# fifo_uart_tx

**fifo_uart_tx: wiring heat map**

The die is cut into 11 by 11 equal tiles; dark blue is low, red is high, scaled to the fullest tile. Values are wire area over tile area, all layers added.
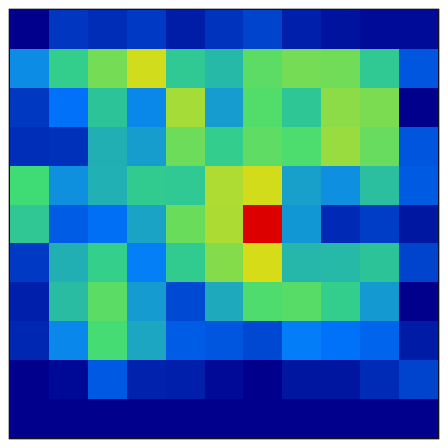

### src/rtl/fifo_uart_tx.sv
// Serial drain stage behind synchronous_fifo: pops one word per frame and shifts it out
// LSB-first as start / DATA_WIDTH data / STOP_BITS stop bits.
module fifo_uart_tx #(
    parameter int DATA_WIDTH   = 8,
    parameter int CLKS_PER_BIT = 16,
    parameter int STOP_BITS    = 1
) (
    input  logic                  clk,
    input  logic                  rst_n,
    input  logic                  empty,
    input  logic [DATA_WIDTH-1:0] fifo_data,
    input  logic                  tx_en,
    output logic                  r_en,
    output logic                  tx,
    output logic                  busy,
    output logic                  frame_done
);
    localparam int BAUD_W = (CLKS_PER_BIT > 1) ? $clog2(CLKS_PER_BIT) : 1;
    localparam int BIT_W  = $clog2(DATA_WIDTH) + 1;
    localparam logic [BAUD_W-1:0] BAUD_LAST = BAUD_W'(CLKS_PER_BIT - 1);
    localparam logic [BIT_W-1:0]  DATA_LAST = BIT_W'(DATA_WIDTH - 1);
    localparam logic [BIT_W-1:0]  STOP_LAST = BIT_W'(STOP_BITS - 1);

    typedef enum logic [2:0] {IDLE, FETCH, LOAD, START, DATA, STOP} state_t;

    state_t                r_state, w_next;
    logic [BAUD_W-1:0]     r_baud;
    logic [BIT_W-1:0]      r_bit;
    logic [DATA_WIDTH-1:0] r_shift;
    logic                  w_baud_last, w_data_last, w_stop_last, w_timed;

    assign w_baud_last = (r_baud == BAUD_LAST);
    assign w_data_last = w_baud_last && (r_bit == DATA_LAST);
    assign w_stop_last = w_baud_last && (r_bit == STOP_LAST);
    assign w_timed     = (r_state == START) || (r_state == DATA) || (r_state == STOP);

    always_ff @(posedge clk or negedge rst_n) begin
        if (!rst_n) begin
            r_state <= IDLE;
            r_baud  <= '0;
            r_bit   <= '0;
            r_shift <= '0;
        end else begin
            r_state <= w_next;
            if (w_timed && !w_baud_last)
                r_baud <= r_baud + BAUD_W'(1);
            else
                r_baud <= '0;
            // Bit counter is shared by DATA and STOP; it restarts on every state change.
            if (w_next != r_state)
                r_bit <= '0;
            else if (w_baud_last && ((r_state == DATA) || (r_state == STOP)))
                r_bit <= r_bit + BIT_W'(1);
            if (r_state == LOAD)
                r_shift <= fifo_data;
            else if ((r_state == DATA) && w_baud_last)
                r_shift <= r_shift >> 1;
        end
    end

    always_comb begin
        w_next = r_state;
        case (r_state)
            IDLE:    if (tx_en && !empty) w_next = FETCH;
            FETCH:   w_next = LOAD;
            LOAD:    w_next = START;
            START:   if (w_baud_last) w_next = DATA;
            DATA:    if (w_data_last) w_next = STOP;
            STOP:    if (w_stop_last) w_next = (tx_en && !empty) ? FETCH : IDLE;
            default: w_next = IDLE;
        endcase
    end

    // Moore outputs: async reset forces IDLE, so tx goes high immediately.
    assign r_en       = (r_state == FETCH);
    assign busy       = (r_state != IDLE);
    assign frame_done = (r_state == STOP) && w_stop_last;
    assign tx         = (r_state == START) ? 1'b0 :
                        (r_state == DATA)  ? r_shift[0] : 1'b1;
endmodule

### config.mk
export PLATFORM = sky130hd
export DESIGN_NAME = fifo_uart_tx
export DESIGN_NICKNAME = d
export VERILOG_FILES = /design/src/rtl/fifo_uart_tx.sv
export SDC_FILE = /design/constraint.sdc
export NUM_CORES = 1
export LEC_CHECK = 0
export ABC_AREA = 1
export CORE_UTILIZATION = 40
export CTS_CLUSTER_DIAMETER = 80
export CTS_CLUSTER_SIZE = 24
export DETAILED_ROUTE_END_ITERATION = 16
export HOLD_SLACK_MARGIN = 0.1
export PLACE_DENSITY = 0.67
export SKIP_CTS_REPAIR_TIMING = 1
export SYNTH_ARGS = -nofsm -noshare
export SYNTH_HDL_FRONTEND = slang
export SYNTH_SLANG_ARGS = --single-unit
### constraint.sdc
create_clock -name clk -period 1.5 [get_ports clk]
set_input_delay 0.15 -clock clk [delete_from_list [all_inputs] [get_ports clk]]
set_output_delay 0.15 -clock clk [all_outputs]
set_load 0.03 [all_outputs]
# store_narrow

**src/rtl/store_pkg.sv**
```systemverilog
`default_nettype none
// ============================================================================
//  Module      : store_pkg
//  Description : Shared types and helpers for the narrow-store engine:
//                access-size encodings, FSM state enum, lane masks and the
//                big-endian lane placement / alignment helpers.
//  Revision    : 1.0 - initial release
// ============================================================================
package store_pkg;

    // Access size as presented on st_size.
    typedef enum logic [1:0] {
        SZ_BYTE = 2'b00,
        SZ_HALF = 2'b01,
        SZ_WORD = 2'b10,
        SZ_RSVD = 2'b11
    } size_e;

    // Controller states.
    typedef enum logic [2:0] {
        IDLE  = 3'd0,
        READ  = 3'd1,
        MERGE = 3'd2,
        WRITE = 3'd3,
        ERR   = 3'd4
    } state_e;

    // Unshifted lane masks; lane_shift() moves them into position.
    localparam logic [31:0] BYTE_LANE_MASK = 32'h0000_00FF;
    localparam logic [31:0] HALF_LANE_MASK = 32'h0000_FFFF;
    localparam logic [31:0] WORD_LANE_MASK = 32'hFFFF_FFFF;
    localparam logic [31:0] NONE_LANE_MASK = 32'h0000_0000;

    // Big-endian lane placement: byte k lives at [31-8k:24-8k], the half at
    // offset 0 lives in the upper 16 bits, the half at offset 2 in the lower.
    function automatic logic [4:0] lane_shift(input size_e sz, input logic [1:0] off);
        logic [1:0] inv;
        inv = 2'd3 - off;
        case (sz)
            SZ_BYTE: lane_shift = {inv, 3'b000};
            SZ_HALF: lane_shift = off[1] ? 5'd0 : 5'd16;
            default: lane_shift = 5'd0;
        endcase
    endfunction

    function automatic logic [31:0] lane_mask(input size_e sz);
        case (sz)
            SZ_BYTE: lane_mask = BYTE_LANE_MASK;
            SZ_HALF: lane_mask = HALF_LANE_MASK;
            SZ_WORD: lane_mask = WORD_LANE_MASK;
            default: lane_mask = NONE_LANE_MASK;
        endcase
    endfunction

    // Reserved size is always rejected; halves need even, words need
    // word-aligned addresses.
    function automatic logic is_misaligned(input size_e sz, input logic [1:0] off);
        case (sz)
            SZ_BYTE: is_misaligned = 1'b0;
            SZ_HALF: is_misaligned = off[0];
            SZ_WORD: is_misaligned = (off != 2'b00);
            default: is_misaligned = 1'b1;
        endcase
    endfunction

endpackage : store_pkg
`default_nettype wire

```
**src/rtl/store_narrow_lane_merge.sv**
```systemverilog
`default_nettype none
// ============================================================================
//  Module      : lane_merge
//  Description : Combinational lane insert. Places the low-order bits of the
//                new data into the addressed big-endian lane of the old word
//                and keeps every other bit of the old word.
//  Revision    : 1.0 - initial release
// ============================================================================
module lane_merge
    import store_pkg::*;
(
    input  logic [31:0] old_word_i,
    input  logic [31:0] new_data_i,
    input  size_e       size_i,
    input  logic [1:0]  offset_i,
    output logic [31:0] merged_o
);

    logic [4:0]  shift;
    logic [31:0] mask;

    // Position the lane mask and data, then splice into the old word.
    always_comb begin
        shift    = lane_shift(size_i, offset_i);
        mask     = lane_mask(size_i) << shift;
        merged_o = (old_word_i & ~mask) | ((new_data_i << shift) & mask);
    end

endmodule : lane_merge
`default_nettype wire

```
**src/rtl/store_narrow.sv**
```systemverilog
`default_nettype none
// ============================================================================
//  Module      : store_narrow
//  Description : Byte/half/word store engine in front of a word-only data
//                memory. Sub-word stores do a read-merge-write; word stores
//                write directly; misaligned/reserved requests are rejected.
//  Revision    : 1.0 - initial release
// ============================================================================
module store_narrow
    import store_pkg::*;
#(
    parameter int AW = 32
) (
    input  logic          clk,
    input  logic          rst_n,
    input  logic          st_req,
    input  logic [AW-1:0] st_addr,
    input  logic [31:0]   st_data,
    input  logic [1:0]    st_size,
    output logic          st_busy,
    output logic          st_ack,
    output logic          st_err,
    output logic [AW-1:0] mem_addr,
    output logic          mem_rd,
    input  logic [31:0]   mem_rdata,
    output logic          mem_wr,
    output logic [31:0]   mem_wdata
);

    state_e        state_q, state_d;
    logic [AW-1:0] addr_q,  addr_d;
    logic [31:0]   data_q,  data_d;
    size_e         size_q,  size_d;
    logic [31:0]   wdata_q, wdata_d;

    logic          in_idle;
    size_e         req_size;
    logic [31:0]   merge_old;
    logic [31:0]   merge_new;
    size_e         merge_size;
    logic [1:0]    merge_off;
    logic [31:0]   merged;

    // One merge unit serves both paths: in IDLE it builds the full word for
    // a word store straight from the request; in MERGE it splices the latched
    // sub-word data into the word just read back.
    always_comb begin
        in_idle    = (state_q == IDLE);
        req_size   = size_e'(st_size);
        merge_old  = (state_q == MERGE) ? mem_rdata : 32'h0;
        merge_new  = in_idle ? st_data        : data_q;
        merge_size = in_idle ? req_size       : size_q;
        merge_off  = in_idle ? st_addr[1:0]   : addr_q[1:0];
    end

    lane_merge u_lane_merge (
        .old_word_i (merge_old),
        .new_data_i (merge_new),
        .size_i     (merge_size),
        .offset_i   (merge_off),
        .merged_o   (merged)
    );

    // State and request registers; reset drops any store in flight.
    always_ff @(posedge clk or negedge rst_n) begin
        if (!rst_n) begin
            state_q <= IDLE;
            addr_q  <= '0;
            data_q  <= 32'h0;
            size_q  <= SZ_BYTE;
            wdata_q <= 32'h0;
        end else begin
            state_q <= state_d;
            addr_q  <= addr_d;
            data_q  <= data_d;
            size_q  <= size_d;
            wdata_q <= wdata_d;
        end
    end

    // Next-state logic; requests are only looked at in IDLE.
    always_comb begin
        state_d = state_q;
        addr_d  = addr_q;
        data_d  = data_q;
        size_d  = size_q;
        wdata_d = wdata_q;
        case (state_q)
            IDLE: begin
                if (st_req) begin
                    addr_d = st_addr;
                    data_d = st_data;
                    size_d = req_size;
                    if (is_misaligned(req_size, st_addr[1:0])) begin
                        state_d = ERR;
                    end else if (req_size == SZ_WORD) begin
                        wdata_d = merged;
                        state_d = WRITE;
                    end else begin
                        state_d = READ;
                    end
                end
            end
            READ: begin
                state_d = MERGE;
            end
            MERGE: begin
                wdata_d = merged;
                state_d = WRITE;
            end
            WRITE: begin
                state_d = IDLE;
            end
            ERR: begin
                state_d = IDLE;
            end
            default: begin
                state_d = IDLE;
            end
        endcase
    end

    // Outputs decode purely from state, so reset forces them all low at once.
    always_comb begin
        st_busy   = (state_q != IDLE);
        mem_rd    = (state_q == READ);
        mem_wr    = (state_q == WRITE);
        st_ack    = (state_q == WRITE);
        st_err    = (state_q == ERR);
        mem_addr  = '0;
        mem_wdata = 32'h0;
        if ((state_q == READ) || (state_q == WRITE)) begin
            mem_addr = {addr_q[AW-1:2], 2'b00};
        end
        if (state_q == WRITE) begin
            mem_wdata = wdata_q;
        end
    end

endmodule : store_narrow
`default_nettype wire

```
**config.mk**
```make
export PLATFORM = sky130hd
export DESIGN_NAME = store_narrow
export DESIGN_NICKNAME = d
export VERILOG_FILES = /design/src/rtl/store_pkg.sv /design/src/rtl/store_narrow_lane_merge.sv /design/src/rtl/store_narrow.sv
export SDC_FILE = /design/constraint.sdc
export NUM_CORES = 1
export LEC_CHECK = 0
export CAP_MARGIN = 10
export CORE_MARGIN = 4
export CORE_UTILIZATION = 53
export CTS_BUF_LIST = sky130_fd_sc_hd__clkbuf_2
export DETAILED_ROUTE_END_ITERATION = 8
export PLACE_DENSITY_LB_ADDON = 0.05
export REMOVE_ABC_BUFFERS = 1
export SLEW_MARGIN = 25
export SYNTH_ARGS = -nofsm -noshare
export SYNTH_HDL_FRONTEND = slang
export SYNTH_SLANG_ARGS = --single-unit
```
**constraint.sdc**
```tcl
create_clock -name clk -period 11.4 [get_ports clk]
set_clock_uncertainty 0.2 [all_clocks]
set_input_delay 2.85 -clock clk [delete_from_list [all_inputs] [get_ports clk]]
set_output_delay 2.85 -clock clk [all_outputs]
set_load 0.01 [all_outputs]
```
# time_keeper

### config.mk
export PLATFORM = sky130hd
export DESIGN_NAME = time_keeper
export DESIGN_NICKNAME = d
export VERILOG_FILES = /design/src/rtl/time_keeper_pkg.sv /design/src/rtl/time_keeper_mod_counter.sv /design/src/rtl/time_keeper.sv
export SDC_FILE = /design/constraint.sdc
export NUM_CORES = 1
export LEC_CHECK = 0
export CAP_MARGIN = 30
export CORE_MARGIN = 3
export CORE_UTILIZATION = 54
export DETAILED_ROUTE_END_ITERATION = 12
export HOLD_SLACK_MARGIN = 0.1
export PLACE_DENSITY = 0.84
export SKIP_LAST_GASP = 1
export SLEW_MARGIN = 40
export SYNTH_ARGS = -nofsm -noshare
export SYNTH_HDL_FRONTEND = slang
export SYNTH_SLANG_ARGS = --single-unit
### constraint.sdc
create_clock -name input_clock -period 3.74 [get_ports input_clock]
set_input_delay 1.122 -clock input_clock [delete_from_list [all_inputs] [get_ports input_clock]]
set_output_delay 1.122 -clock input_clock [all_outputs]
set_load 0.1 [all_outputs]
### src/rtl/time_keeper_pkg.sv
// Shared limits, field widths and load validation for the time-of-day keeper.
package time_keeper_pkg;

  localparam int HOURS_W   = 5;
  localparam int MINUTES_W = 6;
  localparam int SECONDS_W = 6;
  localparam int PRESC_W   = 8;

  localparam logic [HOURS_W-1:0]   MAX_HOURS   = 5'd23;
  localparam logic [MINUTES_W-1:0] MAX_MINUTES = 6'd59;
  localparam logic [SECONDS_W-1:0] MAX_SECONDS = 6'd59;

  localparam int HOURS_MOD   = int'(MAX_HOURS) + 1;
  localparam int MINUTES_MOD = int'(MAX_MINUTES) + 1;
  localparam int SECONDS_MOD = int'(MAX_SECONDS) + 1;

  function automatic logic load_in_range(input logic [HOURS_W-1:0]   h,
                                         input logic [MINUTES_W-1:0] m);
    return (h <= MAX_HOURS) && (m <= MAX_MINUTES);
  endfunction

endpackage

### src/rtl/time_keeper_mod_counter.sv
// Modulo-N counter with synchronous load; carry_out flags the wrapping increment.
module mod_counter #(
  parameter int MODULUS = 60,
  parameter int WIDTH   = 6
) (
  input  logic             input_clock,
  input  logic             reset,
  input  logic             enable,
  input  logic             load,
  input  logic [WIDTH-1:0] load_value,
  output logic [WIDTH-1:0] count,
  output logic             carry_out
);

  localparam logic [WIDTH-1:0] LAST = WIDTH'(MODULUS - 1);

  // Load takes priority so a time set never also advances on the same edge.
  always_ff @(posedge input_clock or posedge reset) begin
    if (reset)          count <= '0;
    else if (load)      count <= load_value;
    else if (enable)    count <= (count == LAST) ? '0 : count + WIDTH'(1);
  end

  assign carry_out = enable & (count == LAST);

endmodule

### src/rtl/time_keeper.sv
// Hours/minutes/seconds clock advanced by tick_in rising edges, with validated time load.
module time_keeper
  import time_keeper_pkg::*;
#(
  parameter int ticks_per_second = 2
) (
  input  logic                 input_clock,
  input  logic                 reset,
  input  logic                 tick_in,
  input  logic                 load,
  input  logic [HOURS_W-1:0]   load_hours,
  input  logic [MINUTES_W-1:0] load_minutes,
  output logic [HOURS_W-1:0]   hours,
  output logic [MINUTES_W-1:0] minutes,
  output logic [SECONDS_W-1:0] seconds,
  output logic                 second_pulse,
  output logic                 load_error
);

  localparam logic [PRESC_W-1:0] PRESC_LAST = PRESC_W'(ticks_per_second - 1);

  logic               tick_d;
  logic [PRESC_W-1:0] prescaler;
  logic               tick_ev;
  logic               load_ok;
  logic               load_bad;
  logic               second_ev;
  logic               sec_carry;
  logic               min_carry;
  logic               hr_carry;

  assign tick_ev   = tick_in & ~tick_d;
  assign load_ok   = load & load_in_range(load_hours, load_minutes);
  assign load_bad  = load & ~load_ok;
  // A valid load pre-empts any coincident second event.
  assign second_ev = tick_ev & (prescaler == PRESC_LAST) & ~load_ok;

  // tick_d resets high so a tick_in already high at release is not an edge.
  always_ff @(posedge input_clock or posedge reset) begin
    if (reset) begin
      tick_d       <= 1'b1;
      prescaler    <= '0;
      second_pulse <= 1'b0;
      load_error   <= 1'b0;
    end else begin
      tick_d       <= tick_in;
      second_pulse <= second_ev;
      load_error   <= load_bad;
      if (load_ok)
        prescaler <= '0;
      else if (tick_ev)
        prescaler <= (prescaler == PRESC_LAST) ? '0 : prescaler + PRESC_W'(1);
    end
  end

  mod_counter #(.MODULUS(SECONDS_MOD), .WIDTH(SECONDS_W)) u_seconds (
    .input_clock (input_clock),
    .reset       (reset),
    .enable      (second_ev),
    .load        (load_ok),
    .load_value  ('0),
    .count       (seconds),
    .carry_out   (sec_carry)
  );

  mod_counter #(.MODULUS(MINUTES_MOD), .WIDTH(MINUTES_W)) u_minutes (
    .input_clock (input_clock),
    .reset       (reset),
    .enable      (sec_carry),
    .load        (load_ok),
    .load_value  (load_minutes),
    .count       (minutes),
    .carry_out   (min_carry)
  );

  mod_counter #(.MODULUS(HOURS_MOD), .WIDTH(HOURS_W)) u_hours (
    .input_clock (input_clock),
    .reset       (reset),
    .enable      (min_carry),
    .load        (load_ok),
    .load_value  (load_hours),
    .count       (hours),
    .carry_out   (hr_carry)
  );

  // Day rollover only happens as the tail of a full seconds/minutes carry chain.
  always_comb assert (!hr_carry || (min_carry && sec_carry));

endmodule

**store_narrow: track usage over the die**

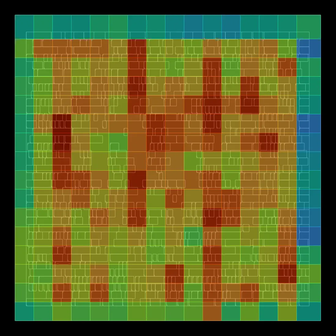
GR Util met1: 40.89%
busiest grt layer: met2
GR Util met2: 47.12%

==> flow_summary.ini, store_narrow <==
; implementation run metrics
[die]
die_h_um = 112.3
core_area_um2 = 10460
fp_util_pct = 55.12

[clock_tree]
cts.sinks = 101
ctsHoldBuffers = 0
clkTransAtPathRegs_ns = 0.22

[logic_synthesis]
adder_share_pct = 0.8679
aoi_share_pct = 16.34
simple_gate_share_pct = 28.94
mux_share_pct = 5.750
ys_seq_share_pct = 43.83
top_cell_area_share_pct = 43.83
largest_area_cell = dfrtp_1

[timing]
fin_crit_sh_pct = 53.46
finalHoldViolCount = 0
worst_pin_slew_ns = 0.7744
layout_min_cycle_time_ns = 6.095
worst_slack_ns = 5.305
clock.fmax_ghz = 0.1641

[cells_and_area]
antenna_cells = 0
syn2layout_area_growth_pct = 31.29
nets = 944
fin_util_pct = 72.36

[routing]
num_vias = 5773
routed_wl_mm = 18.63
drc = 0

[place]
portBuffers = 167
place_inst = 963
dpl_cell_area_um2 = 7477
dp_hpwl_mm = 13.35

[min_path]
min_path_cells = 2
holdPathEnd = addr_q[26]

[pwr]
combinationalPower_uw = 1350
power.internal_uw = 1106
power_density_nw_per_um2 = 283.8

[setup_path]
r2r_slack_ns = 6.44
crit_end = st_busy

[status]
status = completed
store_narrow: layout make-up:
cell class                 count  area [µm²]
timing repair buffer         175        1742
inverter                      11       41.29
tap                          136       170.2
clock inverter                 3       13.76
sequential                   101        2529
multi-input combinational    541        3015
clock buffer                  12       60.06
fill                         798        2892
store_narrow: routing by layer:
metal  track usage, %  up-vias  wire length (µm)
met5                0        -                 0
met4            10.42        0               413
met3            4.528       33              1606
met2            47.12      298              8866
met1            40.89     2751              7741
li1                 -     2691                 -
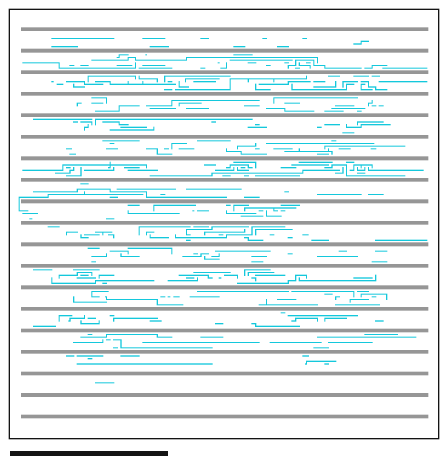
**Above:** fifo_uart_tx (met1 routing).
The bar under the picture is 20 µm long. Supply wires on this layer in gray.
163 nets have wire on it. The layer carries 1070 µm of wire. The wires run mostly horizontal. The layer holds 47% of the routed length. The longest straight run is 19.8 µm.
Via Count: 960
final WL: 2.288 mm
GR Util met1: 21.59%

About 'wiring heat map' of fifo_uart_tx:
The mean over all tiles is 0.12. 22% of the tiles are over half the peak. The fullest tile reaches 0.43. 14% of the tiles are nearly empty.
Global Route Usage Sum: 16.99%
per-cell routed wire length: 11.50 µm

==> flow_summary.ini, fifo_uart_tx <==
; implementation run metrics
[die]
fp_util_pct = 43.06
dieArea_um2 = 2927
io_pins = 16

[logic_synthesis]
ys_chip_area_um2 = 1086
aoi_share_pct = 8.410
top_cell_area_share_pct = 43.78
simple_gate_share_pct = 32.37
top_cell = nand2_1

[cells_and_area]
nets = 185
drive_above_1_share_pct = 31.95

[place]
dp_hpwl_mm = 1.624
portBuffers = 15
dpl_cell_area_um2 = 1340

[status]
violations = setup timing
status = complete, but fails checks

[routing]
drt_iter0_markers = 7

[pwr]
power_uw = 848.1

[timing]
worst_pin_slew_ns = 0.2504
finalSetupViolations = 1
finalHoldViolCount = 0
worst_slack_ns = -0.06018

[clock_tree]
cts.sinks = 19

[global_route]
grt_start_max_net_pins = 20
==> fifo_uart_tx: metal layers <==
metal | routed length, µm | part of all wire (%) | up-vias | GRT usage, %
met5 | 0 | 0 | - | 0
met3 | 102 | 4.5 | 2 | 5.367
met4 | 17 | 0.74 | 0 | 3.846
met2 | 1096 | 48 | 15 | 27.98
met1 | 1073 | 47 | 440 | 21.59
li1 | - | - | 503 | -
==> fifo_uart_tx: critical path, cell delays in order (launching register included) <==
cell and delay, ns:
dfrtp_1 0.41, ha_4 0.17, nand3_4 0.14, nor2_1 0.11, nand2_1 0.09, inv_1 0.07, buf_6 0.12
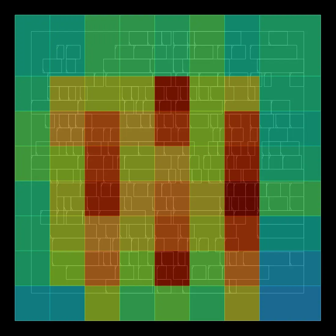
**Above:** time_keeper (track usage over the die).
Global Route Usage Sum: 22.00%
busiest grt layer: met2
final core utilization: 69.95%

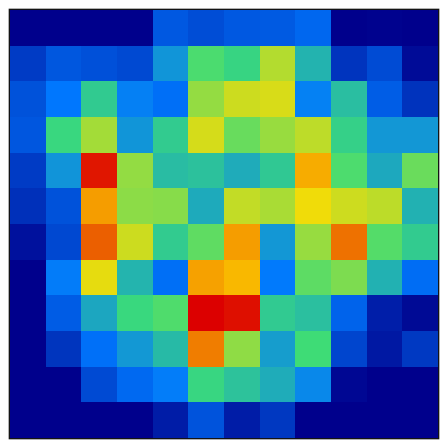
**Above:** time_keeper (wiring heat map).
The die is cut into 12 by 12 equal tiles; dark blue is low, red is high, scaled to the fullest tile. Values are wire area over tile area, all layers added.
The densest ninth of the die: east. The fullest tile reaches 0.45. 28% of the tiles are over half the peak.
Via Count: 1448
final WL: 3.637 mm

==> flow_summary.ini, time_keeper <==
; implementation run metrics
[status]
status = completed

[pwr]
clk-power_uw = 148
leakagePower_uw = 0.0008322
max-vdd-ir-drop_uv = 378.7
swShare_pct = 41.01
p_clk_share_pct = 19.1

[global_route]
grt_start_max_net_pins = 29

[place]
place_inst = 238
gp_congestion = 0.8396

[timing]
worst_pin_slew_ns = 0.7111

[cells_and_area]
n_all_inverters = 5
buf_share_pct = 15.31
fin_area_um2 = 1946
fill_cells = 227

[setup_path]
cp.arrival_ns = 3.01
cpPeakStageDelay_ns = 0.51

[logic_synthesis]
fp_nets = 198
adder_share_pct = 3.918
yosysUniqueCellTypes = 42
yosysCellCount = 178
top_cell = dfrtp_1
ff_type = dfrtp_1
ys_chip_area_um2 = 1597

[min_path]
min_path_type = flop to flop
[time_keeper: worst max-delay path by stage]
stage	end	slack (ns)	depth (start not counted)
after global placement	u_seconds.count[4]	0.76	5
after floorplan	u_hours.count[0]	1.34	7
after detailed placement	u_seconds.count[4]	0.68	5
final	prescaler[6]	0.98	6
after CTS	u_seconds.count[4]	1.01	5
after global routing	prescaler[6]	0.79	6
[time_keeper: routing by layer]
metal / GRT usage [%] / vias to the layer above / wire [µm]
met5: 0 / - / 0
met4: 8.861 / 0 / 30
met3: 3.191 / 4 / 155
met2: 37.81 / 34 / 1927
met1: 27.80 / 700 / 1523
li1: - / 710 / -

==> layout pictures side by side <==
M3 wires.
panel A
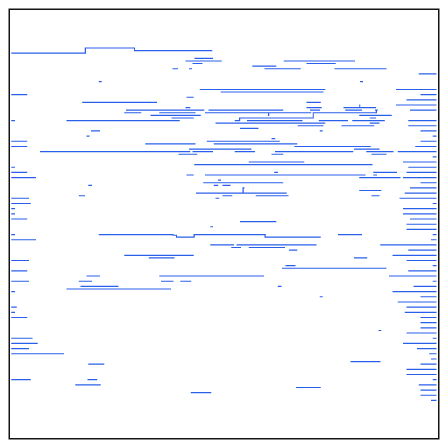
panel B
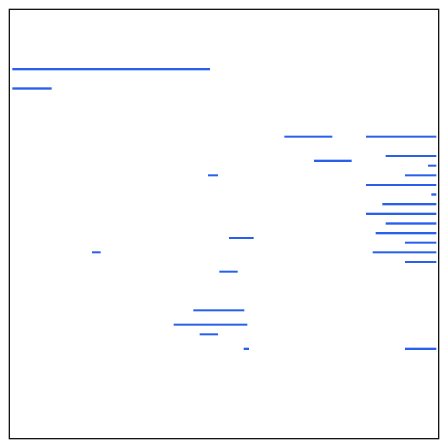
panel C
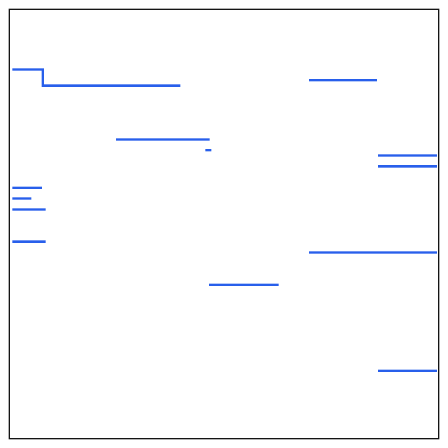
- time_keeper = panel B
- fifo_uart_tx = panel C
- store_narrow = panel A


# sram_ctrl

**sram_ctrl: track usage over the die**

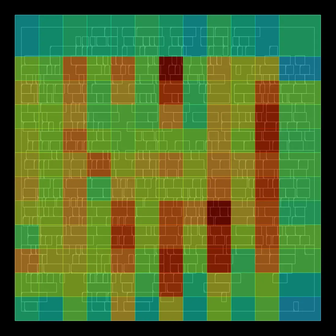

File: src/rtl/sram_ctrl.sv
`default_nettype none
// ============================================================================
// Module      : sram_ctrl
// Description : Initiator-side controller for an asynchronous 16-bit SRAM.
//               Converts single-word read/write requests into timed
//               CE_N/OE_N/WE_N/UB_N/LB_N/address sequences and drives the
//               data-bus tristate buffer (tri_we/tri_wdata, tri_rdata).
//               Optional macro SRAM_CTRL_WR_VERIFY_EN: after every write an
//               internal read-back of the same address is performed and
//               wr_err latches on any mismatch in the enabled bytes.
// Revision    : 1.0 - initial release
// ============================================================================
module sram_ctrl #(
    parameter int N            = 16,
    parameter int ADDR_W       = 20,
    parameter int RD_WAIT      = 2,
    parameter int WR_PULSE_CYC = 2
) (
    input  logic              clk,
    input  logic              reset,
    // request / response interface
    input  logic              req_valid,
    output logic              req_ready,
    input  logic              req_we,
    input  logic [ADDR_W-1:0] req_addr,
    input  logic [N-1:0]      req_wdata,
    input  logic [1:0]        req_be,
    output logic              rsp_valid,
    output logic [N-1:0]      rsp_rdata,
    output logic              wr_err,
    // SRAM pins
    output logic [ADDR_W-1:0] SRAM_ADDR,
    output logic              SRAM_CE_N,
    output logic              SRAM_OE_N,
    output logic              SRAM_WE_N,
    output logic              SRAM_UB_N,
    output logic              SRAM_LB_N,
    // tristate buffer
    output logic              tri_we,
    output logic [N-1:0]      tri_wdata,
    input  logic [N-1:0]      tri_rdata
);

    typedef enum logic [2:0] {
        ST_IDLE     = 3'd0,
        ST_RD       = 3'd1,
        ST_RD_CAP   = 3'd2,
        ST_WR_SETUP = 3'd3,
        ST_WR_PULSE = 3'd4,
        ST_WR_HOLD  = 3'd5
    } state_t;

    // Counter reload values: the counter counts down to zero inclusive,
    // so a phase of K cycles loads K-1.
    localparam logic [3:0] C_RD_LOAD = 4'(RD_WAIT - 1);
    localparam logic [3:0] C_WR_LOAD = 4'(WR_PULSE_CYC - 1);

    state_t            r_state;
    logic [3:0]        r_cnt;
    logic [1:0]        r_be;
    logic              r_req_ready;
    logic              r_rsp_valid;
    logic [N-1:0]      r_rsp_rdata;
    logic [ADDR_W-1:0] r_addr;
    logic              r_ce_n;
    logic              r_oe_n;
    logic              r_we_n;
    logic              r_ub_n;
    logic              r_lb_n;
    logic              r_tri_we;
    logic [N-1:0]      r_tri_wdata;

`ifdef SRAM_CTRL_WR_VERIFY_EN
    logic              r_verify;
    logic              r_wr_err;
    logic [N-1:0]      w_mask;
    logic              w_miscompare;

    // Only the bytes that were actually written take part in the compare.
    assign w_mask       = {{(N/2){r_be[1]}}, {(N/2){r_be[0]}}};
    assign w_miscompare = |((tri_rdata ^ r_tri_wdata) & w_mask);
    assign wr_err       = r_wr_err;
`else
    assign wr_err       = 1'b0;
`endif

    // Controller FSM: sequences the SRAM pins; every output is a register.
    always_ff @(posedge clk) begin
        if (reset) begin
            r_state     <= ST_IDLE;
            r_cnt       <= 4'd0;
            r_be        <= 2'b00;
            r_req_ready <= 1'b1;
            r_rsp_valid <= 1'b0;
            r_rsp_rdata <= '0;
            r_addr      <= '0;
            r_ce_n      <= 1'b1;
            r_oe_n      <= 1'b1;
            r_we_n      <= 1'b1;
            r_ub_n      <= 1'b1;
            r_lb_n      <= 1'b1;
            r_tri_we    <= 1'b0;
            r_tri_wdata <= '0;
`ifdef SRAM_CTRL_WR_VERIFY_EN
            r_verify    <= 1'b0;
            r_wr_err    <= 1'b0;
`endif
        end else begin
            r_rsp_valid <= 1'b0;
            case (r_state)
                ST_IDLE: begin
                    // req_ready is always high here, so req_valid alone accepts.
                    if (req_valid) begin
                        r_addr      <= req_addr;
                        r_be        <= req_be;
                        r_req_ready <= 1'b0;
                        r_ce_n      <= 1'b0;
                        if (req_we) begin
                            r_state     <= ST_WR_SETUP;
                            r_tri_we    <= 1'b1;
                            r_tri_wdata <= req_wdata;
                            r_oe_n      <= 1'b1;
                            r_we_n      <= 1'b1;
                            r_ub_n      <= ~req_be[1];
                            r_lb_n      <= ~req_be[0];
                        end else begin
                            r_state  <= ST_RD;
                            r_cnt    <= C_RD_LOAD;
                            r_tri_we <= 1'b0;
                            r_oe_n   <= 1'b0;
                            r_we_n   <= 1'b1;
                            r_ub_n   <= 1'b0;
                            r_lb_n   <= 1'b0;
                        end
                    end
                end

                ST_RD: begin
                    if (r_cnt == 4'd0) begin
                        r_state <= ST_RD_CAP;
                    end else begin
                        r_cnt <= r_cnt - 4'd1;
                    end
                end

                ST_RD_CAP: begin
                    // tri_rdata lags the bus by one clock; by now it reflects
                    // a bus value sampled while OE_N was already low.
                    r_state     <= ST_IDLE;
                    r_req_ready <= 1'b1;
                    r_rsp_valid <= 1'b1;
                    r_ce_n      <= 1'b1;
                    r_oe_n      <= 1'b1;
                    r_we_n      <= 1'b1;
                    r_ub_n      <= 1'b1;
                    r_lb_n      <= 1'b1;
                    r_tri_we    <= 1'b0;
`ifdef SRAM_CTRL_WR_VERIFY_EN
                    r_verify <= 1'b0;
                    if (r_verify) begin
                        if (w_miscompare) begin
                            r_wr_err <= 1'b1;
                        end
                    end else begin
                        r_rsp_rdata <= tri_rdata;
                    end
`else
                    r_rsp_rdata <= tri_rdata;
`endif
                end

                ST_WR_SETUP: begin
                    // A write with no byte enabled never pulses WE_N.
                    r_state <= ST_WR_PULSE;
                    r_cnt   <= C_WR_LOAD;
                    r_we_n  <= ~(|r_be);
                end

                ST_WR_PULSE: begin
                    if (r_cnt == 4'd0) begin
                        r_state <= ST_WR_HOLD;
                        r_we_n  <= 1'b1;
                    end else begin
                        r_cnt <= r_cnt - 4'd1;
                    end
                end

                ST_WR_HOLD: begin
`ifdef SRAM_CTRL_WR_VERIFY_EN
                    // Turn the bus around and read the word back; tri_we
                    // drops on the same edge OE_N asserts.
                    r_state  <= ST_RD;
                    r_cnt    <= C_RD_LOAD;
                    r_verify <= 1'b1;
                    r_tri_we <= 1'b0;
                    r_oe_n   <= 1'b0;
                    r_we_n   <= 1'b1;
                    r_ub_n   <= 1'b0;
                    r_lb_n   <= 1'b0;
`else
                    r_state     <= ST_IDLE;
                    r_req_ready <= 1'b1;
                    r_rsp_valid <= 1'b1;
                    r_ce_n      <= 1'b1;
                    r_oe_n      <= 1'b1;
                    r_we_n      <= 1'b1;
                    r_ub_n      <= 1'b1;
                    r_lb_n      <= 1'b1;
                    r_tri_we    <= 1'b0;
`endif
                end

                default: begin
                    r_state     <= ST_IDLE;
                    r_req_ready <= 1'b1;
                    r_ce_n      <= 1'b1;
                    r_oe_n      <= 1'b1;
                    r_we_n      <= 1'b1;
                    r_ub_n      <= 1'b1;
                    r_lb_n      <= 1'b1;
                    r_tri_we    <= 1'b0;
                end
            endcase
        end
    end

    assign req_ready = r_req_ready;
    assign rsp_valid = r_rsp_valid;
    assign rsp_rdata = r_rsp_rdata;
    assign SRAM_ADDR = r_addr;
    assign SRAM_CE_N = r_ce_n;
    assign SRAM_OE_N = r_oe_n;
    assign SRAM_WE_N = r_we_n;
    assign SRAM_UB_N = r_ub_n;
    assign SRAM_LB_N = r_lb_n;
    assign tri_we    = r_tri_we;
    assign tri_wdata = r_tri_wdata;

endmodule
`default_nettype wire

File: config.mk
export PLATFORM = sky130hd
export DESIGN_NAME = sram_ctrl
export DESIGN_NICKNAME = d
export VERILOG_FILES = /design/src/rtl/sram_ctrl.sv
export SDC_FILE = /design/constraint.sdc
export NUM_CORES = 1
export LEC_CHECK = 0
export CAP_MARGIN = 20
export CORE_MARGIN = 1.5
export CORE_UTILIZATION = 37
export DETAILED_ROUTE_END_ITERATION = 8
export PLACE_DENSITY = 0.73
export SLEW_MARGIN = 20
export SYNTH_ARGS = -nofsm -noshare
export SYNTH_HDL_FRONTEND = slang
export SYNTH_SLANG_ARGS = --single-unit
File: constraint.sdc
create_clock -name clk -period 1.4 [get_ports clk]
set_input_delay 0.14 -clock clk [delete_from_list [all_inputs] [get_ports clk]]
set_output_delay 0.14 -clock clk [all_outputs]
set_load 0.05 [all_outputs]
# ysyx_22051013_ifu

$ cat config.mk
export PLATFORM = sky130hd
export DESIGN_NAME = ysyx_22051013_ifu
export DESIGN_NICKNAME = d
export VERILOG_FILES = /design/src/rtl/ysyx_22051013_ifu_pkg.sv /design/src/rtl/ysyx_22051013_ifu_pcgen.sv /design/src/rtl/ysyx_22051013_ifu.sv
export SDC_FILE = /design/constraint.sdc
export NUM_CORES = 1
export LEC_CHECK = 0
export ABC_AREA = 1
export CAP_MARGIN = 25
export CORE_MARGIN = 2
export CORE_UTILIZATION = 44
export CTS_BUF_LIST = sky130_fd_sc_hd__clkbuf_2
export CTS_CLUSTER_DIAMETER = 30
export DETAILED_ROUTE_END_ITERATION = 8
export GPL_ROUTABILITY_DRIVEN = 1
export GPL_TIMING_DRIVEN = 0
export PLACE_DENSITY = 0.8
export SETUP_SLACK_MARGIN = 0.2
export SYNTH_ARGS = -nofsm -noshare
export SYNTH_HDL_FRONTEND = slang
export SYNTH_SLANG_ARGS = --single-unit
$ cat constraint.sdc
create_clock -name clk -period 6.1 [get_ports clk]
set_input_delay 1.525 -clock clk [delete_from_list [all_inputs] [get_ports clk]]
set_output_delay 1.525 -clock clk [all_outputs]
set_load 0.03 [all_outputs]
$ cat src/rtl/ysyx_22051013_ifu_pkg.sv
// Shared definitions for the instruction fetch unit: widths, reset PC,
// the NOP substituted on misaligned fetches, FSM state encoding and the
// doubleword-to-instruction select helper.
package ysyx_22051013_ifu_pkg;

  localparam int PC_W   = 64;
  localparam int INST_W = 32;

  localparam logic [PC_W-1:0]   YSYX_22051013_RESET_PC = 64'h0000_0000_8000_0000;
  localparam logic [INST_W-1:0] YSYX_22051013_NOP_INST = 32'h0000_0013;

  typedef enum logic [1:0] {
    ST_IDLE = 2'd0,
    ST_REQ  = 2'd1,
    ST_WAIT = 2'd2,
    ST_OUT  = 2'd3
  } state_t;

  // Memory returns an aligned doubleword; pc[2] picks the upper or lower word.
  function automatic logic [INST_W-1:0] sel_word(input logic [PC_W-1:0] pc,
                                                 input logic [63:0]     dword);
    return pc[2] ? dword[63:32] : dword[31:0];
  endfunction

endpackage

$ cat src/rtl/ysyx_22051013_ifu_pcgen.sv
// PC register, next-PC selection (redirect / pc+4 / hold) and the kill flag
// that marks an in-flight fetch as stale.
// Ports: clk, rst; state and handshake events from the fetch FSM; redirect
// request; outputs pc, pc_next (for registered request-valid) and kill.
module ysyx_22051013_ifu_pcgen
  import ysyx_22051013_ifu_pkg::*;
#(
  parameter logic [PC_W-1:0] RESET_PC = YSYX_22051013_RESET_PC
) (
  input  logic            clk,
  input  logic            rst,
  input  state_t          state,
  input  logic            req_fire,
  input  logic            resp_valid,
  input  logic            out_fire,
  input  logic            redirect_valid,
  input  logic [PC_W-1:0] redirect_pc,
  output logic [PC_W-1:0] pc,
  output logic [PC_W-1:0] pc_next,
  output logic            kill
);

  logic kill_next;

  // Redirect beats every other PC update.
  always_comb begin
    pc_next = pc;
    if (redirect_valid)
      pc_next = redirect_pc;
    else if (out_fire)
      pc_next = pc + 64'd4;
  end

  // kill tracks a single outstanding response that must be dropped. Any
  // response arriving in WAIT retires it, including one coincident with a
  // redirect (that response is dropped by the FSM directly).
  always_comb begin
    kill_next = kill;
    case (state)
      ST_REQ: begin
        if (redirect_valid && req_fire)
          kill_next = 1'b1;
      end
      ST_WAIT: begin
        if (resp_valid)
          kill_next = 1'b0;
        else if (redirect_valid)
          kill_next = 1'b1;
      end
      default: ;
    endcase
  end

  always_ff @(posedge clk or posedge rst) begin
    if (rst) begin
      pc   <= RESET_PC;
      kill <= 1'b0;
    end else begin
      pc   <= pc_next;
      kill <= kill_next;
    end
  end

endmodule

$ cat src/rtl/ysyx_22051013_ifu.sv
// Instruction fetch stage: owns the PC, issues one aligned doubleword read per
// instruction, selects the 32-bit word and hands {pc, inst} to decode.
// Ports: clk/rst; redirect_valid/redirect_pc from execute; imem_req_* request
// channel (valid/ready); imem_resp_* read data; inst_valid_o/inst_ready_i,
// inst_o, pc_o, misalign_o toward decode.
module ysyx_22051013_ifu
  import ysyx_22051013_ifu_pkg::*;
#(
  parameter logic [PC_W-1:0]   RESET_PC = YSYX_22051013_RESET_PC,
  parameter logic [INST_W-1:0] NOP_INST = YSYX_22051013_NOP_INST
) (
  input  logic              clk,
  input  logic              rst,
  input  logic              redirect_valid,
  input  logic [PC_W-1:0]   redirect_pc,
  output logic              imem_req_valid,
  input  logic              imem_req_ready,
  output logic [PC_W-1:0]   imem_req_addr,
  input  logic              imem_resp_valid,
  input  logic [63:0]       imem_resp_data,
  output logic              inst_valid_o,
  input  logic              inst_ready_i,
  output logic [INST_W-1:0] inst_o,
  output logic [PC_W-1:0]   pc_o,
  output logic              misalign_o
);

  state_t          state, state_next;
  logic [PC_W-1:0] pc, pc_next;
  logic            kill;
  logic            req_fire, resp_fire, out_fire, misaligned;
  logic            load_fetch, load_nop;

  assign req_fire      = imem_req_valid & imem_req_ready;
  assign resp_fire     = (state == ST_WAIT) & imem_resp_valid;
  assign out_fire      = inst_valid_o & inst_ready_i;
  assign misaligned    = (pc[1:0] != 2'b00);
  assign imem_req_addr = {pc[PC_W-1:3], 3'b000};

  ysyx_22051013_ifu_pcgen #(
    .RESET_PC (RESET_PC)
  ) u_pcgen (
    .clk            (clk),
    .rst            (rst),
    .state          (state),
    .req_fire       (req_fire),
    .resp_valid     (resp_fire),
    .out_fire       (out_fire),
    .redirect_valid (redirect_valid),
    .redirect_pc    (redirect_pc),
    .pc             (pc),
    .pc_next        (pc_next),
    .kill           (kill)
  );

  // State register.
  always_ff @(posedge clk or posedge rst) begin
    if (rst)
      state <= ST_IDLE;
    else
      state <= state_next;
  end

  // Next-state logic.
  always_comb begin
    state_next = state;
    case (state)
      ST_IDLE: state_next = ST_REQ;
      ST_REQ: begin
        // An accepted request targets the old pc even under redirect; kill
        // covers that case. A redirect without acceptance just retries.
        if (req_fire)
          state_next = ST_WAIT;
        else if (redirect_valid)
          state_next = ST_REQ;
        else if (misaligned)
          state_next = ST_OUT;
      end
      ST_WAIT: begin
        if (imem_resp_valid)
          state_next = (kill || redirect_valid) ? ST_REQ : ST_OUT;
      end
      ST_OUT: begin
        if (redirect_valid || inst_ready_i)
          state_next = ST_REQ;
      end
      default: state_next = ST_IDLE;
    endcase
  end

  // Output-load decisions.
  always_comb begin
    load_fetch = (state == ST_WAIT) && imem_resp_valid && !kill && !redirect_valid;
    load_nop   = (state == ST_REQ) && misaligned && !redirect_valid;
  end

  // Registered outputs. Request valid is precomputed from next state/pc so
  // a misaligned pc never raises it.
  always_ff @(posedge clk or posedge rst) begin
    if (rst) begin
      imem_req_valid <= 1'b0;
      inst_valid_o   <= 1'b0;
      inst_o         <= '0;
      pc_o           <= '0;
      misalign_o     <= 1'b0;
    end else begin
      imem_req_valid <= (state_next == ST_REQ) && (pc_next[1:0] == 2'b00);
      inst_valid_o   <= (state_next == ST_OUT);
      if (load_fetch) begin
        inst_o     <= sel_word(pc, imem_resp_data);
        pc_o       <= pc;
        misalign_o <= 1'b0;
      end else if (load_nop) begin
        inst_o     <= NOP_INST;
        pc_o       <= pc;
        misalign_o <= 1'b1;
      end
    end
  end

endmodule

# huffman_dec_controller_flat

$ cat config.mk
export PLATFORM = sky130hd
export DESIGN_NAME = huffman_dec_controller_flat
export DESIGN_NICKNAME = d
export VERILOG_FILES = /design/src/rtl/huffman_pkg.sv /design/src/rtl/huffman_dec_controller_if.sv /design/src/rtl/huffman_dec_controller.sv /design/src/flat_wrapper.sv
export SDC_FILE = /design/constraint.sdc
export NUM_CORES = 1
export LEC_CHECK = 0
export CAP_MARGIN = 20
export CORE_ASPECT_RATIO = 0.9
export CORE_UTILIZATION = 46
export DETAILED_ROUTE_END_ITERATION = 10
export PLACE_DENSITY = 0.73
export SLEW_MARGIN = 10
export SYNTH_ARGS = -nofsm -noshare
export SYNTH_HDL_FRONTEND = slang
export SYNTH_SLANG_ARGS = --single-unit
$ cat constraint.sdc
create_clock -name clock -period 3.6 [get_ports clock]
set_clock_uncertainty 0.1 [all_clocks]
set_input_delay 0.72 -clock clock [delete_from_list [all_inputs] [get_ports clock]]
set_output_delay 0.72 -clock clock [all_outputs]
set_load 0.03 [all_outputs]
$ cat src/rtl/huffman_pkg.sv
// Shared JPEG Huffman definitions: FSM states, block geometry, special symbols
// and the coefficient-index to bit-offset mapping used by encode and decode.
package huffman_pkg;

    localparam int unsigned NUM_COEF = 64;
    localparam int unsigned PIX_W    = 8;
    localparam int unsigned BLOCK_W  = NUM_COEF * PIX_W;

    // {run, size} codes with special meaning
    localparam logic [7:0] EOB = 8'h00;
    localparam logic [7:0] ZRL = 8'hF0;

    typedef enum logic [2:0] {
        ST_IDLE,
        ST_CLEAR,
        ST_DC,
        ST_AC,
        ST_DONE,
        ST_ERR
    } dec_state_t;

    function automatic logic [8:0] coef_offset(input logic [5:0] idx);
        return 9'(idx) * 9'(PIX_W);
    endfunction

endpackage

$ cat src/rtl/huffman_dec_controller_if.sv
// Symbol stream from the Huffman decoder into the block rebuild controller.
interface huffman_dec_controller_if;

    logic       sym_valid;
    logic       sym_ready;
    logic       sym_is_dc;
    logic [3:0] sym_run;
    logic [3:0] sym_size;
    logic [7:0] sym_value;

    modport master (
        output sym_valid, sym_is_dc, sym_run, sym_size, sym_value,
        input  sym_ready
    );

    modport slave (
        input  sym_valid, sym_is_dc, sym_run, sym_size, sym_value,
        output sym_ready
    );

endinterface

$ cat src/rtl/huffman_dec_controller.sv
// Rebuilds a zigzag-ordered 64-coefficient block from decoded DC/AC symbols,
// keeping the DC predictor across blocks and trapping malformed streams.
module huffman_dec_controller
    import huffman_pkg::*;
(
    input  logic                       clock,
    input  logic                       reset_n,
    input  logic                       block_start,
    input  logic                       dc_pred_clear,
    huffman_dec_controller_if.slave    sym,
    output logic [BLOCK_W-1:0]         zigzag_pix_out,
    output logic                       block_valid,
    output logic                       dec_error,
    output logic                       busy
);

    dec_state_t       state, next_state;
    logic [6:0]       pos, target, zrl_pos;
    logic [PIX_W-1:0] prev_dc, dc_sum;
    logic             handshake, can_start;
    logic             dc_write, ac_write, zrl_step;

    assign sym.sym_ready = (state == ST_DC) || (state == ST_AC);
    assign busy          = (state == ST_CLEAR) || (state == ST_DC) || (state == ST_AC);
    assign dec_error     = (state == ST_ERR);
    assign handshake     = sym.sym_valid && sym.sym_ready;
    assign can_start     = (state == ST_IDLE) || (state == ST_DONE);

    // 7-bit position arithmetic so runs past coefficient 63 are seen, not wrapped
    assign target  = pos + 7'(sym.sym_run);
    assign zrl_pos = pos + 7'd16;
    assign dc_sum  = prev_dc + sym.sym_value;

    always_ff @(posedge clock or negedge reset_n) begin
        if (!reset_n) state <= ST_IDLE;
        else          state <= next_state;
    end

    always_comb begin
        next_state = state;
        dc_write   = 1'b0;
        ac_write   = 1'b0;
        zrl_step   = 1'b0;
        case (state)
            ST_IDLE, ST_DONE, ST_ERR: begin
                if (block_start) next_state = ST_CLEAR;
            end
            ST_CLEAR: next_state = ST_DC;
            ST_DC: begin
                if (handshake) begin
                    if (sym.sym_is_dc) begin
                        dc_write   = 1'b1;
                        next_state = ST_AC;
                    end else begin
                        next_state = ST_ERR;
                    end
                end
            end
            ST_AC: begin
                if (handshake) begin
                    if (sym.sym_is_dc) begin
                        next_state = ST_ERR;
                    end else if ({sym.sym_run, sym.sym_size} == EOB) begin
                        next_state = ST_DONE;
                    end else if ({sym.sym_run, sym.sym_size} == ZRL) begin
                        if (zrl_pos > 7'd63) next_state = ST_ERR;
                        else                 zrl_step   = 1'b1;
                    end else if (sym.sym_size == 4'd0) begin
                        next_state = ST_ERR;
                    end else if (target > 7'd63) begin
                        next_state = ST_ERR;
                    end else begin
                        ac_write = 1'b1;
                        if (target == 7'd63) next_state = ST_DONE;
                    end
                end
            end
            default: next_state = ST_IDLE;
        endcase
    end

    always_ff @(posedge clock or negedge reset_n) begin
        if (!reset_n) begin
            zigzag_pix_out <= '0;
            pos            <= '0;
            prev_dc        <= '0;
            block_valid    <= 1'b0;
        end else begin
            block_valid <= (state == ST_AC) && (next_state == ST_DONE);

            // clear wins over the DC update; the two cannot coincide anyway
            if (can_start && dc_pred_clear) prev_dc <= '0;
            else if (dc_write)              prev_dc <= dc_sum;

            if (state == ST_CLEAR) begin
                zigzag_pix_out <= '0;
                pos            <= '0;
            end else if (dc_write) begin
                zigzag_pix_out[coef_offset(6'd0) +: PIX_W] <= dc_sum;
                pos <= 7'd1;
            end else if (zrl_step) begin
                pos <= zrl_pos;
            end else if (ac_write) begin
                zigzag_pix_out[coef_offset(target[5:0]) +: PIX_W] <= sym.sym_value;
                pos <= target + 7'd1;
            end
        end
    end

endmodule

$ cat src/flat_wrapper.sv
// flat-port wrapper written by rule: the top's interface ports become plain ports
module huffman_dec_controller_flat import huffman_pkg::*;
  (clock, reset_n, block_start, dc_pred_clear, zigzag_pix_out, block_valid, dec_error, busy, sym_sym_valid, sym_sym_is_dc, sym_sym_run, sym_sym_size, sym_sym_value, sym_sym_ready);
  huffman_dec_controller_if sym_i ();
  input  logic clock;
  input  logic reset_n;
  input  logic block_start;
  input  logic dc_pred_clear;
  output logic [BLOCK_W-1:0] zigzag_pix_out;
  output logic block_valid;
  output logic dec_error;
  output logic busy;
  input wire logic [$bits(sym_i.sym_valid)-1:0] sym_sym_valid;
  input wire logic [$bits(sym_i.sym_is_dc)-1:0] sym_sym_is_dc;
  input wire logic [$bits(sym_i.sym_run)-1:0] sym_sym_run;
  input wire logic [$bits(sym_i.sym_size)-1:0] sym_sym_size;
  input wire logic [$bits(sym_i.sym_value)-1:0] sym_sym_value;
  output wire logic [$bits(sym_i.sym_ready)-1:0] sym_sym_ready;
  assign sym_i.sym_valid = sym_sym_valid;
  assign sym_i.sym_is_dc = sym_sym_is_dc;
  assign sym_i.sym_run = sym_sym_run;
  assign sym_i.sym_size = sym_sym_size;
  assign sym_i.sym_value = sym_sym_value;
  assign sym_sym_ready = sym_i.sym_ready;
  huffman_dec_controller u_core (.clock(clock), .reset_n(reset_n), .block_start(block_start), .dc_pred_clear(dc_pred_clear), .sym(sym_i), .zigzag_pix_out(zigzag_pix_out), .block_valid(block_valid), .dec_error(dec_error), .busy(busy));
endmodule
**ysyx_22051013_ifu: track usage over the die**

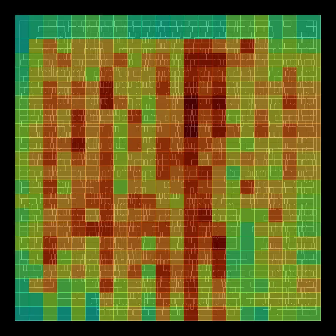
Global Route Usage Sum: 31.60%
met3 usage: 6.433%
GR Util met2: 52.57%
busiest grt layer: met2

==> flow_summary.ini, ysyx_22051013_ifu <==
; implementation run metrics
[status]
status = completed

[logic_synthesis]
aoi_share_pct = 12.06
simple_gate_share_pct = 29.02
yosys-top-cells-count = nand2_1, dfrtp_1, inv_1, o21ai_0, nor2_1
edf_count = 0
ff_type = dfrtp_1
syn-cell-area_um2 = 9346
top_cell = nand2_1
ys_seq_share_pct = 44.46
yosysUniqueCellTypes = 40
syn_area_per_cell_um2 = 7.223

[timing]
finClkSkew_ns = 0.05069
fin_setup_tns_ns = 0

[cells_and_area]
mostFrequentLayoutCell = nand2_1
nets = 1747
syn2layout_area_growth_pct = 38.73
drive_above_1_share_pct = 9.108
fin_cells = 1904
n_all_inverters = 136
fin_util_pct = 61.88

[clock_tree]
cts_buffers = 17
cts_post_setup_buffers_inserted = 0
cts-root-buf = clkbuf_2
clkTransAtPathRegs_ns = 0.29

[place]
dpl_cell_area_um2 = 12710

[global_route]
met1_usage_pct = 40.07
grt_remaining_overflow = 0
antenna_found_initial = 4

[min_path]
holdCritStartpoint = pc_o[7]
min_path_cells = 2

[die]
chipWidth_um = 149.7
tap_cells = 275
fp_util_pct = 44.60
rows = 53
io_pins = 297

[routing]
num_vias = 9851
detail-route-antenna-nets = 0
wl_per_cell_um = 18.74
first_pass_iters = 7

[pwr]
clk-power_uw = 621
p_clk_share_pct = 13.9
pwr-share-seq_pct = 37.5

[setup_path]
startpoint_type = flop
cp.arrival_ns = 2.23
rr_startpoint = inst_valid_o
ysyx_22051013_ifu: worst min-delay path: cells and delay by family, from the launching register on:
kind / cells / cell delay [ns]
DFF: 1 / 0.40
and+or+nand+nor: 2 / 0.11
ysyx_22051013_ifu: registers in the layout, indices dropped and copies added, names as in the netlist:
register and cells:
misalign_o 1, imem_req_valid 1, u_pcgen.pc 64, state 2, u_pcgen.kill 1, inst_valid_o 1, inst_o 32, pc_o 64
ysyx_22051013_ifu: metal layers:
layer  part of all wire, %  vias to the layer above
li1                      -                     4669
met1                    39                     4595
met2                    47                      506
met3                   9.6                       81
met4                   4.0                        0
met5                     0                        -
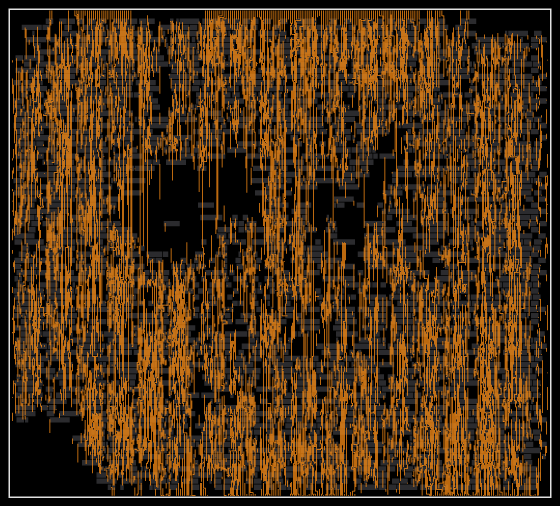
**Above:** huffman_dec_controller_flat (met2 routing).
Cells faint in the background.
The longest straight run is 103 µm. 2679 nets have wire on it.
GR Util met2: 51.43%
final WL: 83.90 mm
Via Count: 21560

==> flow_summary.ini, huffman_dec_controller_flat <==
; implementation run metrics
[pwr]
clk-power_uw = 6170
pwr-share-seq_pct = 34.2

[setup_path]
crit_required_ns = 4.04
crit_type = flop to flop
endpoint_kind = flop
path_common_cell = buf_4

[logic_synthesis]
syn_inst = 2482
area_leaders = dfrtp_1, nand2_1, o21ai_0
yosys-top-cells-count = nand2_1, dfrtp_1, o21ai_0
ys_seq_share_pct = 56.88

[status]
status = completed

[routing]
first_pass_iters = 5
wl_met3_mm = 7.620
met2_wirelength_mm = 39.55
via_per_inst = 5.570

[global_route]
grt_use_total_pct = 32.16

[timing]
whs_ns = 0.009326

[min_path]
min_path_type = primary input to asynchronous set/reset pin

[flow_run]
max_cap_violations = 0

[place]
dpl_cell_area_um2 = 31770

[clock_tree]
clk_path_buf_depth = 3

[cells_and_area]
fin_util_pct = 68.40

[die]
fp_util_pct = 47.08
die_h_um = 215.8
-- huffman_dec_controller_flat: worst min path at each step --
stage | from | end | slack [ns] | depth (start not counted)
6_report | reset_n | u_core.zigzag_pix_out[217] | 0.009 | 1
5_1_grt | reset_n | u_core.zigzag_pix_out[217] | 0.06 | 1
4_1_cts | reset_n | u_core.zigzag_pix_out[193] | 0.05 | 1
3_5_place_dp | u_core.zigzag_pix_out[413] | u_core.zigzag_pix_out[413] | 0.39 | 2
3_3_place_gp | u_core.zigzag_pix_out[394] | u_core.zigzag_pix_out[394] | 0.38 | 2
2_1_floorplan | reset_n | u_core.block_valid | 0.32 | 0
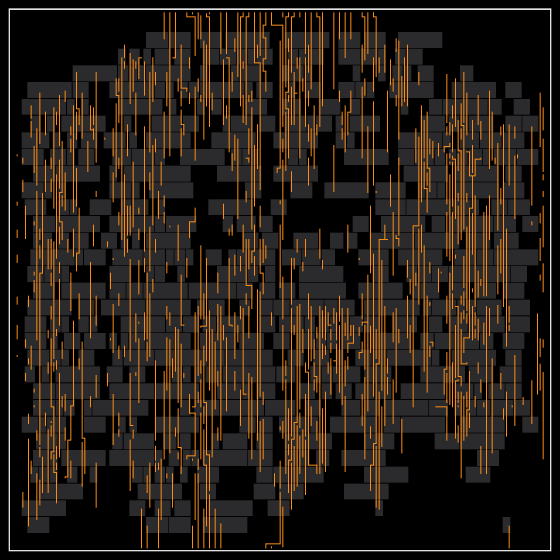
**Above:** sram_ctrl (met2 routing).
Cells faint in the background.
The wires run mostly vertical. 450 nets have wire on it. The longest straight run is 29.6 µm. The layer carries 4050 µm of wire. The layer holds 50% of the routed length.
final WL: 8.103 mm
Via Count: 2801
GR Util met2: 32.13%

## Picture notes: 'track usage over the die' of sram_ctrl
Global Route Usage Sum: 19.60%
final core utilization: 67.01%
per-cell routed wire length: 14.12 µm
GR Util met1: 23.75%

==> flow_summary.ini, sram_ctrl <==
; implementation run metrics
[status]
status = complete, but fails checks
violations = setup timing

[clock_tree]
cts.sinks = 68
cts-root-buf = clkbuf_8
clk_path_buf_depth = 2
ctsHoldBuffers = 0

[setup_path]
crit_required_ns = 1.67
ff2ff_path_depth = 5
r2r_slack_ns = -0.11
crit_type = flop to flop

[pwr]
p_clk_share_pct = 27.2
power_uw = 6172
combinationalPower_uw = 2220

[logic_synthesis]
syn-cell-area_um2 = 2663
edf_count = 0
yosys-top-cells-count = nand2_1, dfxtp_1, a21oi_1
syn_area_per_cell_um2 = 8.020
area_leaders = dfxtp_1, nand2_1, a21oi_1

[timing]
worst_slack_ns = -0.1106
finalSetupViolations = 19

[global_route]
antenna_found_initial = 0
grt_use_met3_pct = 5.749
grt_remaining_overflow = 0
grt.busiest_layer = met2

[cells_and_area]
n_all_inverters = 3
comb_share_pct = 31.29
logic_gates = 238
mostFrequentLayoutCell = nand2_1

[routing]
drt_iter0_markers = 78

[place]
dpl_cell_area_um2 = 3998

[die]
die_h_um = 87.83
chipWidth_um = 87.83
sram_ctrl: kinds of logic after synthesis:
logic type,share of synthesized area (%)
other cells,0.1408
fa+ha+maj,0.9397
buf+inv,5.075
compound gates,16.87
mux,0.4229
xor+xnor,0.3290
simple gates,25.09
flops,51.13
sram_ctrl: flip-flops by register name, summed over array words and instances (netlist names):
name       flops
tri_we         1
SRAM_LB_N      1
r_state        3
rsp_valid      1
r_be           2
SRAM_CE_N      1
SRAM_WE_N      1
r_cnt          4
tri_wdata     16
SRAM_OE_N      1
rsp_rdata     16
SRAM_UB_N      1
SRAM_ADDR     20

==> layout pictures side by side <==
M3 wires.
picture 1
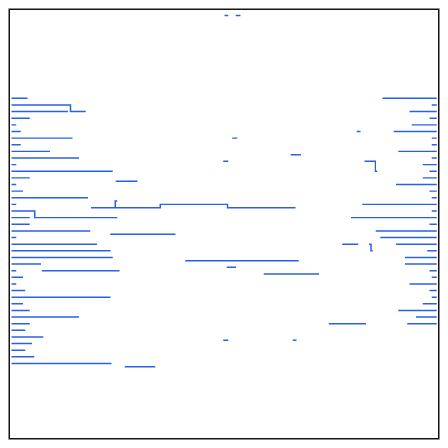
picture 2
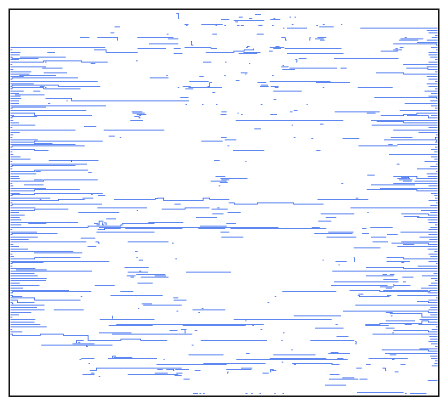
picture 3
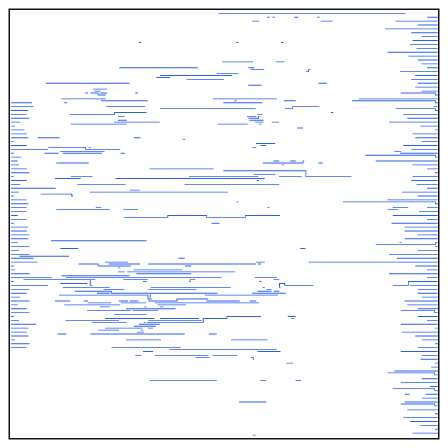
Picture 1 comes from sram_ctrl.
Picture 2 comes from huffman_dec_controller_flat.
Picture 3 comes from ysyx_22051013_ifu.


# lsu_mem_initiator

**lsu_mem_initiator: met1 routing**

The bar under the picture is 20 µm long. Supply wires on this layer in gray.
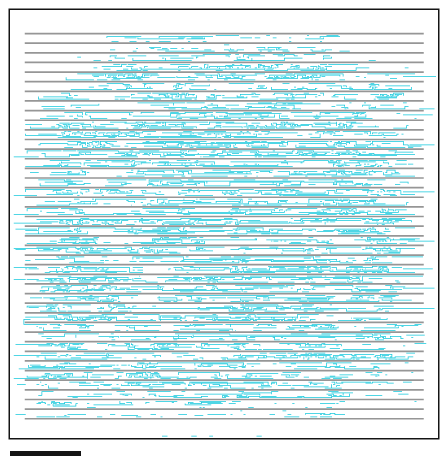

## src/rtl/lsu_mem_initiator.sv

```systemverilog
// MEM-stage load/store unit: byte-addressed RV32I loads/stores mapped onto a word-wide data memory.
// Optional macro LSU_MISALIGN_TRAP_EN: reject misaligned H/W accesses instead of force-aligning them.
module lsu_mem_initiator #(
    parameter int ADDR_W = 7,
    parameter int XLEN   = 32
) (
    input  logic              clk,
    input  logic              rst_n,
    input  logic              req_valid,
    output logic              req_ready,
    input  logic              req_we,
    input  logic [2:0]        req_funct3,
    input  logic [31:0]       req_addr,
    input  logic [XLEN-1:0]   req_wdata,
    output logic              resp_valid,
    output logic [XLEN-1:0]   resp_rdata,
    output logic              resp_err,
    output logic              mem_read,
    output logic              mem_write,
    output logic [ADDR_W-1:0] mem_addr,
    output logic [XLEN-1:0]   mem_wdata,
    input  logic [XLEN-1:0]   mem_rdata
);

    localparam logic [1:0] S_IDLE = 2'd0;
    localparam logic [1:0] S_RD   = 2'd1;
    localparam logic [1:0] S_WR   = 2'd2;
    localparam logic [1:0] S_RESP = 2'd3;

    logic [1:0]      state;
    logic [2:0]      op_f3;
    logic            op_we;
    logic [1:0]      op_lane;
    logic [XLEN-1:0] op_wdata;

    logic            f3_legal;
    logic            misalign;
    logic            req_bad;
    logic            unused_addr_hi;

    // Address bits above the memory window wrap silently.
    assign unused_addr_hi = ^req_addr[31:ADDR_W+2];

    always_comb begin
        f3_legal = 1'b0;
        misalign = 1'b0;
        case (req_funct3)
            3'b000, 3'b001, 3'b010: f3_legal = 1'b1;
            3'b100, 3'b101:         f3_legal = !req_we;
            default:                f3_legal = 1'b0;
        endcase
`ifdef LSU_MISALIGN_TRAP_EN
        misalign = ((req_funct3[1:0] == 2'b01) && req_addr[0]) ||
                   ((req_funct3[1:0] == 2'b10) && (req_addr[1:0] != 2'b00));
`else
        misalign = 1'b0;
`endif
        req_bad = !f3_legal || misalign;
    end

    function automatic logic [31:0] load_extract(input logic [2:0]  f3,
                                                 input logic [1:0]  lane,
                                                 input logic [31:0] word);
        logic [7:0]  b;
        logic [15:0] h;
        case (lane)
            2'd0:    b = word[7:0];
            2'd1:    b = word[15:8];
            2'd2:    b = word[23:16];
            default: b = word[31:24];
        endcase
        h = lane[1] ? word[31:16] : word[15:0];
        case (f3)
            3'b000:  load_extract = {{24{b[7]}}, b};
            3'b100:  load_extract = {24'h000000, b};
            3'b001:  load_extract = {{16{h[15]}}, h};
            3'b101:  load_extract = {16'h0000, h};
            default: load_extract = word;
        endcase
    endfunction

    function automatic logic [31:0] store_merge(input logic [2:0]  f3,
                                                input logic [1:0]  lane,
                                                input logic [31:0] word,
                                                input logic [31:0] wd);
        logic [31:0] r;
        r = word;
        case (f3[1:0])
            2'b00: begin
                case (lane)
                    2'd0:    r[7:0]   = wd[7:0];
                    2'd1:    r[15:8]  = wd[7:0];
                    2'd2:    r[23:16] = wd[7:0];
                    default: r[31:24] = wd[7:0];
                endcase
            end
            2'b01: begin
                if (lane[1]) r[31:16] = wd[15:0];
                else         r[15:0]  = wd[15:0];
            end
            default: r = wd;
        endcase
        store_merge = r;
    endfunction

    // Every output is registered; each transition sets the outputs of the state being entered.
    always_ff @(posedge clk or negedge rst_n) begin
        if (!rst_n) begin
            state      <= S_IDLE;
            op_f3      <= '0;
            op_we      <= 1'b0;
            op_lane    <= '0;
            op_wdata   <= '0;
            req_ready  <= 1'b0;
            resp_valid <= 1'b0;
            resp_rdata <= '0;
            resp_err   <= 1'b0;
            mem_read   <= 1'b0;
            mem_write  <= 1'b0;
            mem_addr   <= '0;
            mem_wdata  <= '0;
        end else begin
            mem_read   <= 1'b0;
            mem_write  <= 1'b0;
            resp_valid <= 1'b0;
            case (state)
                S_IDLE: begin
                    if (req_valid && req_ready) begin
                        op_f3     <= req_funct3;
                        op_we     <= req_we;
                        op_lane   <= req_addr[1:0];
                        op_wdata  <= req_wdata;
                        req_ready <= 1'b0;
                        if (req_bad) begin
                            state      <= S_RESP;
                            resp_valid <= 1'b1;
                            resp_err   <= 1'b1;
                            resp_rdata <= '0;
                        end else if (req_we && (req_funct3[1:0] == 2'b10)) begin
                            state     <= S_WR;
                            mem_write <= 1'b1;
                            mem_addr  <= req_addr[ADDR_W+1:2];
                            mem_wdata <= req_wdata;
                        end else begin
                            state    <= S_RD;
                            mem_read <= 1'b1;
                            mem_addr <= req_addr[ADDR_W+1:2];
                        end
                    end else begin
                        req_ready <= 1'b1;
                    end
                end
                S_RD: begin
                    if (op_we) begin
                        state     <= S_WR;
                        mem_write <= 1'b1;
                        mem_wdata <= store_merge(op_f3, op_lane, mem_rdata, op_wdata);
                    end else begin
                        state      <= S_RESP;
                        resp_valid <= 1'b1;
                        resp_err   <= 1'b0;
                        resp_rdata <= load_extract(op_f3, op_lane, mem_rdata);
                    end
                end
                S_WR: begin
                    state      <= S_RESP;
                    resp_valid <= 1'b1;
                    resp_err   <= 1'b0;
                    resp_rdata <= '0;
                end
                default: begin
                    state      <= S_IDLE;
                    req_ready  <= 1'b1;
                    resp_rdata <= '0;
                    resp_err   <= 1'b0;
                end
            endcase
        end
    end

endmodule

```

## config.mk

```make
export PLATFORM = sky130hd
export DESIGN_NAME = lsu_mem_initiator
export DESIGN_NICKNAME = d
export VERILOG_FILES = /design/src/rtl/lsu_mem_initiator.sv
export SDC_FILE = /design/constraint.sdc
export NUM_CORES = 1
export LEC_CHECK = 0
export ABC_AREA = 1
export CORE_MARGIN = 4
export CORE_UTILIZATION = 52
export CTS_CLUSTER_DIAMETER = 30
export CTS_CLUSTER_SIZE = 14
export DETAILED_ROUTE_END_ITERATION = 10
export PLACE_DENSITY = 0.93
export SLEW_MARGIN = 40
export SYNTH_ARGS = -nofsm -noshare
export SYNTH_HDL_FRONTEND = slang
export SYNTH_SLANG_ARGS = --single-unit
```

## constraint.sdc

```tcl
create_clock -name clk -period 3.34 [get_ports clk]
set_clock_uncertainty 0.15 [all_clocks]
set_input_delay 0.668 -clock clk [delete_from_list [all_inputs] [get_ports clk]]
set_output_delay 0.668 -clock clk [all_outputs]
set_load 0.01 [all_outputs]
```

# change_dispenser_flat

**config.mk**
```make
export PLATFORM = sky130hd
export DESIGN_NAME = change_dispenser_flat
export DESIGN_NICKNAME = d
export VERILOG_FILES = /design/src/rtl/change_dispenser_if.sv /design/src/rtl/change_dispenser.sv /design/src/flat_wrapper.sv
export SDC_FILE = /design/constraint.sdc
export NUM_CORES = 1
export LEC_CHECK = 0
export ABC_CLOCK_PERIOD_IN_PS = 3150
export CELL_PAD_IN_SITES_DETAIL_PLACEMENT = 0
export CELL_PAD_IN_SITES_GLOBAL_PLACEMENT = 1
export CORE_UTILIZATION = 45
export CTS_BUF_LIST = sky130_fd_sc_hd__clkbuf_8
export DETAILED_ROUTE_END_ITERATION = 10
export GPL_ROUTABILITY_DRIVEN = 0
export GPL_TIMING_DRIVEN = 0
export HOLD_SLACK_MARGIN = 0.15
export MAX_ROUTING_LAYER = met4
export PLACE_DENSITY_LB_ADDON = 0.08
export REMOVE_ABC_BUFFERS = 1
export SLEW_MARGIN = 20
export SYNTH_ARGS = -nofsm -noshare
export SYNTH_HDL_FRONTEND = slang
export SYNTH_SLANG_ARGS = --single-unit
```
**constraint.sdc**
```tcl
create_clock -name clock -period 3.15 [get_ports clock]
set_input_delay 0.63 -clock clock [delete_from_list [all_inputs] [get_ports clock]]
set_output_delay 0.63 -clock clock [all_outputs]
set_load 0.01 [all_outputs]
```
**src/rtl/change_dispenser_if.sv**
```systemverilog
`default_nettype none
// ============================================================================
//  Module   : change_dispenser_if
//  Purpose  : Bundles the vend-side inputs, the hopper handshake and the
//             status outputs of change_dispenser into one interface.
//  Revision : 1.0 - initial release
// ----------------------------------------------------------------------------
//  Signals
//    vend         : dispense strobe from the vending FSM
//    change[2:0]  : change owed in nickel units, valid with vend
//    hopper_ack   : hopper acknowledge for the current coin
//    dispense_req : request to the hopper to release coin_out
//    coin_out[2:0]: coin code (NICKEL=001, DIME=010, idle=000)
//    busy         : payout in progress
//    done         : one-cycle pulse when a payout completes
//    balance[2:0] : remaining nickel units of the active payout
//    overrun      : sticky, a vend was dropped (pending slot full)
//    fault        : sticky, the hopper timed out
//  Modports
//    master : the dispenser side
//    slave  : the environment side (vending FSM + hopper)
// ============================================================================
interface change_dispenser_if;
  logic       vend;
  logic [2:0] change;
  logic       hopper_ack;
  logic       dispense_req;
  logic [2:0] coin_out;
  logic       busy;
  logic       done;
  logic [2:0] balance;
  logic       overrun;
  logic       fault;

  modport master (
    input  vend, change, hopper_ack,
    output dispense_req, coin_out, busy, done, balance, overrun, fault
  );

  modport slave (
    output vend, change, hopper_ack,
    input  dispense_req, coin_out, busy, done, balance, overrun, fault
  );
endinterface
`default_nettype wire

```
**src/rtl/change_dispenser.sv**
```systemverilog
`default_nettype none
// ============================================================================
//  Module   : change_dispenser
//  Purpose  : Pays out change one coin at a time over a four-phase
//             request/acknowledge handshake with a coin hopper. Holds one
//             pending payout, detects a stalled hopper and flags overrun and
//             fault conditions.
//  Revision : 1.0 - initial release
// ----------------------------------------------------------------------------
//  Parameters
//    TIMEOUT_CYCLES : cycles allowed per hopper_ack edge (2..255)
//  Ports
//    clock : rising-edge clock
//    reset : asynchronous active-low reset
//    bus   : change_dispenser_if.master (vend/change in, hopper handshake,
//            status outputs); every output is registered
// ============================================================================
module change_dispenser #(
  parameter int TIMEOUT_CYCLES = 15
) (
  input wire logic           clock,
  input wire logic           reset,
  change_dispenser_if.master bus
);

  typedef enum logic [1:0] {
    S_IDLE    = 2'd0,
    S_REQ     = 2'd1,
    S_RELEASE = 2'd2,
    S_FAULT   = 2'd3
  } state_t;

  localparam logic [2:0] c_coin_idle    = 3'b000;
  localparam logic [2:0] c_coin_nickel  = 3'b001;
  localparam logic [2:0] c_coin_dime    = 3'b010;
  // The timer counts edges already spent waiting, so the edge that would
  // make it equal TIMEOUT_CYCLES is the one that faults.
  localparam logic [7:0] c_timeout_last = 8'(TIMEOUT_CYCLES - 1);

  state_t     r_state;
  logic [7:0] r_timer;
  logic       r_pend_valid;
  logic [2:0] r_pend_change;
  logic       r_dispense_req;
  logic [2:0] r_coin;
  logic       r_busy;
  logic       r_done;
  logic [2:0] r_balance;
  logic       r_overrun;
  logic       r_fault;

  logic       w_vend_valid;
  logic       w_active;
  logic       w_ack_edge;
  logic       w_finish;
  logic       w_timeout;
  logic [2:0] w_coin_value;

  function automatic logic [2:0] coin_for(input logic [2:0] amount);
    return (amount >= 3'd2) ? c_coin_dime : c_coin_nickel;
  endfunction

  assign w_vend_valid = bus.vend && (bus.change != 3'd0);
  assign w_active     = (r_state == S_REQ) || (r_state == S_RELEASE);
  // The edge each wait state is looking for: ack high in REQ, low in RELEASE.
  assign w_ack_edge   = (r_state == S_REQ) ? bus.hopper_ack : !bus.hopper_ack;
  assign w_finish     = (r_state == S_RELEASE) && !bus.hopper_ack && (r_balance == 3'd0);
  assign w_timeout    = (r_timer == c_timeout_last);
  assign w_coin_value = (r_coin == c_coin_dime) ? 3'd2 : 3'd1;

  always_ff @(posedge clock or negedge reset) begin
    if (!reset) begin
      r_state        <= S_IDLE;
      r_timer        <= 8'd0;
      r_pend_valid   <= 1'b0;
      r_pend_change  <= 3'd0;
      r_dispense_req <= 1'b0;
      r_coin         <= c_coin_idle;
      r_busy         <= 1'b0;
      r_done         <= 1'b0;
      r_balance      <= 3'd0;
      r_overrun      <= 1'b0;
      r_fault        <= 1'b0;
    end else begin
      r_done <= 1'b0;

      // Vends arriving mid-payout go to the pending slot. The completing
      // edge is handled below because its slot may be consumed or bypassed.
      if (w_active && w_vend_valid && !w_finish) begin
        if (r_pend_valid) begin
          r_overrun <= 1'b1;
        end else begin
          r_pend_valid  <= 1'b1;
          r_pend_change <= bus.change;
        end
      end

      case (r_state)
        S_IDLE: begin
          if (w_vend_valid) begin
            r_state        <= S_REQ;
            r_balance      <= bus.change;
            r_coin         <= coin_for(bus.change);
            r_dispense_req <= 1'b1;
            r_busy         <= 1'b1;
            r_timer        <= 8'd0;
          end
        end

        S_REQ, S_RELEASE: begin
          if (!w_ack_edge) begin
            if (w_timeout) begin
              // Pending slot clear here overrides any store made above.
              r_state        <= S_FAULT;
              r_fault        <= 1'b1;
              r_dispense_req <= 1'b0;
              r_coin         <= c_coin_idle;
              r_busy         <= 1'b0;
              r_pend_valid   <= 1'b0;
              r_timer        <= 8'd0;
            end else begin
              r_timer <= r_timer + 8'd1;
            end
          end else if (r_state == S_REQ) begin
            r_state        <= S_RELEASE;
            r_balance      <= r_balance - w_coin_value;
            r_dispense_req <= 1'b0;
            r_timer        <= 8'd0;
          end else begin
            r_timer <= 8'd0;
            if (r_balance != 3'd0) begin
              r_state        <= S_REQ;
              r_coin         <= coin_for(r_balance);
              r_dispense_req <= 1'b1;
            end else begin
              r_done <= 1'b1;
              if (r_pend_valid) begin
                // Slot is still full on this edge, so a new vend is dropped.
                r_pend_valid   <= 1'b0;
                r_state        <= S_REQ;
                r_balance      <= r_pend_change;
                r_coin         <= coin_for(r_pend_change);
                r_dispense_req <= 1'b1;
                if (w_vend_valid) begin
                  r_overrun <= 1'b1;
                end
              end else if (w_vend_valid) begin
                r_state        <= S_REQ;
                r_balance      <= bus.change;
                r_coin         <= coin_for(bus.change);
                r_dispense_req <= 1'b1;
              end else begin
                r_state <= S_IDLE;
                r_coin  <= c_coin_idle;
                r_busy  <= 1'b0;
              end
            end
          end
        end

        default: begin
          // FAULT: everything holds until reset.
        end
      endcase
    end
  end

  assign bus.dispense_req = r_dispense_req;
  assign bus.coin_out     = r_coin;
  assign bus.busy         = r_busy;
  assign bus.done         = r_done;
  assign bus.balance      = r_balance;
  assign bus.overrun      = r_overrun;
  assign bus.fault        = r_fault;

endmodule
`default_nettype wire
```
**src/flat_wrapper.sv**
```systemverilog
// flat-port wrapper written by rule: the top's interface ports become plain ports
module change_dispenser_flat 
#(
  parameter int TIMEOUT_CYCLES = 15
)
  (clock, reset, bus_vend, bus_change, bus_hopper_ack, bus_dispense_req, bus_coin_out, bus_busy, bus_done, bus_balance, bus_overrun, bus_fault);
  change_dispenser_if bus_i ();
  input wire logic clock;
  input wire logic reset;
  input wire logic [$bits(bus_i.vend)-1:0] bus_vend;
  input wire logic [$bits(bus_i.change)-1:0] bus_change;
  input wire logic [$bits(bus_i.hopper_ack)-1:0] bus_hopper_ack;
  output wire logic [$bits(bus_i.dispense_req)-1:0] bus_dispense_req;
  output wire logic [$bits(bus_i.coin_out)-1:0] bus_coin_out;
  output wire logic [$bits(bus_i.busy)-1:0] bus_busy;
  output wire logic [$bits(bus_i.done)-1:0] bus_done;
  output wire logic [$bits(bus_i.balance)-1:0] bus_balance;
  output wire logic [$bits(bus_i.overrun)-1:0] bus_overrun;
  output wire logic [$bits(bus_i.fault)-1:0] bus_fault;
  assign bus_i.vend = bus_vend;
  assign bus_i.change = bus_change;
  assign bus_i.hopper_ack = bus_hopper_ack;
  assign bus_dispense_req = bus_i.dispense_req;
  assign bus_coin_out = bus_i.coin_out;
  assign bus_busy = bus_i.busy;
  assign bus_done = bus_i.done;
  assign bus_balance = bus_i.balance;
  assign bus_overrun = bus_i.overrun;
  assign bus_fault = bus_i.fault;
  change_dispenser #(.TIMEOUT_CYCLES(TIMEOUT_CYCLES)) u_core (.clock(clock), .reset(reset), .bus(bus_i));
endmodule
```
# decode_stage

### src/rtl/decode_stage.sv
// Decodes the fetch window into one registered bundle per cycle (1-cycle latency); fetch stalls while dec_valid_o is held without ex_ready_i.
// Control flow redirects fetch locally for JUMP_HOLD cycles; `define DECODE_32BIT_EN enables 32-bit decode and the SKIP state.
module decode_stage #(
    parameter int JUMP_HOLD = 2
) (
    input  logic        clock_i,
    input  logic        reset_i,
    input  logic [31:0] fetchoutput_i,
    input  logic [19:0] previous_programcounter_i,
    input  logic        ex_ready_i,
    output logic        fetch_enable_o,
    output logic [2:0]  pcjumpenable_o,
    output logic [8:0]  pcchange_o,
    output logic [5:0]  pclocation_o,
    output logic        flush_o,
    output logic        dec_valid_o,
    output logic [1:0]  dec_class_o,
    output logic [3:0]  dec_op_o,
    output logic [5:0]  dec_rd_o,
    output logic [5:0]  dec_ra_o,
    output logic [5:0]  dec_rb_o,
    output logic [15:0] dec_imm_o,
    output logic        dec_len32_o,
    output logic        dec_link_o,
    output logic [19:0] dec_pc_o,
    output logic        illegal_o
);
    localparam int CW = $clog2(JUMP_HOLD + 1);

    typedef enum logic [1:0] {RUN, SKIP, HOLD} state_t;

    typedef struct packed {
        logic [1:0]  cls;
        logic [3:0]  op;
        logic [5:0]  rd;
        logic [5:0]  ra;
        logic [5:0]  rb;
        logic [15:0] imm;
        logic        len32;
        logic        link;
        logic [19:0] pc;
    } dec_t;

    state_t        state_q, state_d;
    logic [CW-1:0] cnt_q, cnt_d;
    dec_t          dec_q, dec_d, issue;
    logic          dec_valid_q, dec_valid_d;
    logic [2:0]    pcjumpenable_q, pcjumpenable_d;
    logic [8:0]    pcchange_q, pcchange_d;
    logic [5:0]    pclocation_q, pclocation_d;
    logic          flush_q, flush_d;
    logic          illegal_q, illegal_d;

    logic [15:0] w1, w2;
    logic        stall, bubble, is_long, long_ok, is_illegal, is_cf, is_link;
    logic [2:0]  cf_code;

    assign w1 = fetchoutput_i[31:16];
    assign w2 = fetchoutput_i[15:0];

    assign stall      = dec_valid_q & ~ex_ready_i;
    assign bubble     = (w1[15:1] == 15'd0);
    assign is_long    = w1[15];
    assign is_cf      = ~w1[15] & (w1[14:13] == 2'd2) & (w1[12:11] == 2'd0);
    assign is_link    = is_cf & w1[10];
    assign cf_code    = {1'b0, w1[10:9]} + 3'd1;
    assign is_illegal = is_long & ~long_ok;

`ifdef DECODE_32BIT_EN
    logic unused_w2;
    assign long_ok   = is_long & w2[15];
    assign unused_w2 = ^w2[14:13];
`else
    logic unused_w2;
    assign long_ok   = 1'b0;
    assign unused_w2 = ^w2;
`endif

    always_comb begin
        issue       = '0;
        issue.cls   = w1[14:13];
        issue.op    = w1[12:9];
        issue.rd    = {3'b000, w1[8:6]};
        issue.ra    = {3'b000, w1[5:3]};
        issue.rb    = {3'b000, w1[2:0]};
        issue.imm   = (w1[14:13] == 2'd2) ? {{7{w1[8]}}, w1[8:0]} : {13'd0, w1[2:0]};
        issue.link  = is_link;
        issue.pc    = previous_programcounter_i;
`ifdef DECODE_32BIT_EN
        if (long_ok) begin
            issue.rd    = {w2[8:6], w1[8:6]};
            issue.ra    = {w2[5:3], w1[5:3]};
            issue.rb    = {w2[2:0], w1[2:0]};
            issue.imm   = {w2[12:0], w1[2:0]};
            issue.len32 = 1'b1;
        end
`endif
    end

    always_ff @(posedge clock_i) begin
        if (!reset_i) begin
            state_q <= RUN;
            cnt_q   <= '0;
        end else begin
            state_q <= state_d;
            cnt_q   <= cnt_d;
        end
    end

    // HOLD counts down even under backpressure so the jump request lasts exactly JUMP_HOLD cycles.
    always_comb begin
        state_d = state_q;
        cnt_d   = cnt_q;
        case (state_q)
            RUN: begin
                if (!stall && !bubble && !is_illegal) begin
                    if (is_cf) begin
                        state_d = HOLD;
                        cnt_d   = CW'(JUMP_HOLD);
                    end else if (long_ok) begin
                        state_d = SKIP;
                    end
                end
            end
            SKIP: begin
                if (!stall) state_d = RUN;
            end
            HOLD: begin
                if (cnt_q == CW'(1)) begin
                    state_d = RUN;
                    cnt_d   = '0;
                end else begin
                    cnt_d = cnt_q - CW'(1);
                end
            end
            default: begin
                state_d = RUN;
                cnt_d   = '0;
            end
        endcase
    end

    always_comb begin
        dec_d          = dec_q;
        dec_valid_d    = stall;
        pcjumpenable_d = pcjumpenable_q;
        pcchange_d     = pcchange_q;
        pclocation_d   = pclocation_q;
        flush_d        = flush_q;
        illegal_d      = 1'b0;
        case (state_q)
            RUN: begin
                if (!stall && !bubble) begin
                    if (is_illegal) begin
                        illegal_d = 1'b1;
                    end else if (is_cf) begin
                        pcjumpenable_d = cf_code;
                        pcchange_d     = w1[8:0];
                        pclocation_d   = w1[5:0];
                        flush_d        = 1'b1;
                        if (is_link) begin
                            dec_valid_d = 1'b1;
                            dec_d       = issue;
                        end
                    end else begin
                        dec_valid_d = 1'b1;
                        dec_d       = issue;
                    end
                end
            end
            HOLD: begin
                if (cnt_q == CW'(1)) begin
                    pcjumpenable_d = 3'd0;
                    flush_d        = 1'b0;
                end
            end
            default: ;
        endcase
    end

    always_ff @(posedge clock_i) begin
        if (!reset_i) begin
            dec_q          <= '0;
            dec_valid_q    <= 1'b0;
            pcjumpenable_q <= 3'd0;
            pcchange_q     <= 9'd0;
            pclocation_q   <= 6'd0;
            flush_q        <= 1'b0;
            illegal_q      <= 1'b0;
        end else begin
            dec_q          <= dec_d;
            dec_valid_q    <= dec_valid_d;
            pcjumpenable_q <= pcjumpenable_d;
            pcchange_q     <= pcchange_d;
            pclocation_q   <= pclocation_d;
            flush_q        <= flush_d;
            illegal_q      <= illegal_d;
        end
    end

    assign fetch_enable_o = ~stall;
    assign pcjumpenable_o = pcjumpenable_q;
    assign pcchange_o     = pcchange_q;
    assign pclocation_o   = pclocation_q;
    assign flush_o        = flush_q;
    assign dec_valid_o    = dec_valid_q;
    assign dec_class_o    = dec_q.cls;
    assign dec_op_o       = dec_q.op;
    assign dec_rd_o       = dec_q.rd;
    assign dec_ra_o       = dec_q.ra;
    assign dec_rb_o       = dec_q.rb;
    assign dec_imm_o      = dec_q.imm;
    assign dec_len32_o    = dec_q.len32;
    assign dec_link_o     = dec_q.link;
    assign dec_pc_o       = dec_q.pc;
    assign illegal_o      = illegal_q;
endmodule

### config.mk
export PLATFORM = sky130hd
export DESIGN_NAME = decode_stage
export DESIGN_NICKNAME = d
export VERILOG_FILES = /design/src/rtl/decode_stage.sv
export SDC_FILE = /design/constraint.sdc
export NUM_CORES = 1
export LEC_CHECK = 0
export CAP_MARGIN = 5
export CORE_MARGIN = 2
export CORE_UTILIZATION = 43
export DETAILED_ROUTE_END_ITERATION = 10
export GPL_TIMING_DRIVEN = 0
export PLACE_DENSITY = 0.86
export SYNTH_ARGS = -nofsm -noshare
export SYNTH_HDL_FRONTEND = slang
export SYNTH_SLANG_ARGS = --single-unit
### constraint.sdc
create_clock -name clock_i -period 2.6 [get_ports clock_i]
set_input_delay 0.39 -clock clock_i [delete_from_list [all_inputs] [get_ports clock_i]]
set_output_delay 0.39 -clock clock_i [all_outputs]
set_load 0.05 [all_outputs]
# icache_direct

## src/rtl/icache_direct.sv

```systemverilog
// Direct-mapped, one-word-per-frame instruction cache: zero-latency hits, one outstanding
// single-word fill per miss, whole-cache flush and saturating hit/miss counters.
module icache_direct #(
    parameter int SETS  = 16,
    parameter int CNT_W = 32
) (
    input  logic             CLK,
    input  logic             RST,
    input  logic             imemREN,
    input  logic [31:0]      imemaddr,
    output logic             ihit,
    output logic [31:0]      imemload,
    input  logic             iflush,
    output logic             iREN,
    output logic [31:0]      iaddr,
    input  logic [31:0]      iload,
    input  logic             iwait,
    output logic [CNT_W-1:0] hit_count,
    output logic [CNT_W-1:0] miss_count
);
    localparam int IDX_W = $clog2(SETS);
    localparam int TAG_W = 30 - IDX_W;

    typedef enum logic {IDLE = 1'b0, FETCH = 1'b1} state_t;

    state_t           state_q, state_d;
    logic [SETS-1:0]  valid_q, valid_d;
    logic [29:0]      miss_word_q, miss_word_d;
    logic [CNT_W-1:0] hit_count_q, hit_count_d;
    logic [CNT_W-1:0] miss_count_q, miss_count_d;
    logic [TAG_W-1:0] tag_q  [SETS];
    logic [31:0]      data_q [SETS];

    logic [IDX_W-1:0] req_idx, fill_idx;
    logic [TAG_W-1:0] req_tag, fill_tag;
    logic             lookup_hit, miss_take, fill_done;
    logic             unused_addr_lsb;

    function automatic logic [CNT_W-1:0] sat_inc(input logic [CNT_W-1:0] v, input logic en);
        return (en && (v != {CNT_W{1'b1}})) ? v + CNT_W'(1) : v;
    endfunction

    assign req_idx         = imemaddr[IDX_W+1:2];
    assign req_tag         = imemaddr[31:IDX_W+2];
    assign fill_idx        = miss_word_q[IDX_W-1:0];
    assign fill_tag        = miss_word_q[29:IDX_W];
    assign unused_addr_lsb = ^imemaddr[1:0];

    // Lookup happens only in IDLE; a fill never bypasses straight to the datapath.
    assign lookup_hit = imemREN && (state_q == IDLE) && valid_q[req_idx]
                        && (tag_q[req_idx] == req_tag);
    assign miss_take  = imemREN && (state_q == IDLE) && !lookup_hit;
    assign fill_done  = (state_q == FETCH) && !iwait;

    always_ff @(posedge CLK or posedge RST) begin
        if (RST) state_q <= IDLE;
        else     state_q <= state_d;
    end

    always_comb begin
        state_d = state_q;
        case (state_q)
            IDLE:    if (miss_take) state_d = FETCH;
            FETCH:   if (!iwait)    state_d = IDLE;
            default: state_d = IDLE;
        endcase
    end

    always_comb begin
        ihit     = 1'b0;
        imemload = '0;
        iREN     = 1'b0;
        iaddr    = '0;
        case (state_q)
            IDLE: begin
                ihit     = lookup_hit;
                imemload = lookup_hit ? data_q[req_idx] : '0;
            end
            FETCH: begin
                iREN  = 1'b1;
                iaddr = {miss_word_q, 2'b00};
            end
            default: ;
        endcase
    end

    always_comb begin
        valid_d     = valid_q;
        miss_word_d = miss_word_q;
        if (miss_take) miss_word_d = imemaddr[31:2];
        if (fill_done) valid_d[fill_idx] = 1'b1;
        // Flush wins over a fill retiring on the same edge.
        if (iflush) valid_d = '0;
        hit_count_d  = sat_inc(hit_count_q, lookup_hit);
        miss_count_d = sat_inc(miss_count_q, miss_take);
    end

    always_ff @(posedge CLK or posedge RST) begin
        if (RST) begin
            valid_q      <= '0;
            miss_word_q  <= '0;
            hit_count_q  <= '0;
            miss_count_q <= '0;
        end else begin
            valid_q      <= valid_d;
            miss_word_q  <= miss_word_d;
            hit_count_q  <= hit_count_d;
            miss_count_q <= miss_count_d;
        end
    end

    always_ff @(posedge CLK) begin
        if (fill_done) begin
            tag_q[fill_idx]  <= fill_tag;
            data_q[fill_idx] <= iload;
        end
    end

    assign hit_count  = hit_count_q;
    assign miss_count = miss_count_q;

endmodule

```

## config.mk

```make
export PLATFORM = sky130hd
export DESIGN_NAME = icache_direct
export DESIGN_NICKNAME = d
export VERILOG_FILES = /design/src/rtl/icache_direct.sv
export SDC_FILE = /design/constraint.sdc
export NUM_CORES = 1
export LEC_CHECK = 0
export CORE_ASPECT_RATIO = 0.9
export CORE_MARGIN = 2
export CORE_UTILIZATION = 48
export CTS_BUF_LIST = sky130_fd_sc_hd__clkbuf_4 sky130_fd_sc_hd__clkbuf_8 sky130_fd_sc_hd__clkbuf_16
export DETAILED_ROUTE_END_ITERATION = 16
export GPL_TIMING_DRIVEN = 1
export PLACE_DENSITY = 0.74
export SYNTH_ARGS = -nofsm -noshare
export SYNTH_HDL_FRONTEND = slang
export SYNTH_SLANG_ARGS = --single-unit
```

## constraint.sdc

```tcl
create_clock -name CLK -period 7.79 [get_ports CLK]
set_input_delay 1.558 -clock CLK [delete_from_list [all_inputs] [get_ports CLK]]
set_output_delay 1.558 -clock CLK [all_outputs]
set_load 0.01 [all_outputs]
```

**icache_direct: track usage over the die**

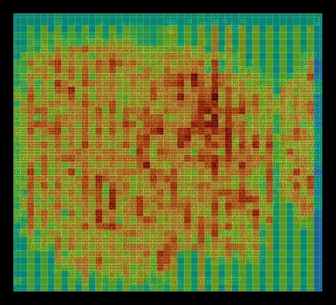
final core utilization: 56.59%
Global Route Usage Sum: 22.30%
GR Util met2: 36.68%

==> flow_summary.ini, icache_direct <==
; implementation run metrics
[status]
status = completed

[clock_tree]
cts.sinks = 1039
tritoncts = built
cts_post_setup_buffers_inserted = 0
cts_buffers = 98
clkTransAtPathRegs_ns = 0.06

[cells_and_area]
reg.largest.list = data_q: 512 flops, tag_q: 416 flops
comb_area_um2 = 9814
clk_share_pct = 6.975
seq_share_pct = 64.15
clkbuf_count = 144
logic_gates = 823
layout_top_cells = edfxtp_1, mux4_2, clkdlybuf4s50_1

[pwr]
combinationalPower_uw = 873
power_uw = 12290
max-vdd-ir-drop_uv = 170.1
p_comb_share_pct = 7.1
pwr-share-seq_pct = 53.5
p_clk_share_pct = 39.4

[timing]
fin_setup_tns_ns = 0

[routing]
num_vias = 20840
top_layer_used = met5
met2_wirelength_mm = 48.15
wl_per_cell_um = 28.12

[place]
dpl_cell_area_um2 = 44440
place_inst = 3276

[die]
die_h_um = 281.1

[global_route]
met1_usage_pct = 30.95
grt.busiest_layer = met2
grt_start_max_net_pins = 70

[setup_path]
path_cells = buf_6 -> buf_12 -> mux4_2 -> mux2i_1 -> xor2_1 -> nand4_1 -> a22oi_1 -> o2111ai_1 -> or3_4 -> buf_4 -> nor2b_1 -> clkdlybuf4s50_1
critPathMaxFanout = 25
startpoint = imemaddr[4]
crit_end = imemload[12]

[logic_synthesis]
logic_family = multiplexers
aoi_share_pct = 1.128
area_leaders = edfxtp_1, mux4_2, dfrtp_1
yosysCellCount = 1982
adder_share_pct = 0.06112
ys_seq_share_pct = 74.84
[icache_direct: synthesized netlist by cell type, drive strengths merged, types with 2 or more instances]
master,number
nor2,67
mux2i,49
inv,24
a2bb2oi,2
buf,63
nand2,44
and4,3
o211ai,2
o2111ai,2
o22ai,11
a31oi,2
nand2b,7
nor4,17
a221oi,4
nand4,12
or4,2
a22o,3
and2,33
o31ai,3
ha,2
nor3b,10
mux4,256
and3,13
or3,5
xnor2,26
nor2b,38
o21a,2
dfrtp,111
mux2,40
edfxtp,928
nand3,23
clkbuf,34
o21ai,18
nor4b,3
xor2,65
a22oi,6
nor3,37
a21oi,8
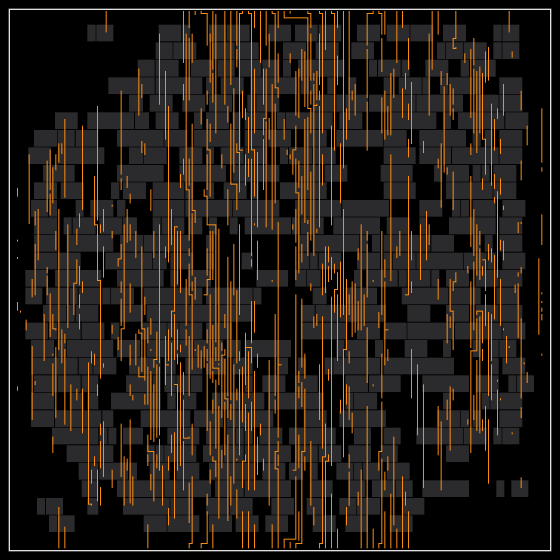
**Above:** decode_stage (met2 routing).
Cells faint in the background.
The layer carries 3570 µm of wire. The layer holds 50% of the routed length.
GR Util met2: 34.91%
final WL: 7.147 mm
Via Count: 2399

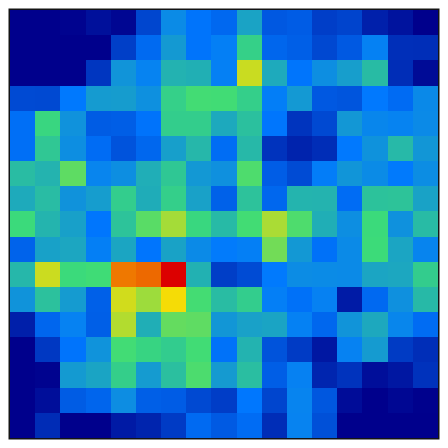
**Above:** decode_stage (wiring heat map).
The die is cut into 17 by 17 equal tiles; dark blue is low, red is high, scaled to the fullest tile. Values are wire area over tile area, all layers added.
The fullest tile reaches 0.58. 9.0% of the tiles are over half the peak. The mean over all tiles is 0.16.
Global Route Usage Sum: 20.46%
per-cell routed wire length: 14.21 µm

==> flow_summary.ini, decode_stage <==
; implementation run metrics
[logic_synthesis]
mux_share_pct = 17.53
syn-cell-area_um2 = 2740
yosys-top-cells-count = nand2_1, dfxtp_1, mux2i_1
syn_area_per_cell_um2 = 9.416
adder_share_pct = 1.370

[status]
status = completed

[setup_path]
crit_end = fetch_enable_o
crit_type = primary input to primary output
critical-path-slowest-cell = clkdlybuf4s50_1

[cells_and_area]
fill_cells = 520
buf_share_pct = 34.47
seq_share_pct = 28.55
n_all_inverters = 5
ff_latch_area_um2 = 1201
mostFrequentLayoutCell = clkdlybuf4s50_1
layout_top_cells = clkdlybuf4s50_1, nand2_1, dfxtp_1

[routing]
first_pass_iters = 4
detail-route-antenna-nets = 0
wl_met3_um = 476

[place]
dp_hpwl_mm = 5.312
dp_slack_ns = 0.07781
portBuffers = 111

[pwr]
max-vdd-ir-drop_uv = 376.7
power_leader = registers
p_clk_share_pct = 37.3
p_sw_uw = 745.1
power_density_nw_per_um2 = 600.8

[flow_run]
max_cap_violations = 0

[global_route]
grt_remaining_overflow = 0
met1_usage_pct = 24.85

[timing]
finalSetupViolations = 0
finClkSkew_ns = 0.004575

[min_path]
holdCritStartpoint = dec_ra_o[1]
min_path_type = flop to flop

[die]
tap_cells = 77
dieArea_um2 = 7027

[clock_tree]
clkTransAtPathRegs_ns = 0.07
tritoncts = built
## decode_stage: kinds of logic after synthesis
| group | after synthesis |
|---|---|
| adder cells (fa/ha/maj) | 3 |
| multiplexers | 48 |
| buffers and inverters | 49 |
| AND-OR/OR-AND | 14 |
| flip-flops | 60 |
| AND/OR/NAND/NOR | 116 |
| other | 1 |
## decode_stage: state kept, by name (all words and copies together), names as in the netlist, 2 cells and up
name and cells:
cnt_q 2, dec_class_o 2, dec_imm_o 9, dec_op_o 4, dec_pc_o 20, dec_ra_o 3, dec_rd_o 3, pcchange_o 9
pcjumpenable_o 3
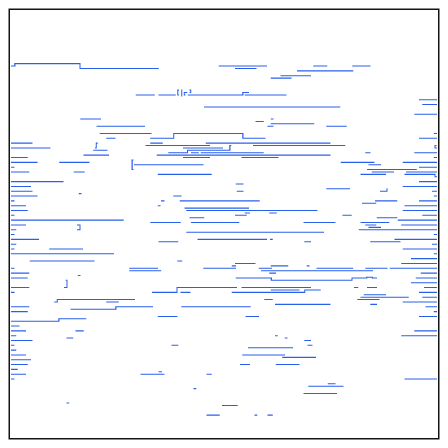
**Above:** lsu_mem_initiator (M3 wires).
The longest straight run is 48.8 µm. The layer holds 8.1% of the routed length. The layer carries 1780 µm of wire. 184 nets have wire on it.
final WL: 22.00 mm
Via Count: 6983
met3 usage: 6.573%

About 'met1 routing' of lsu_mem_initiator:
The layer carries 8950 µm of wire. The longest straight run is 35.0 µm. 1078 nets have wire on it. The wires run mostly horizontal. The layer holds 41% of the routed length.
GR Util met1: 39.95%

==> flow_summary.ini, lsu_mem_initiator <==
; implementation run metrics
[cells_and_area]
fin_area_um2 = 8890
antenna_cells = 0
syn2layout_area_growth_pct = 34.13

[routing]
drt_iter0_markers = 748

[die]
io_pins = 179
dieArea_um2 = 14620

[status]
status = completed

[global_route]
antenna_found_initial = 0

[logic_synthesis]
largest_area_cell = dfrtp_1
syn_area_per_cell_um2 = 6.749
simple_gate_share_pct = 42.06
yosysUniqueCellTypes = 27
aoi_share_pct = 5.494

[place]
portBuffers = 155

[timing]
whs_ns = 0.04107
rsz0062_at_grt = no
worst_slack_ns = 0.8730

[setup_path]
endpoint_kind = flop
path_cells = clkdlybuf4s50_1 -> nand2_1 -> inv_1 -> nor2_4 -> inv_1 -> nand3_1 -> inv_1 -> nand3_1 -> nand2_1

[clock_tree]
htree_levels = 4
==> lsu_mem_initiator: layout make-up <==
cell class	count	share of cell area, %
Multi-Input combinational cell	748	36.10
Sequential cell	116	32.65
Timing Repair Buffer	171	19.06
Clock buffer	19	5.095
Inverter	70	2.970
Tap cell	168	2.365
Clock inverter	13	1.759
==> lsu_mem_initiator: power by group <==
group	leakage [µW]	internal, µW	total (µW)	switching (µW)
clock network	0.000299	1210	1870	668
registers	0.00148	2080	2580	496
logic	0.00271	1890	4840	2950
total	0.00449	5180	9290	4120
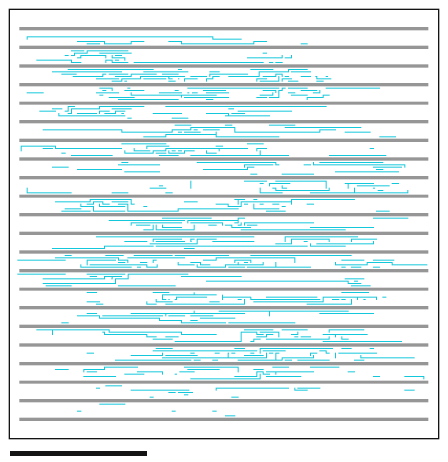
**Above:** change_dispenser_flat (met1 routing).
The bar under the picture is 20 µm long. Supply wires on this layer in gray.
The wires run mostly horizontal. The layer holds 51% of the routed length.
final WL: 3.696 mm
Via Count: 1315
GR Util met1: 32.18%

==> flow_summary.ini, change_dispenser_flat <==
; implementation run metrics
[logic_synthesis]
syn_inst = 164
syn_area_per_cell_um2 = 10.07
yosys_register_bits = 24
mux_share_pct = 6.288

[routing]
drt-met1-wl_mm = 1.894
met2_wirelength_mm = 1.589

[global_route]
grt_use_total_pct = 21.03
grt_pass1_wl_mm = 6.306

[timing]
drv_slew = 0
whs_ns = 0.3404

[setup_path]
cpLargestDelayFamily = adder cells

[place]
place_inst = 219
portBuffers = 16
dp_slack_ns = 0.1903

[die]
core_area_um2 = 3416
dieArea_um2 = 3916

[cells_and_area]
comb_area_um2 = 949.7
syn2layout_area_growth_pct = 14.24

[status]
status = completed
## change_dispenser_flat: power by group
group	leakage, µW	switching [µW]	internal (µW)
registers	0.000295	115	404
clock network	0.0000357	105	170
logic	0.000440	574	500
## change_dispenser_flat: cell type report
class	instances	area share [%]
Tap cell	46	3.050
Timing Repair Buffer	16	8.223
Sequential cell	24	31.83
Multi-Input combinational cell	119	50.33
Inverter	14	2.785
Clock buffer	3	2.188
Clock inverter	1	1.592


==> gallery <==
Met2 routing.
Cells faint in the background.
image #1
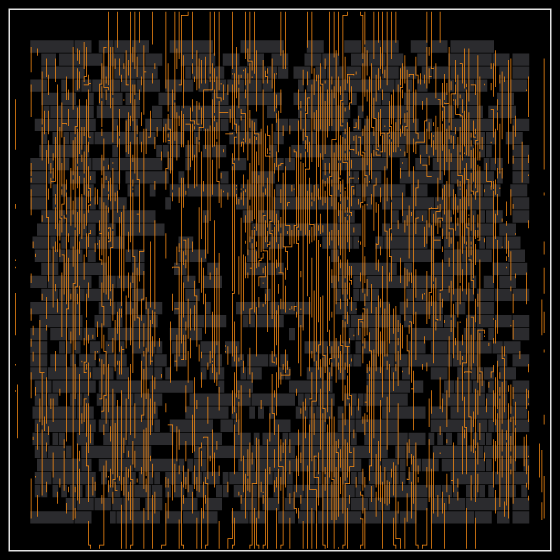
image #2
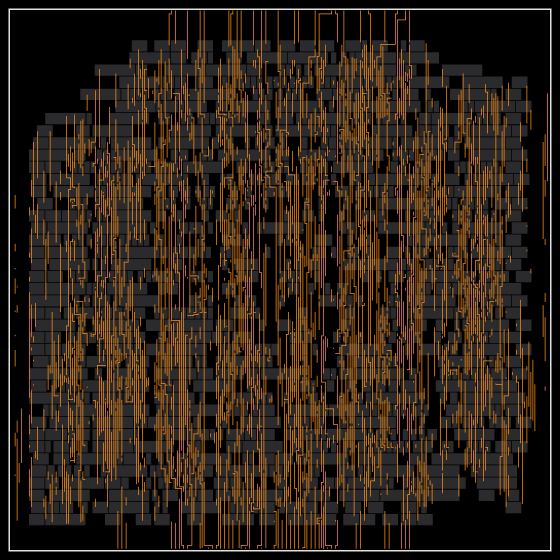
image #3
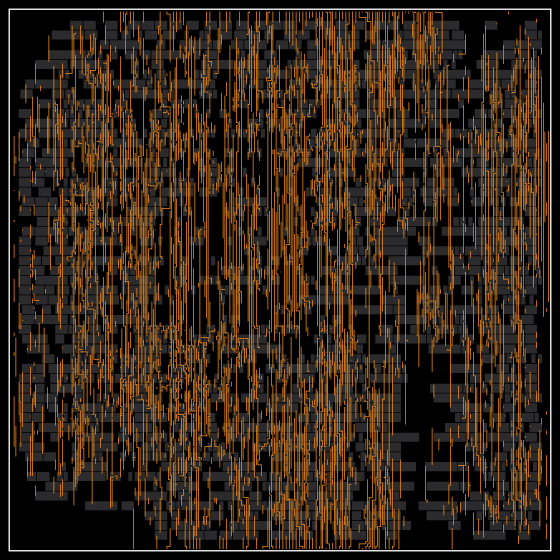
image #4
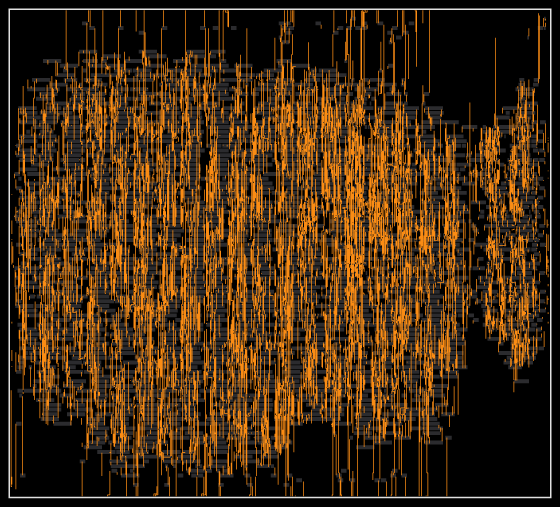
image #5
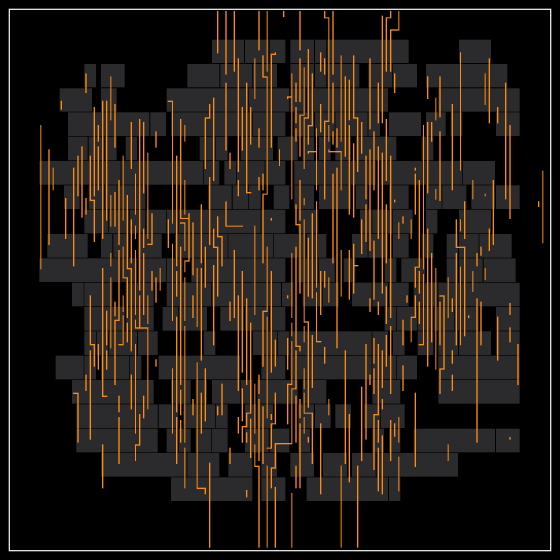
image #6
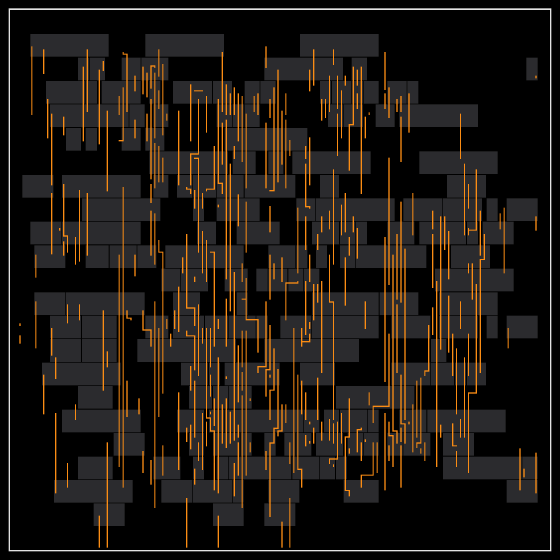
time_keeper -> image #5
icache_direct -> image #4
change_dispenser_flat -> image #6
ysyx_22051013_ifu -> image #3
store_narrow -> image #1
lsu_mem_initiator -> image #2

Key to image #4:
The wires run mostly vertical. The layer holds 50% of the routed length. The longest straight run is 117 µm. 2114 nets have wire on it.


## Gallery

Met1 routing.
shot_01.png
The bar under the picture is 50 µm long. Supply wires on this layer in gray.
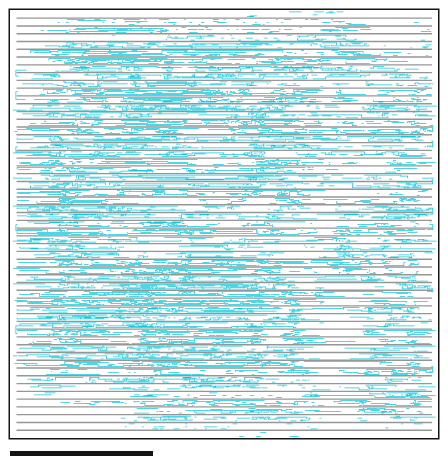
shot_02.png
The bar under the picture is 100 µm long. Supply wires on this layer in gray.
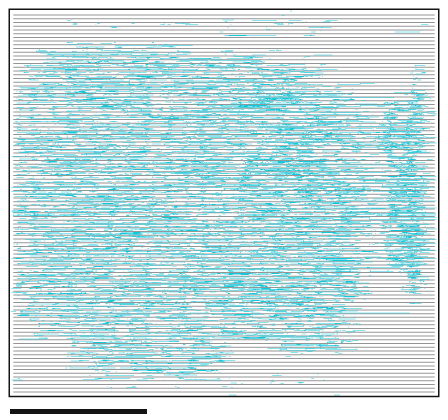
shot_03.png
The bar under the picture is 20 µm long. Supply wires on this layer in gray.
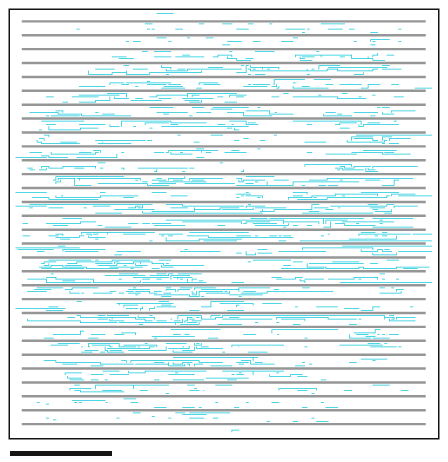
shot_04.png
The bar under the picture is 20 µm long. Supply wires on this layer in gray.
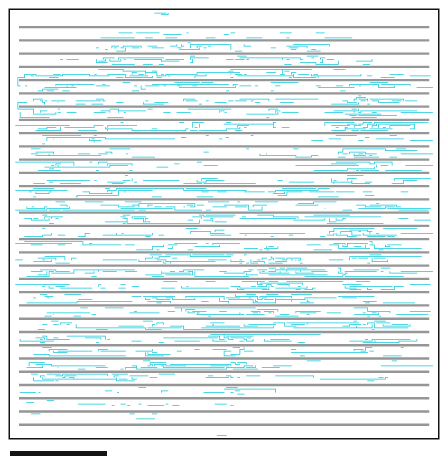
shot_05.png
The bar under the picture is 20 µm long. Supply wires on this layer in gray.
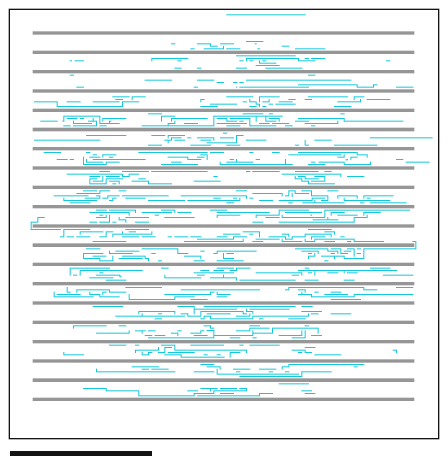
shot_06.png
The bar under the picture is 50 µm long. Supply wires on this layer in gray.
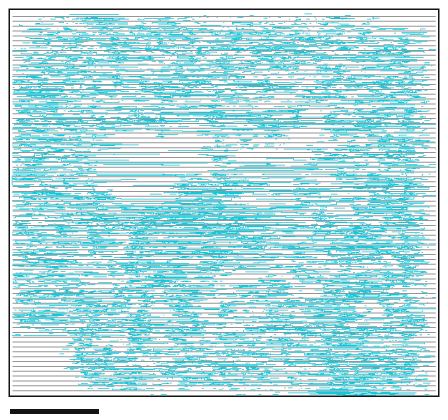
shot_05.png: time_keeper
shot_02.png: icache_direct
shot_06.png: huffman_dec_controller_flat
shot_04.png: sram_ctrl
shot_03.png: decode_stage
shot_01.png: ysyx_22051013_ifu
Of these, smallest die: shot_05.png

Power is estimated from default activity; no workload was simulated.
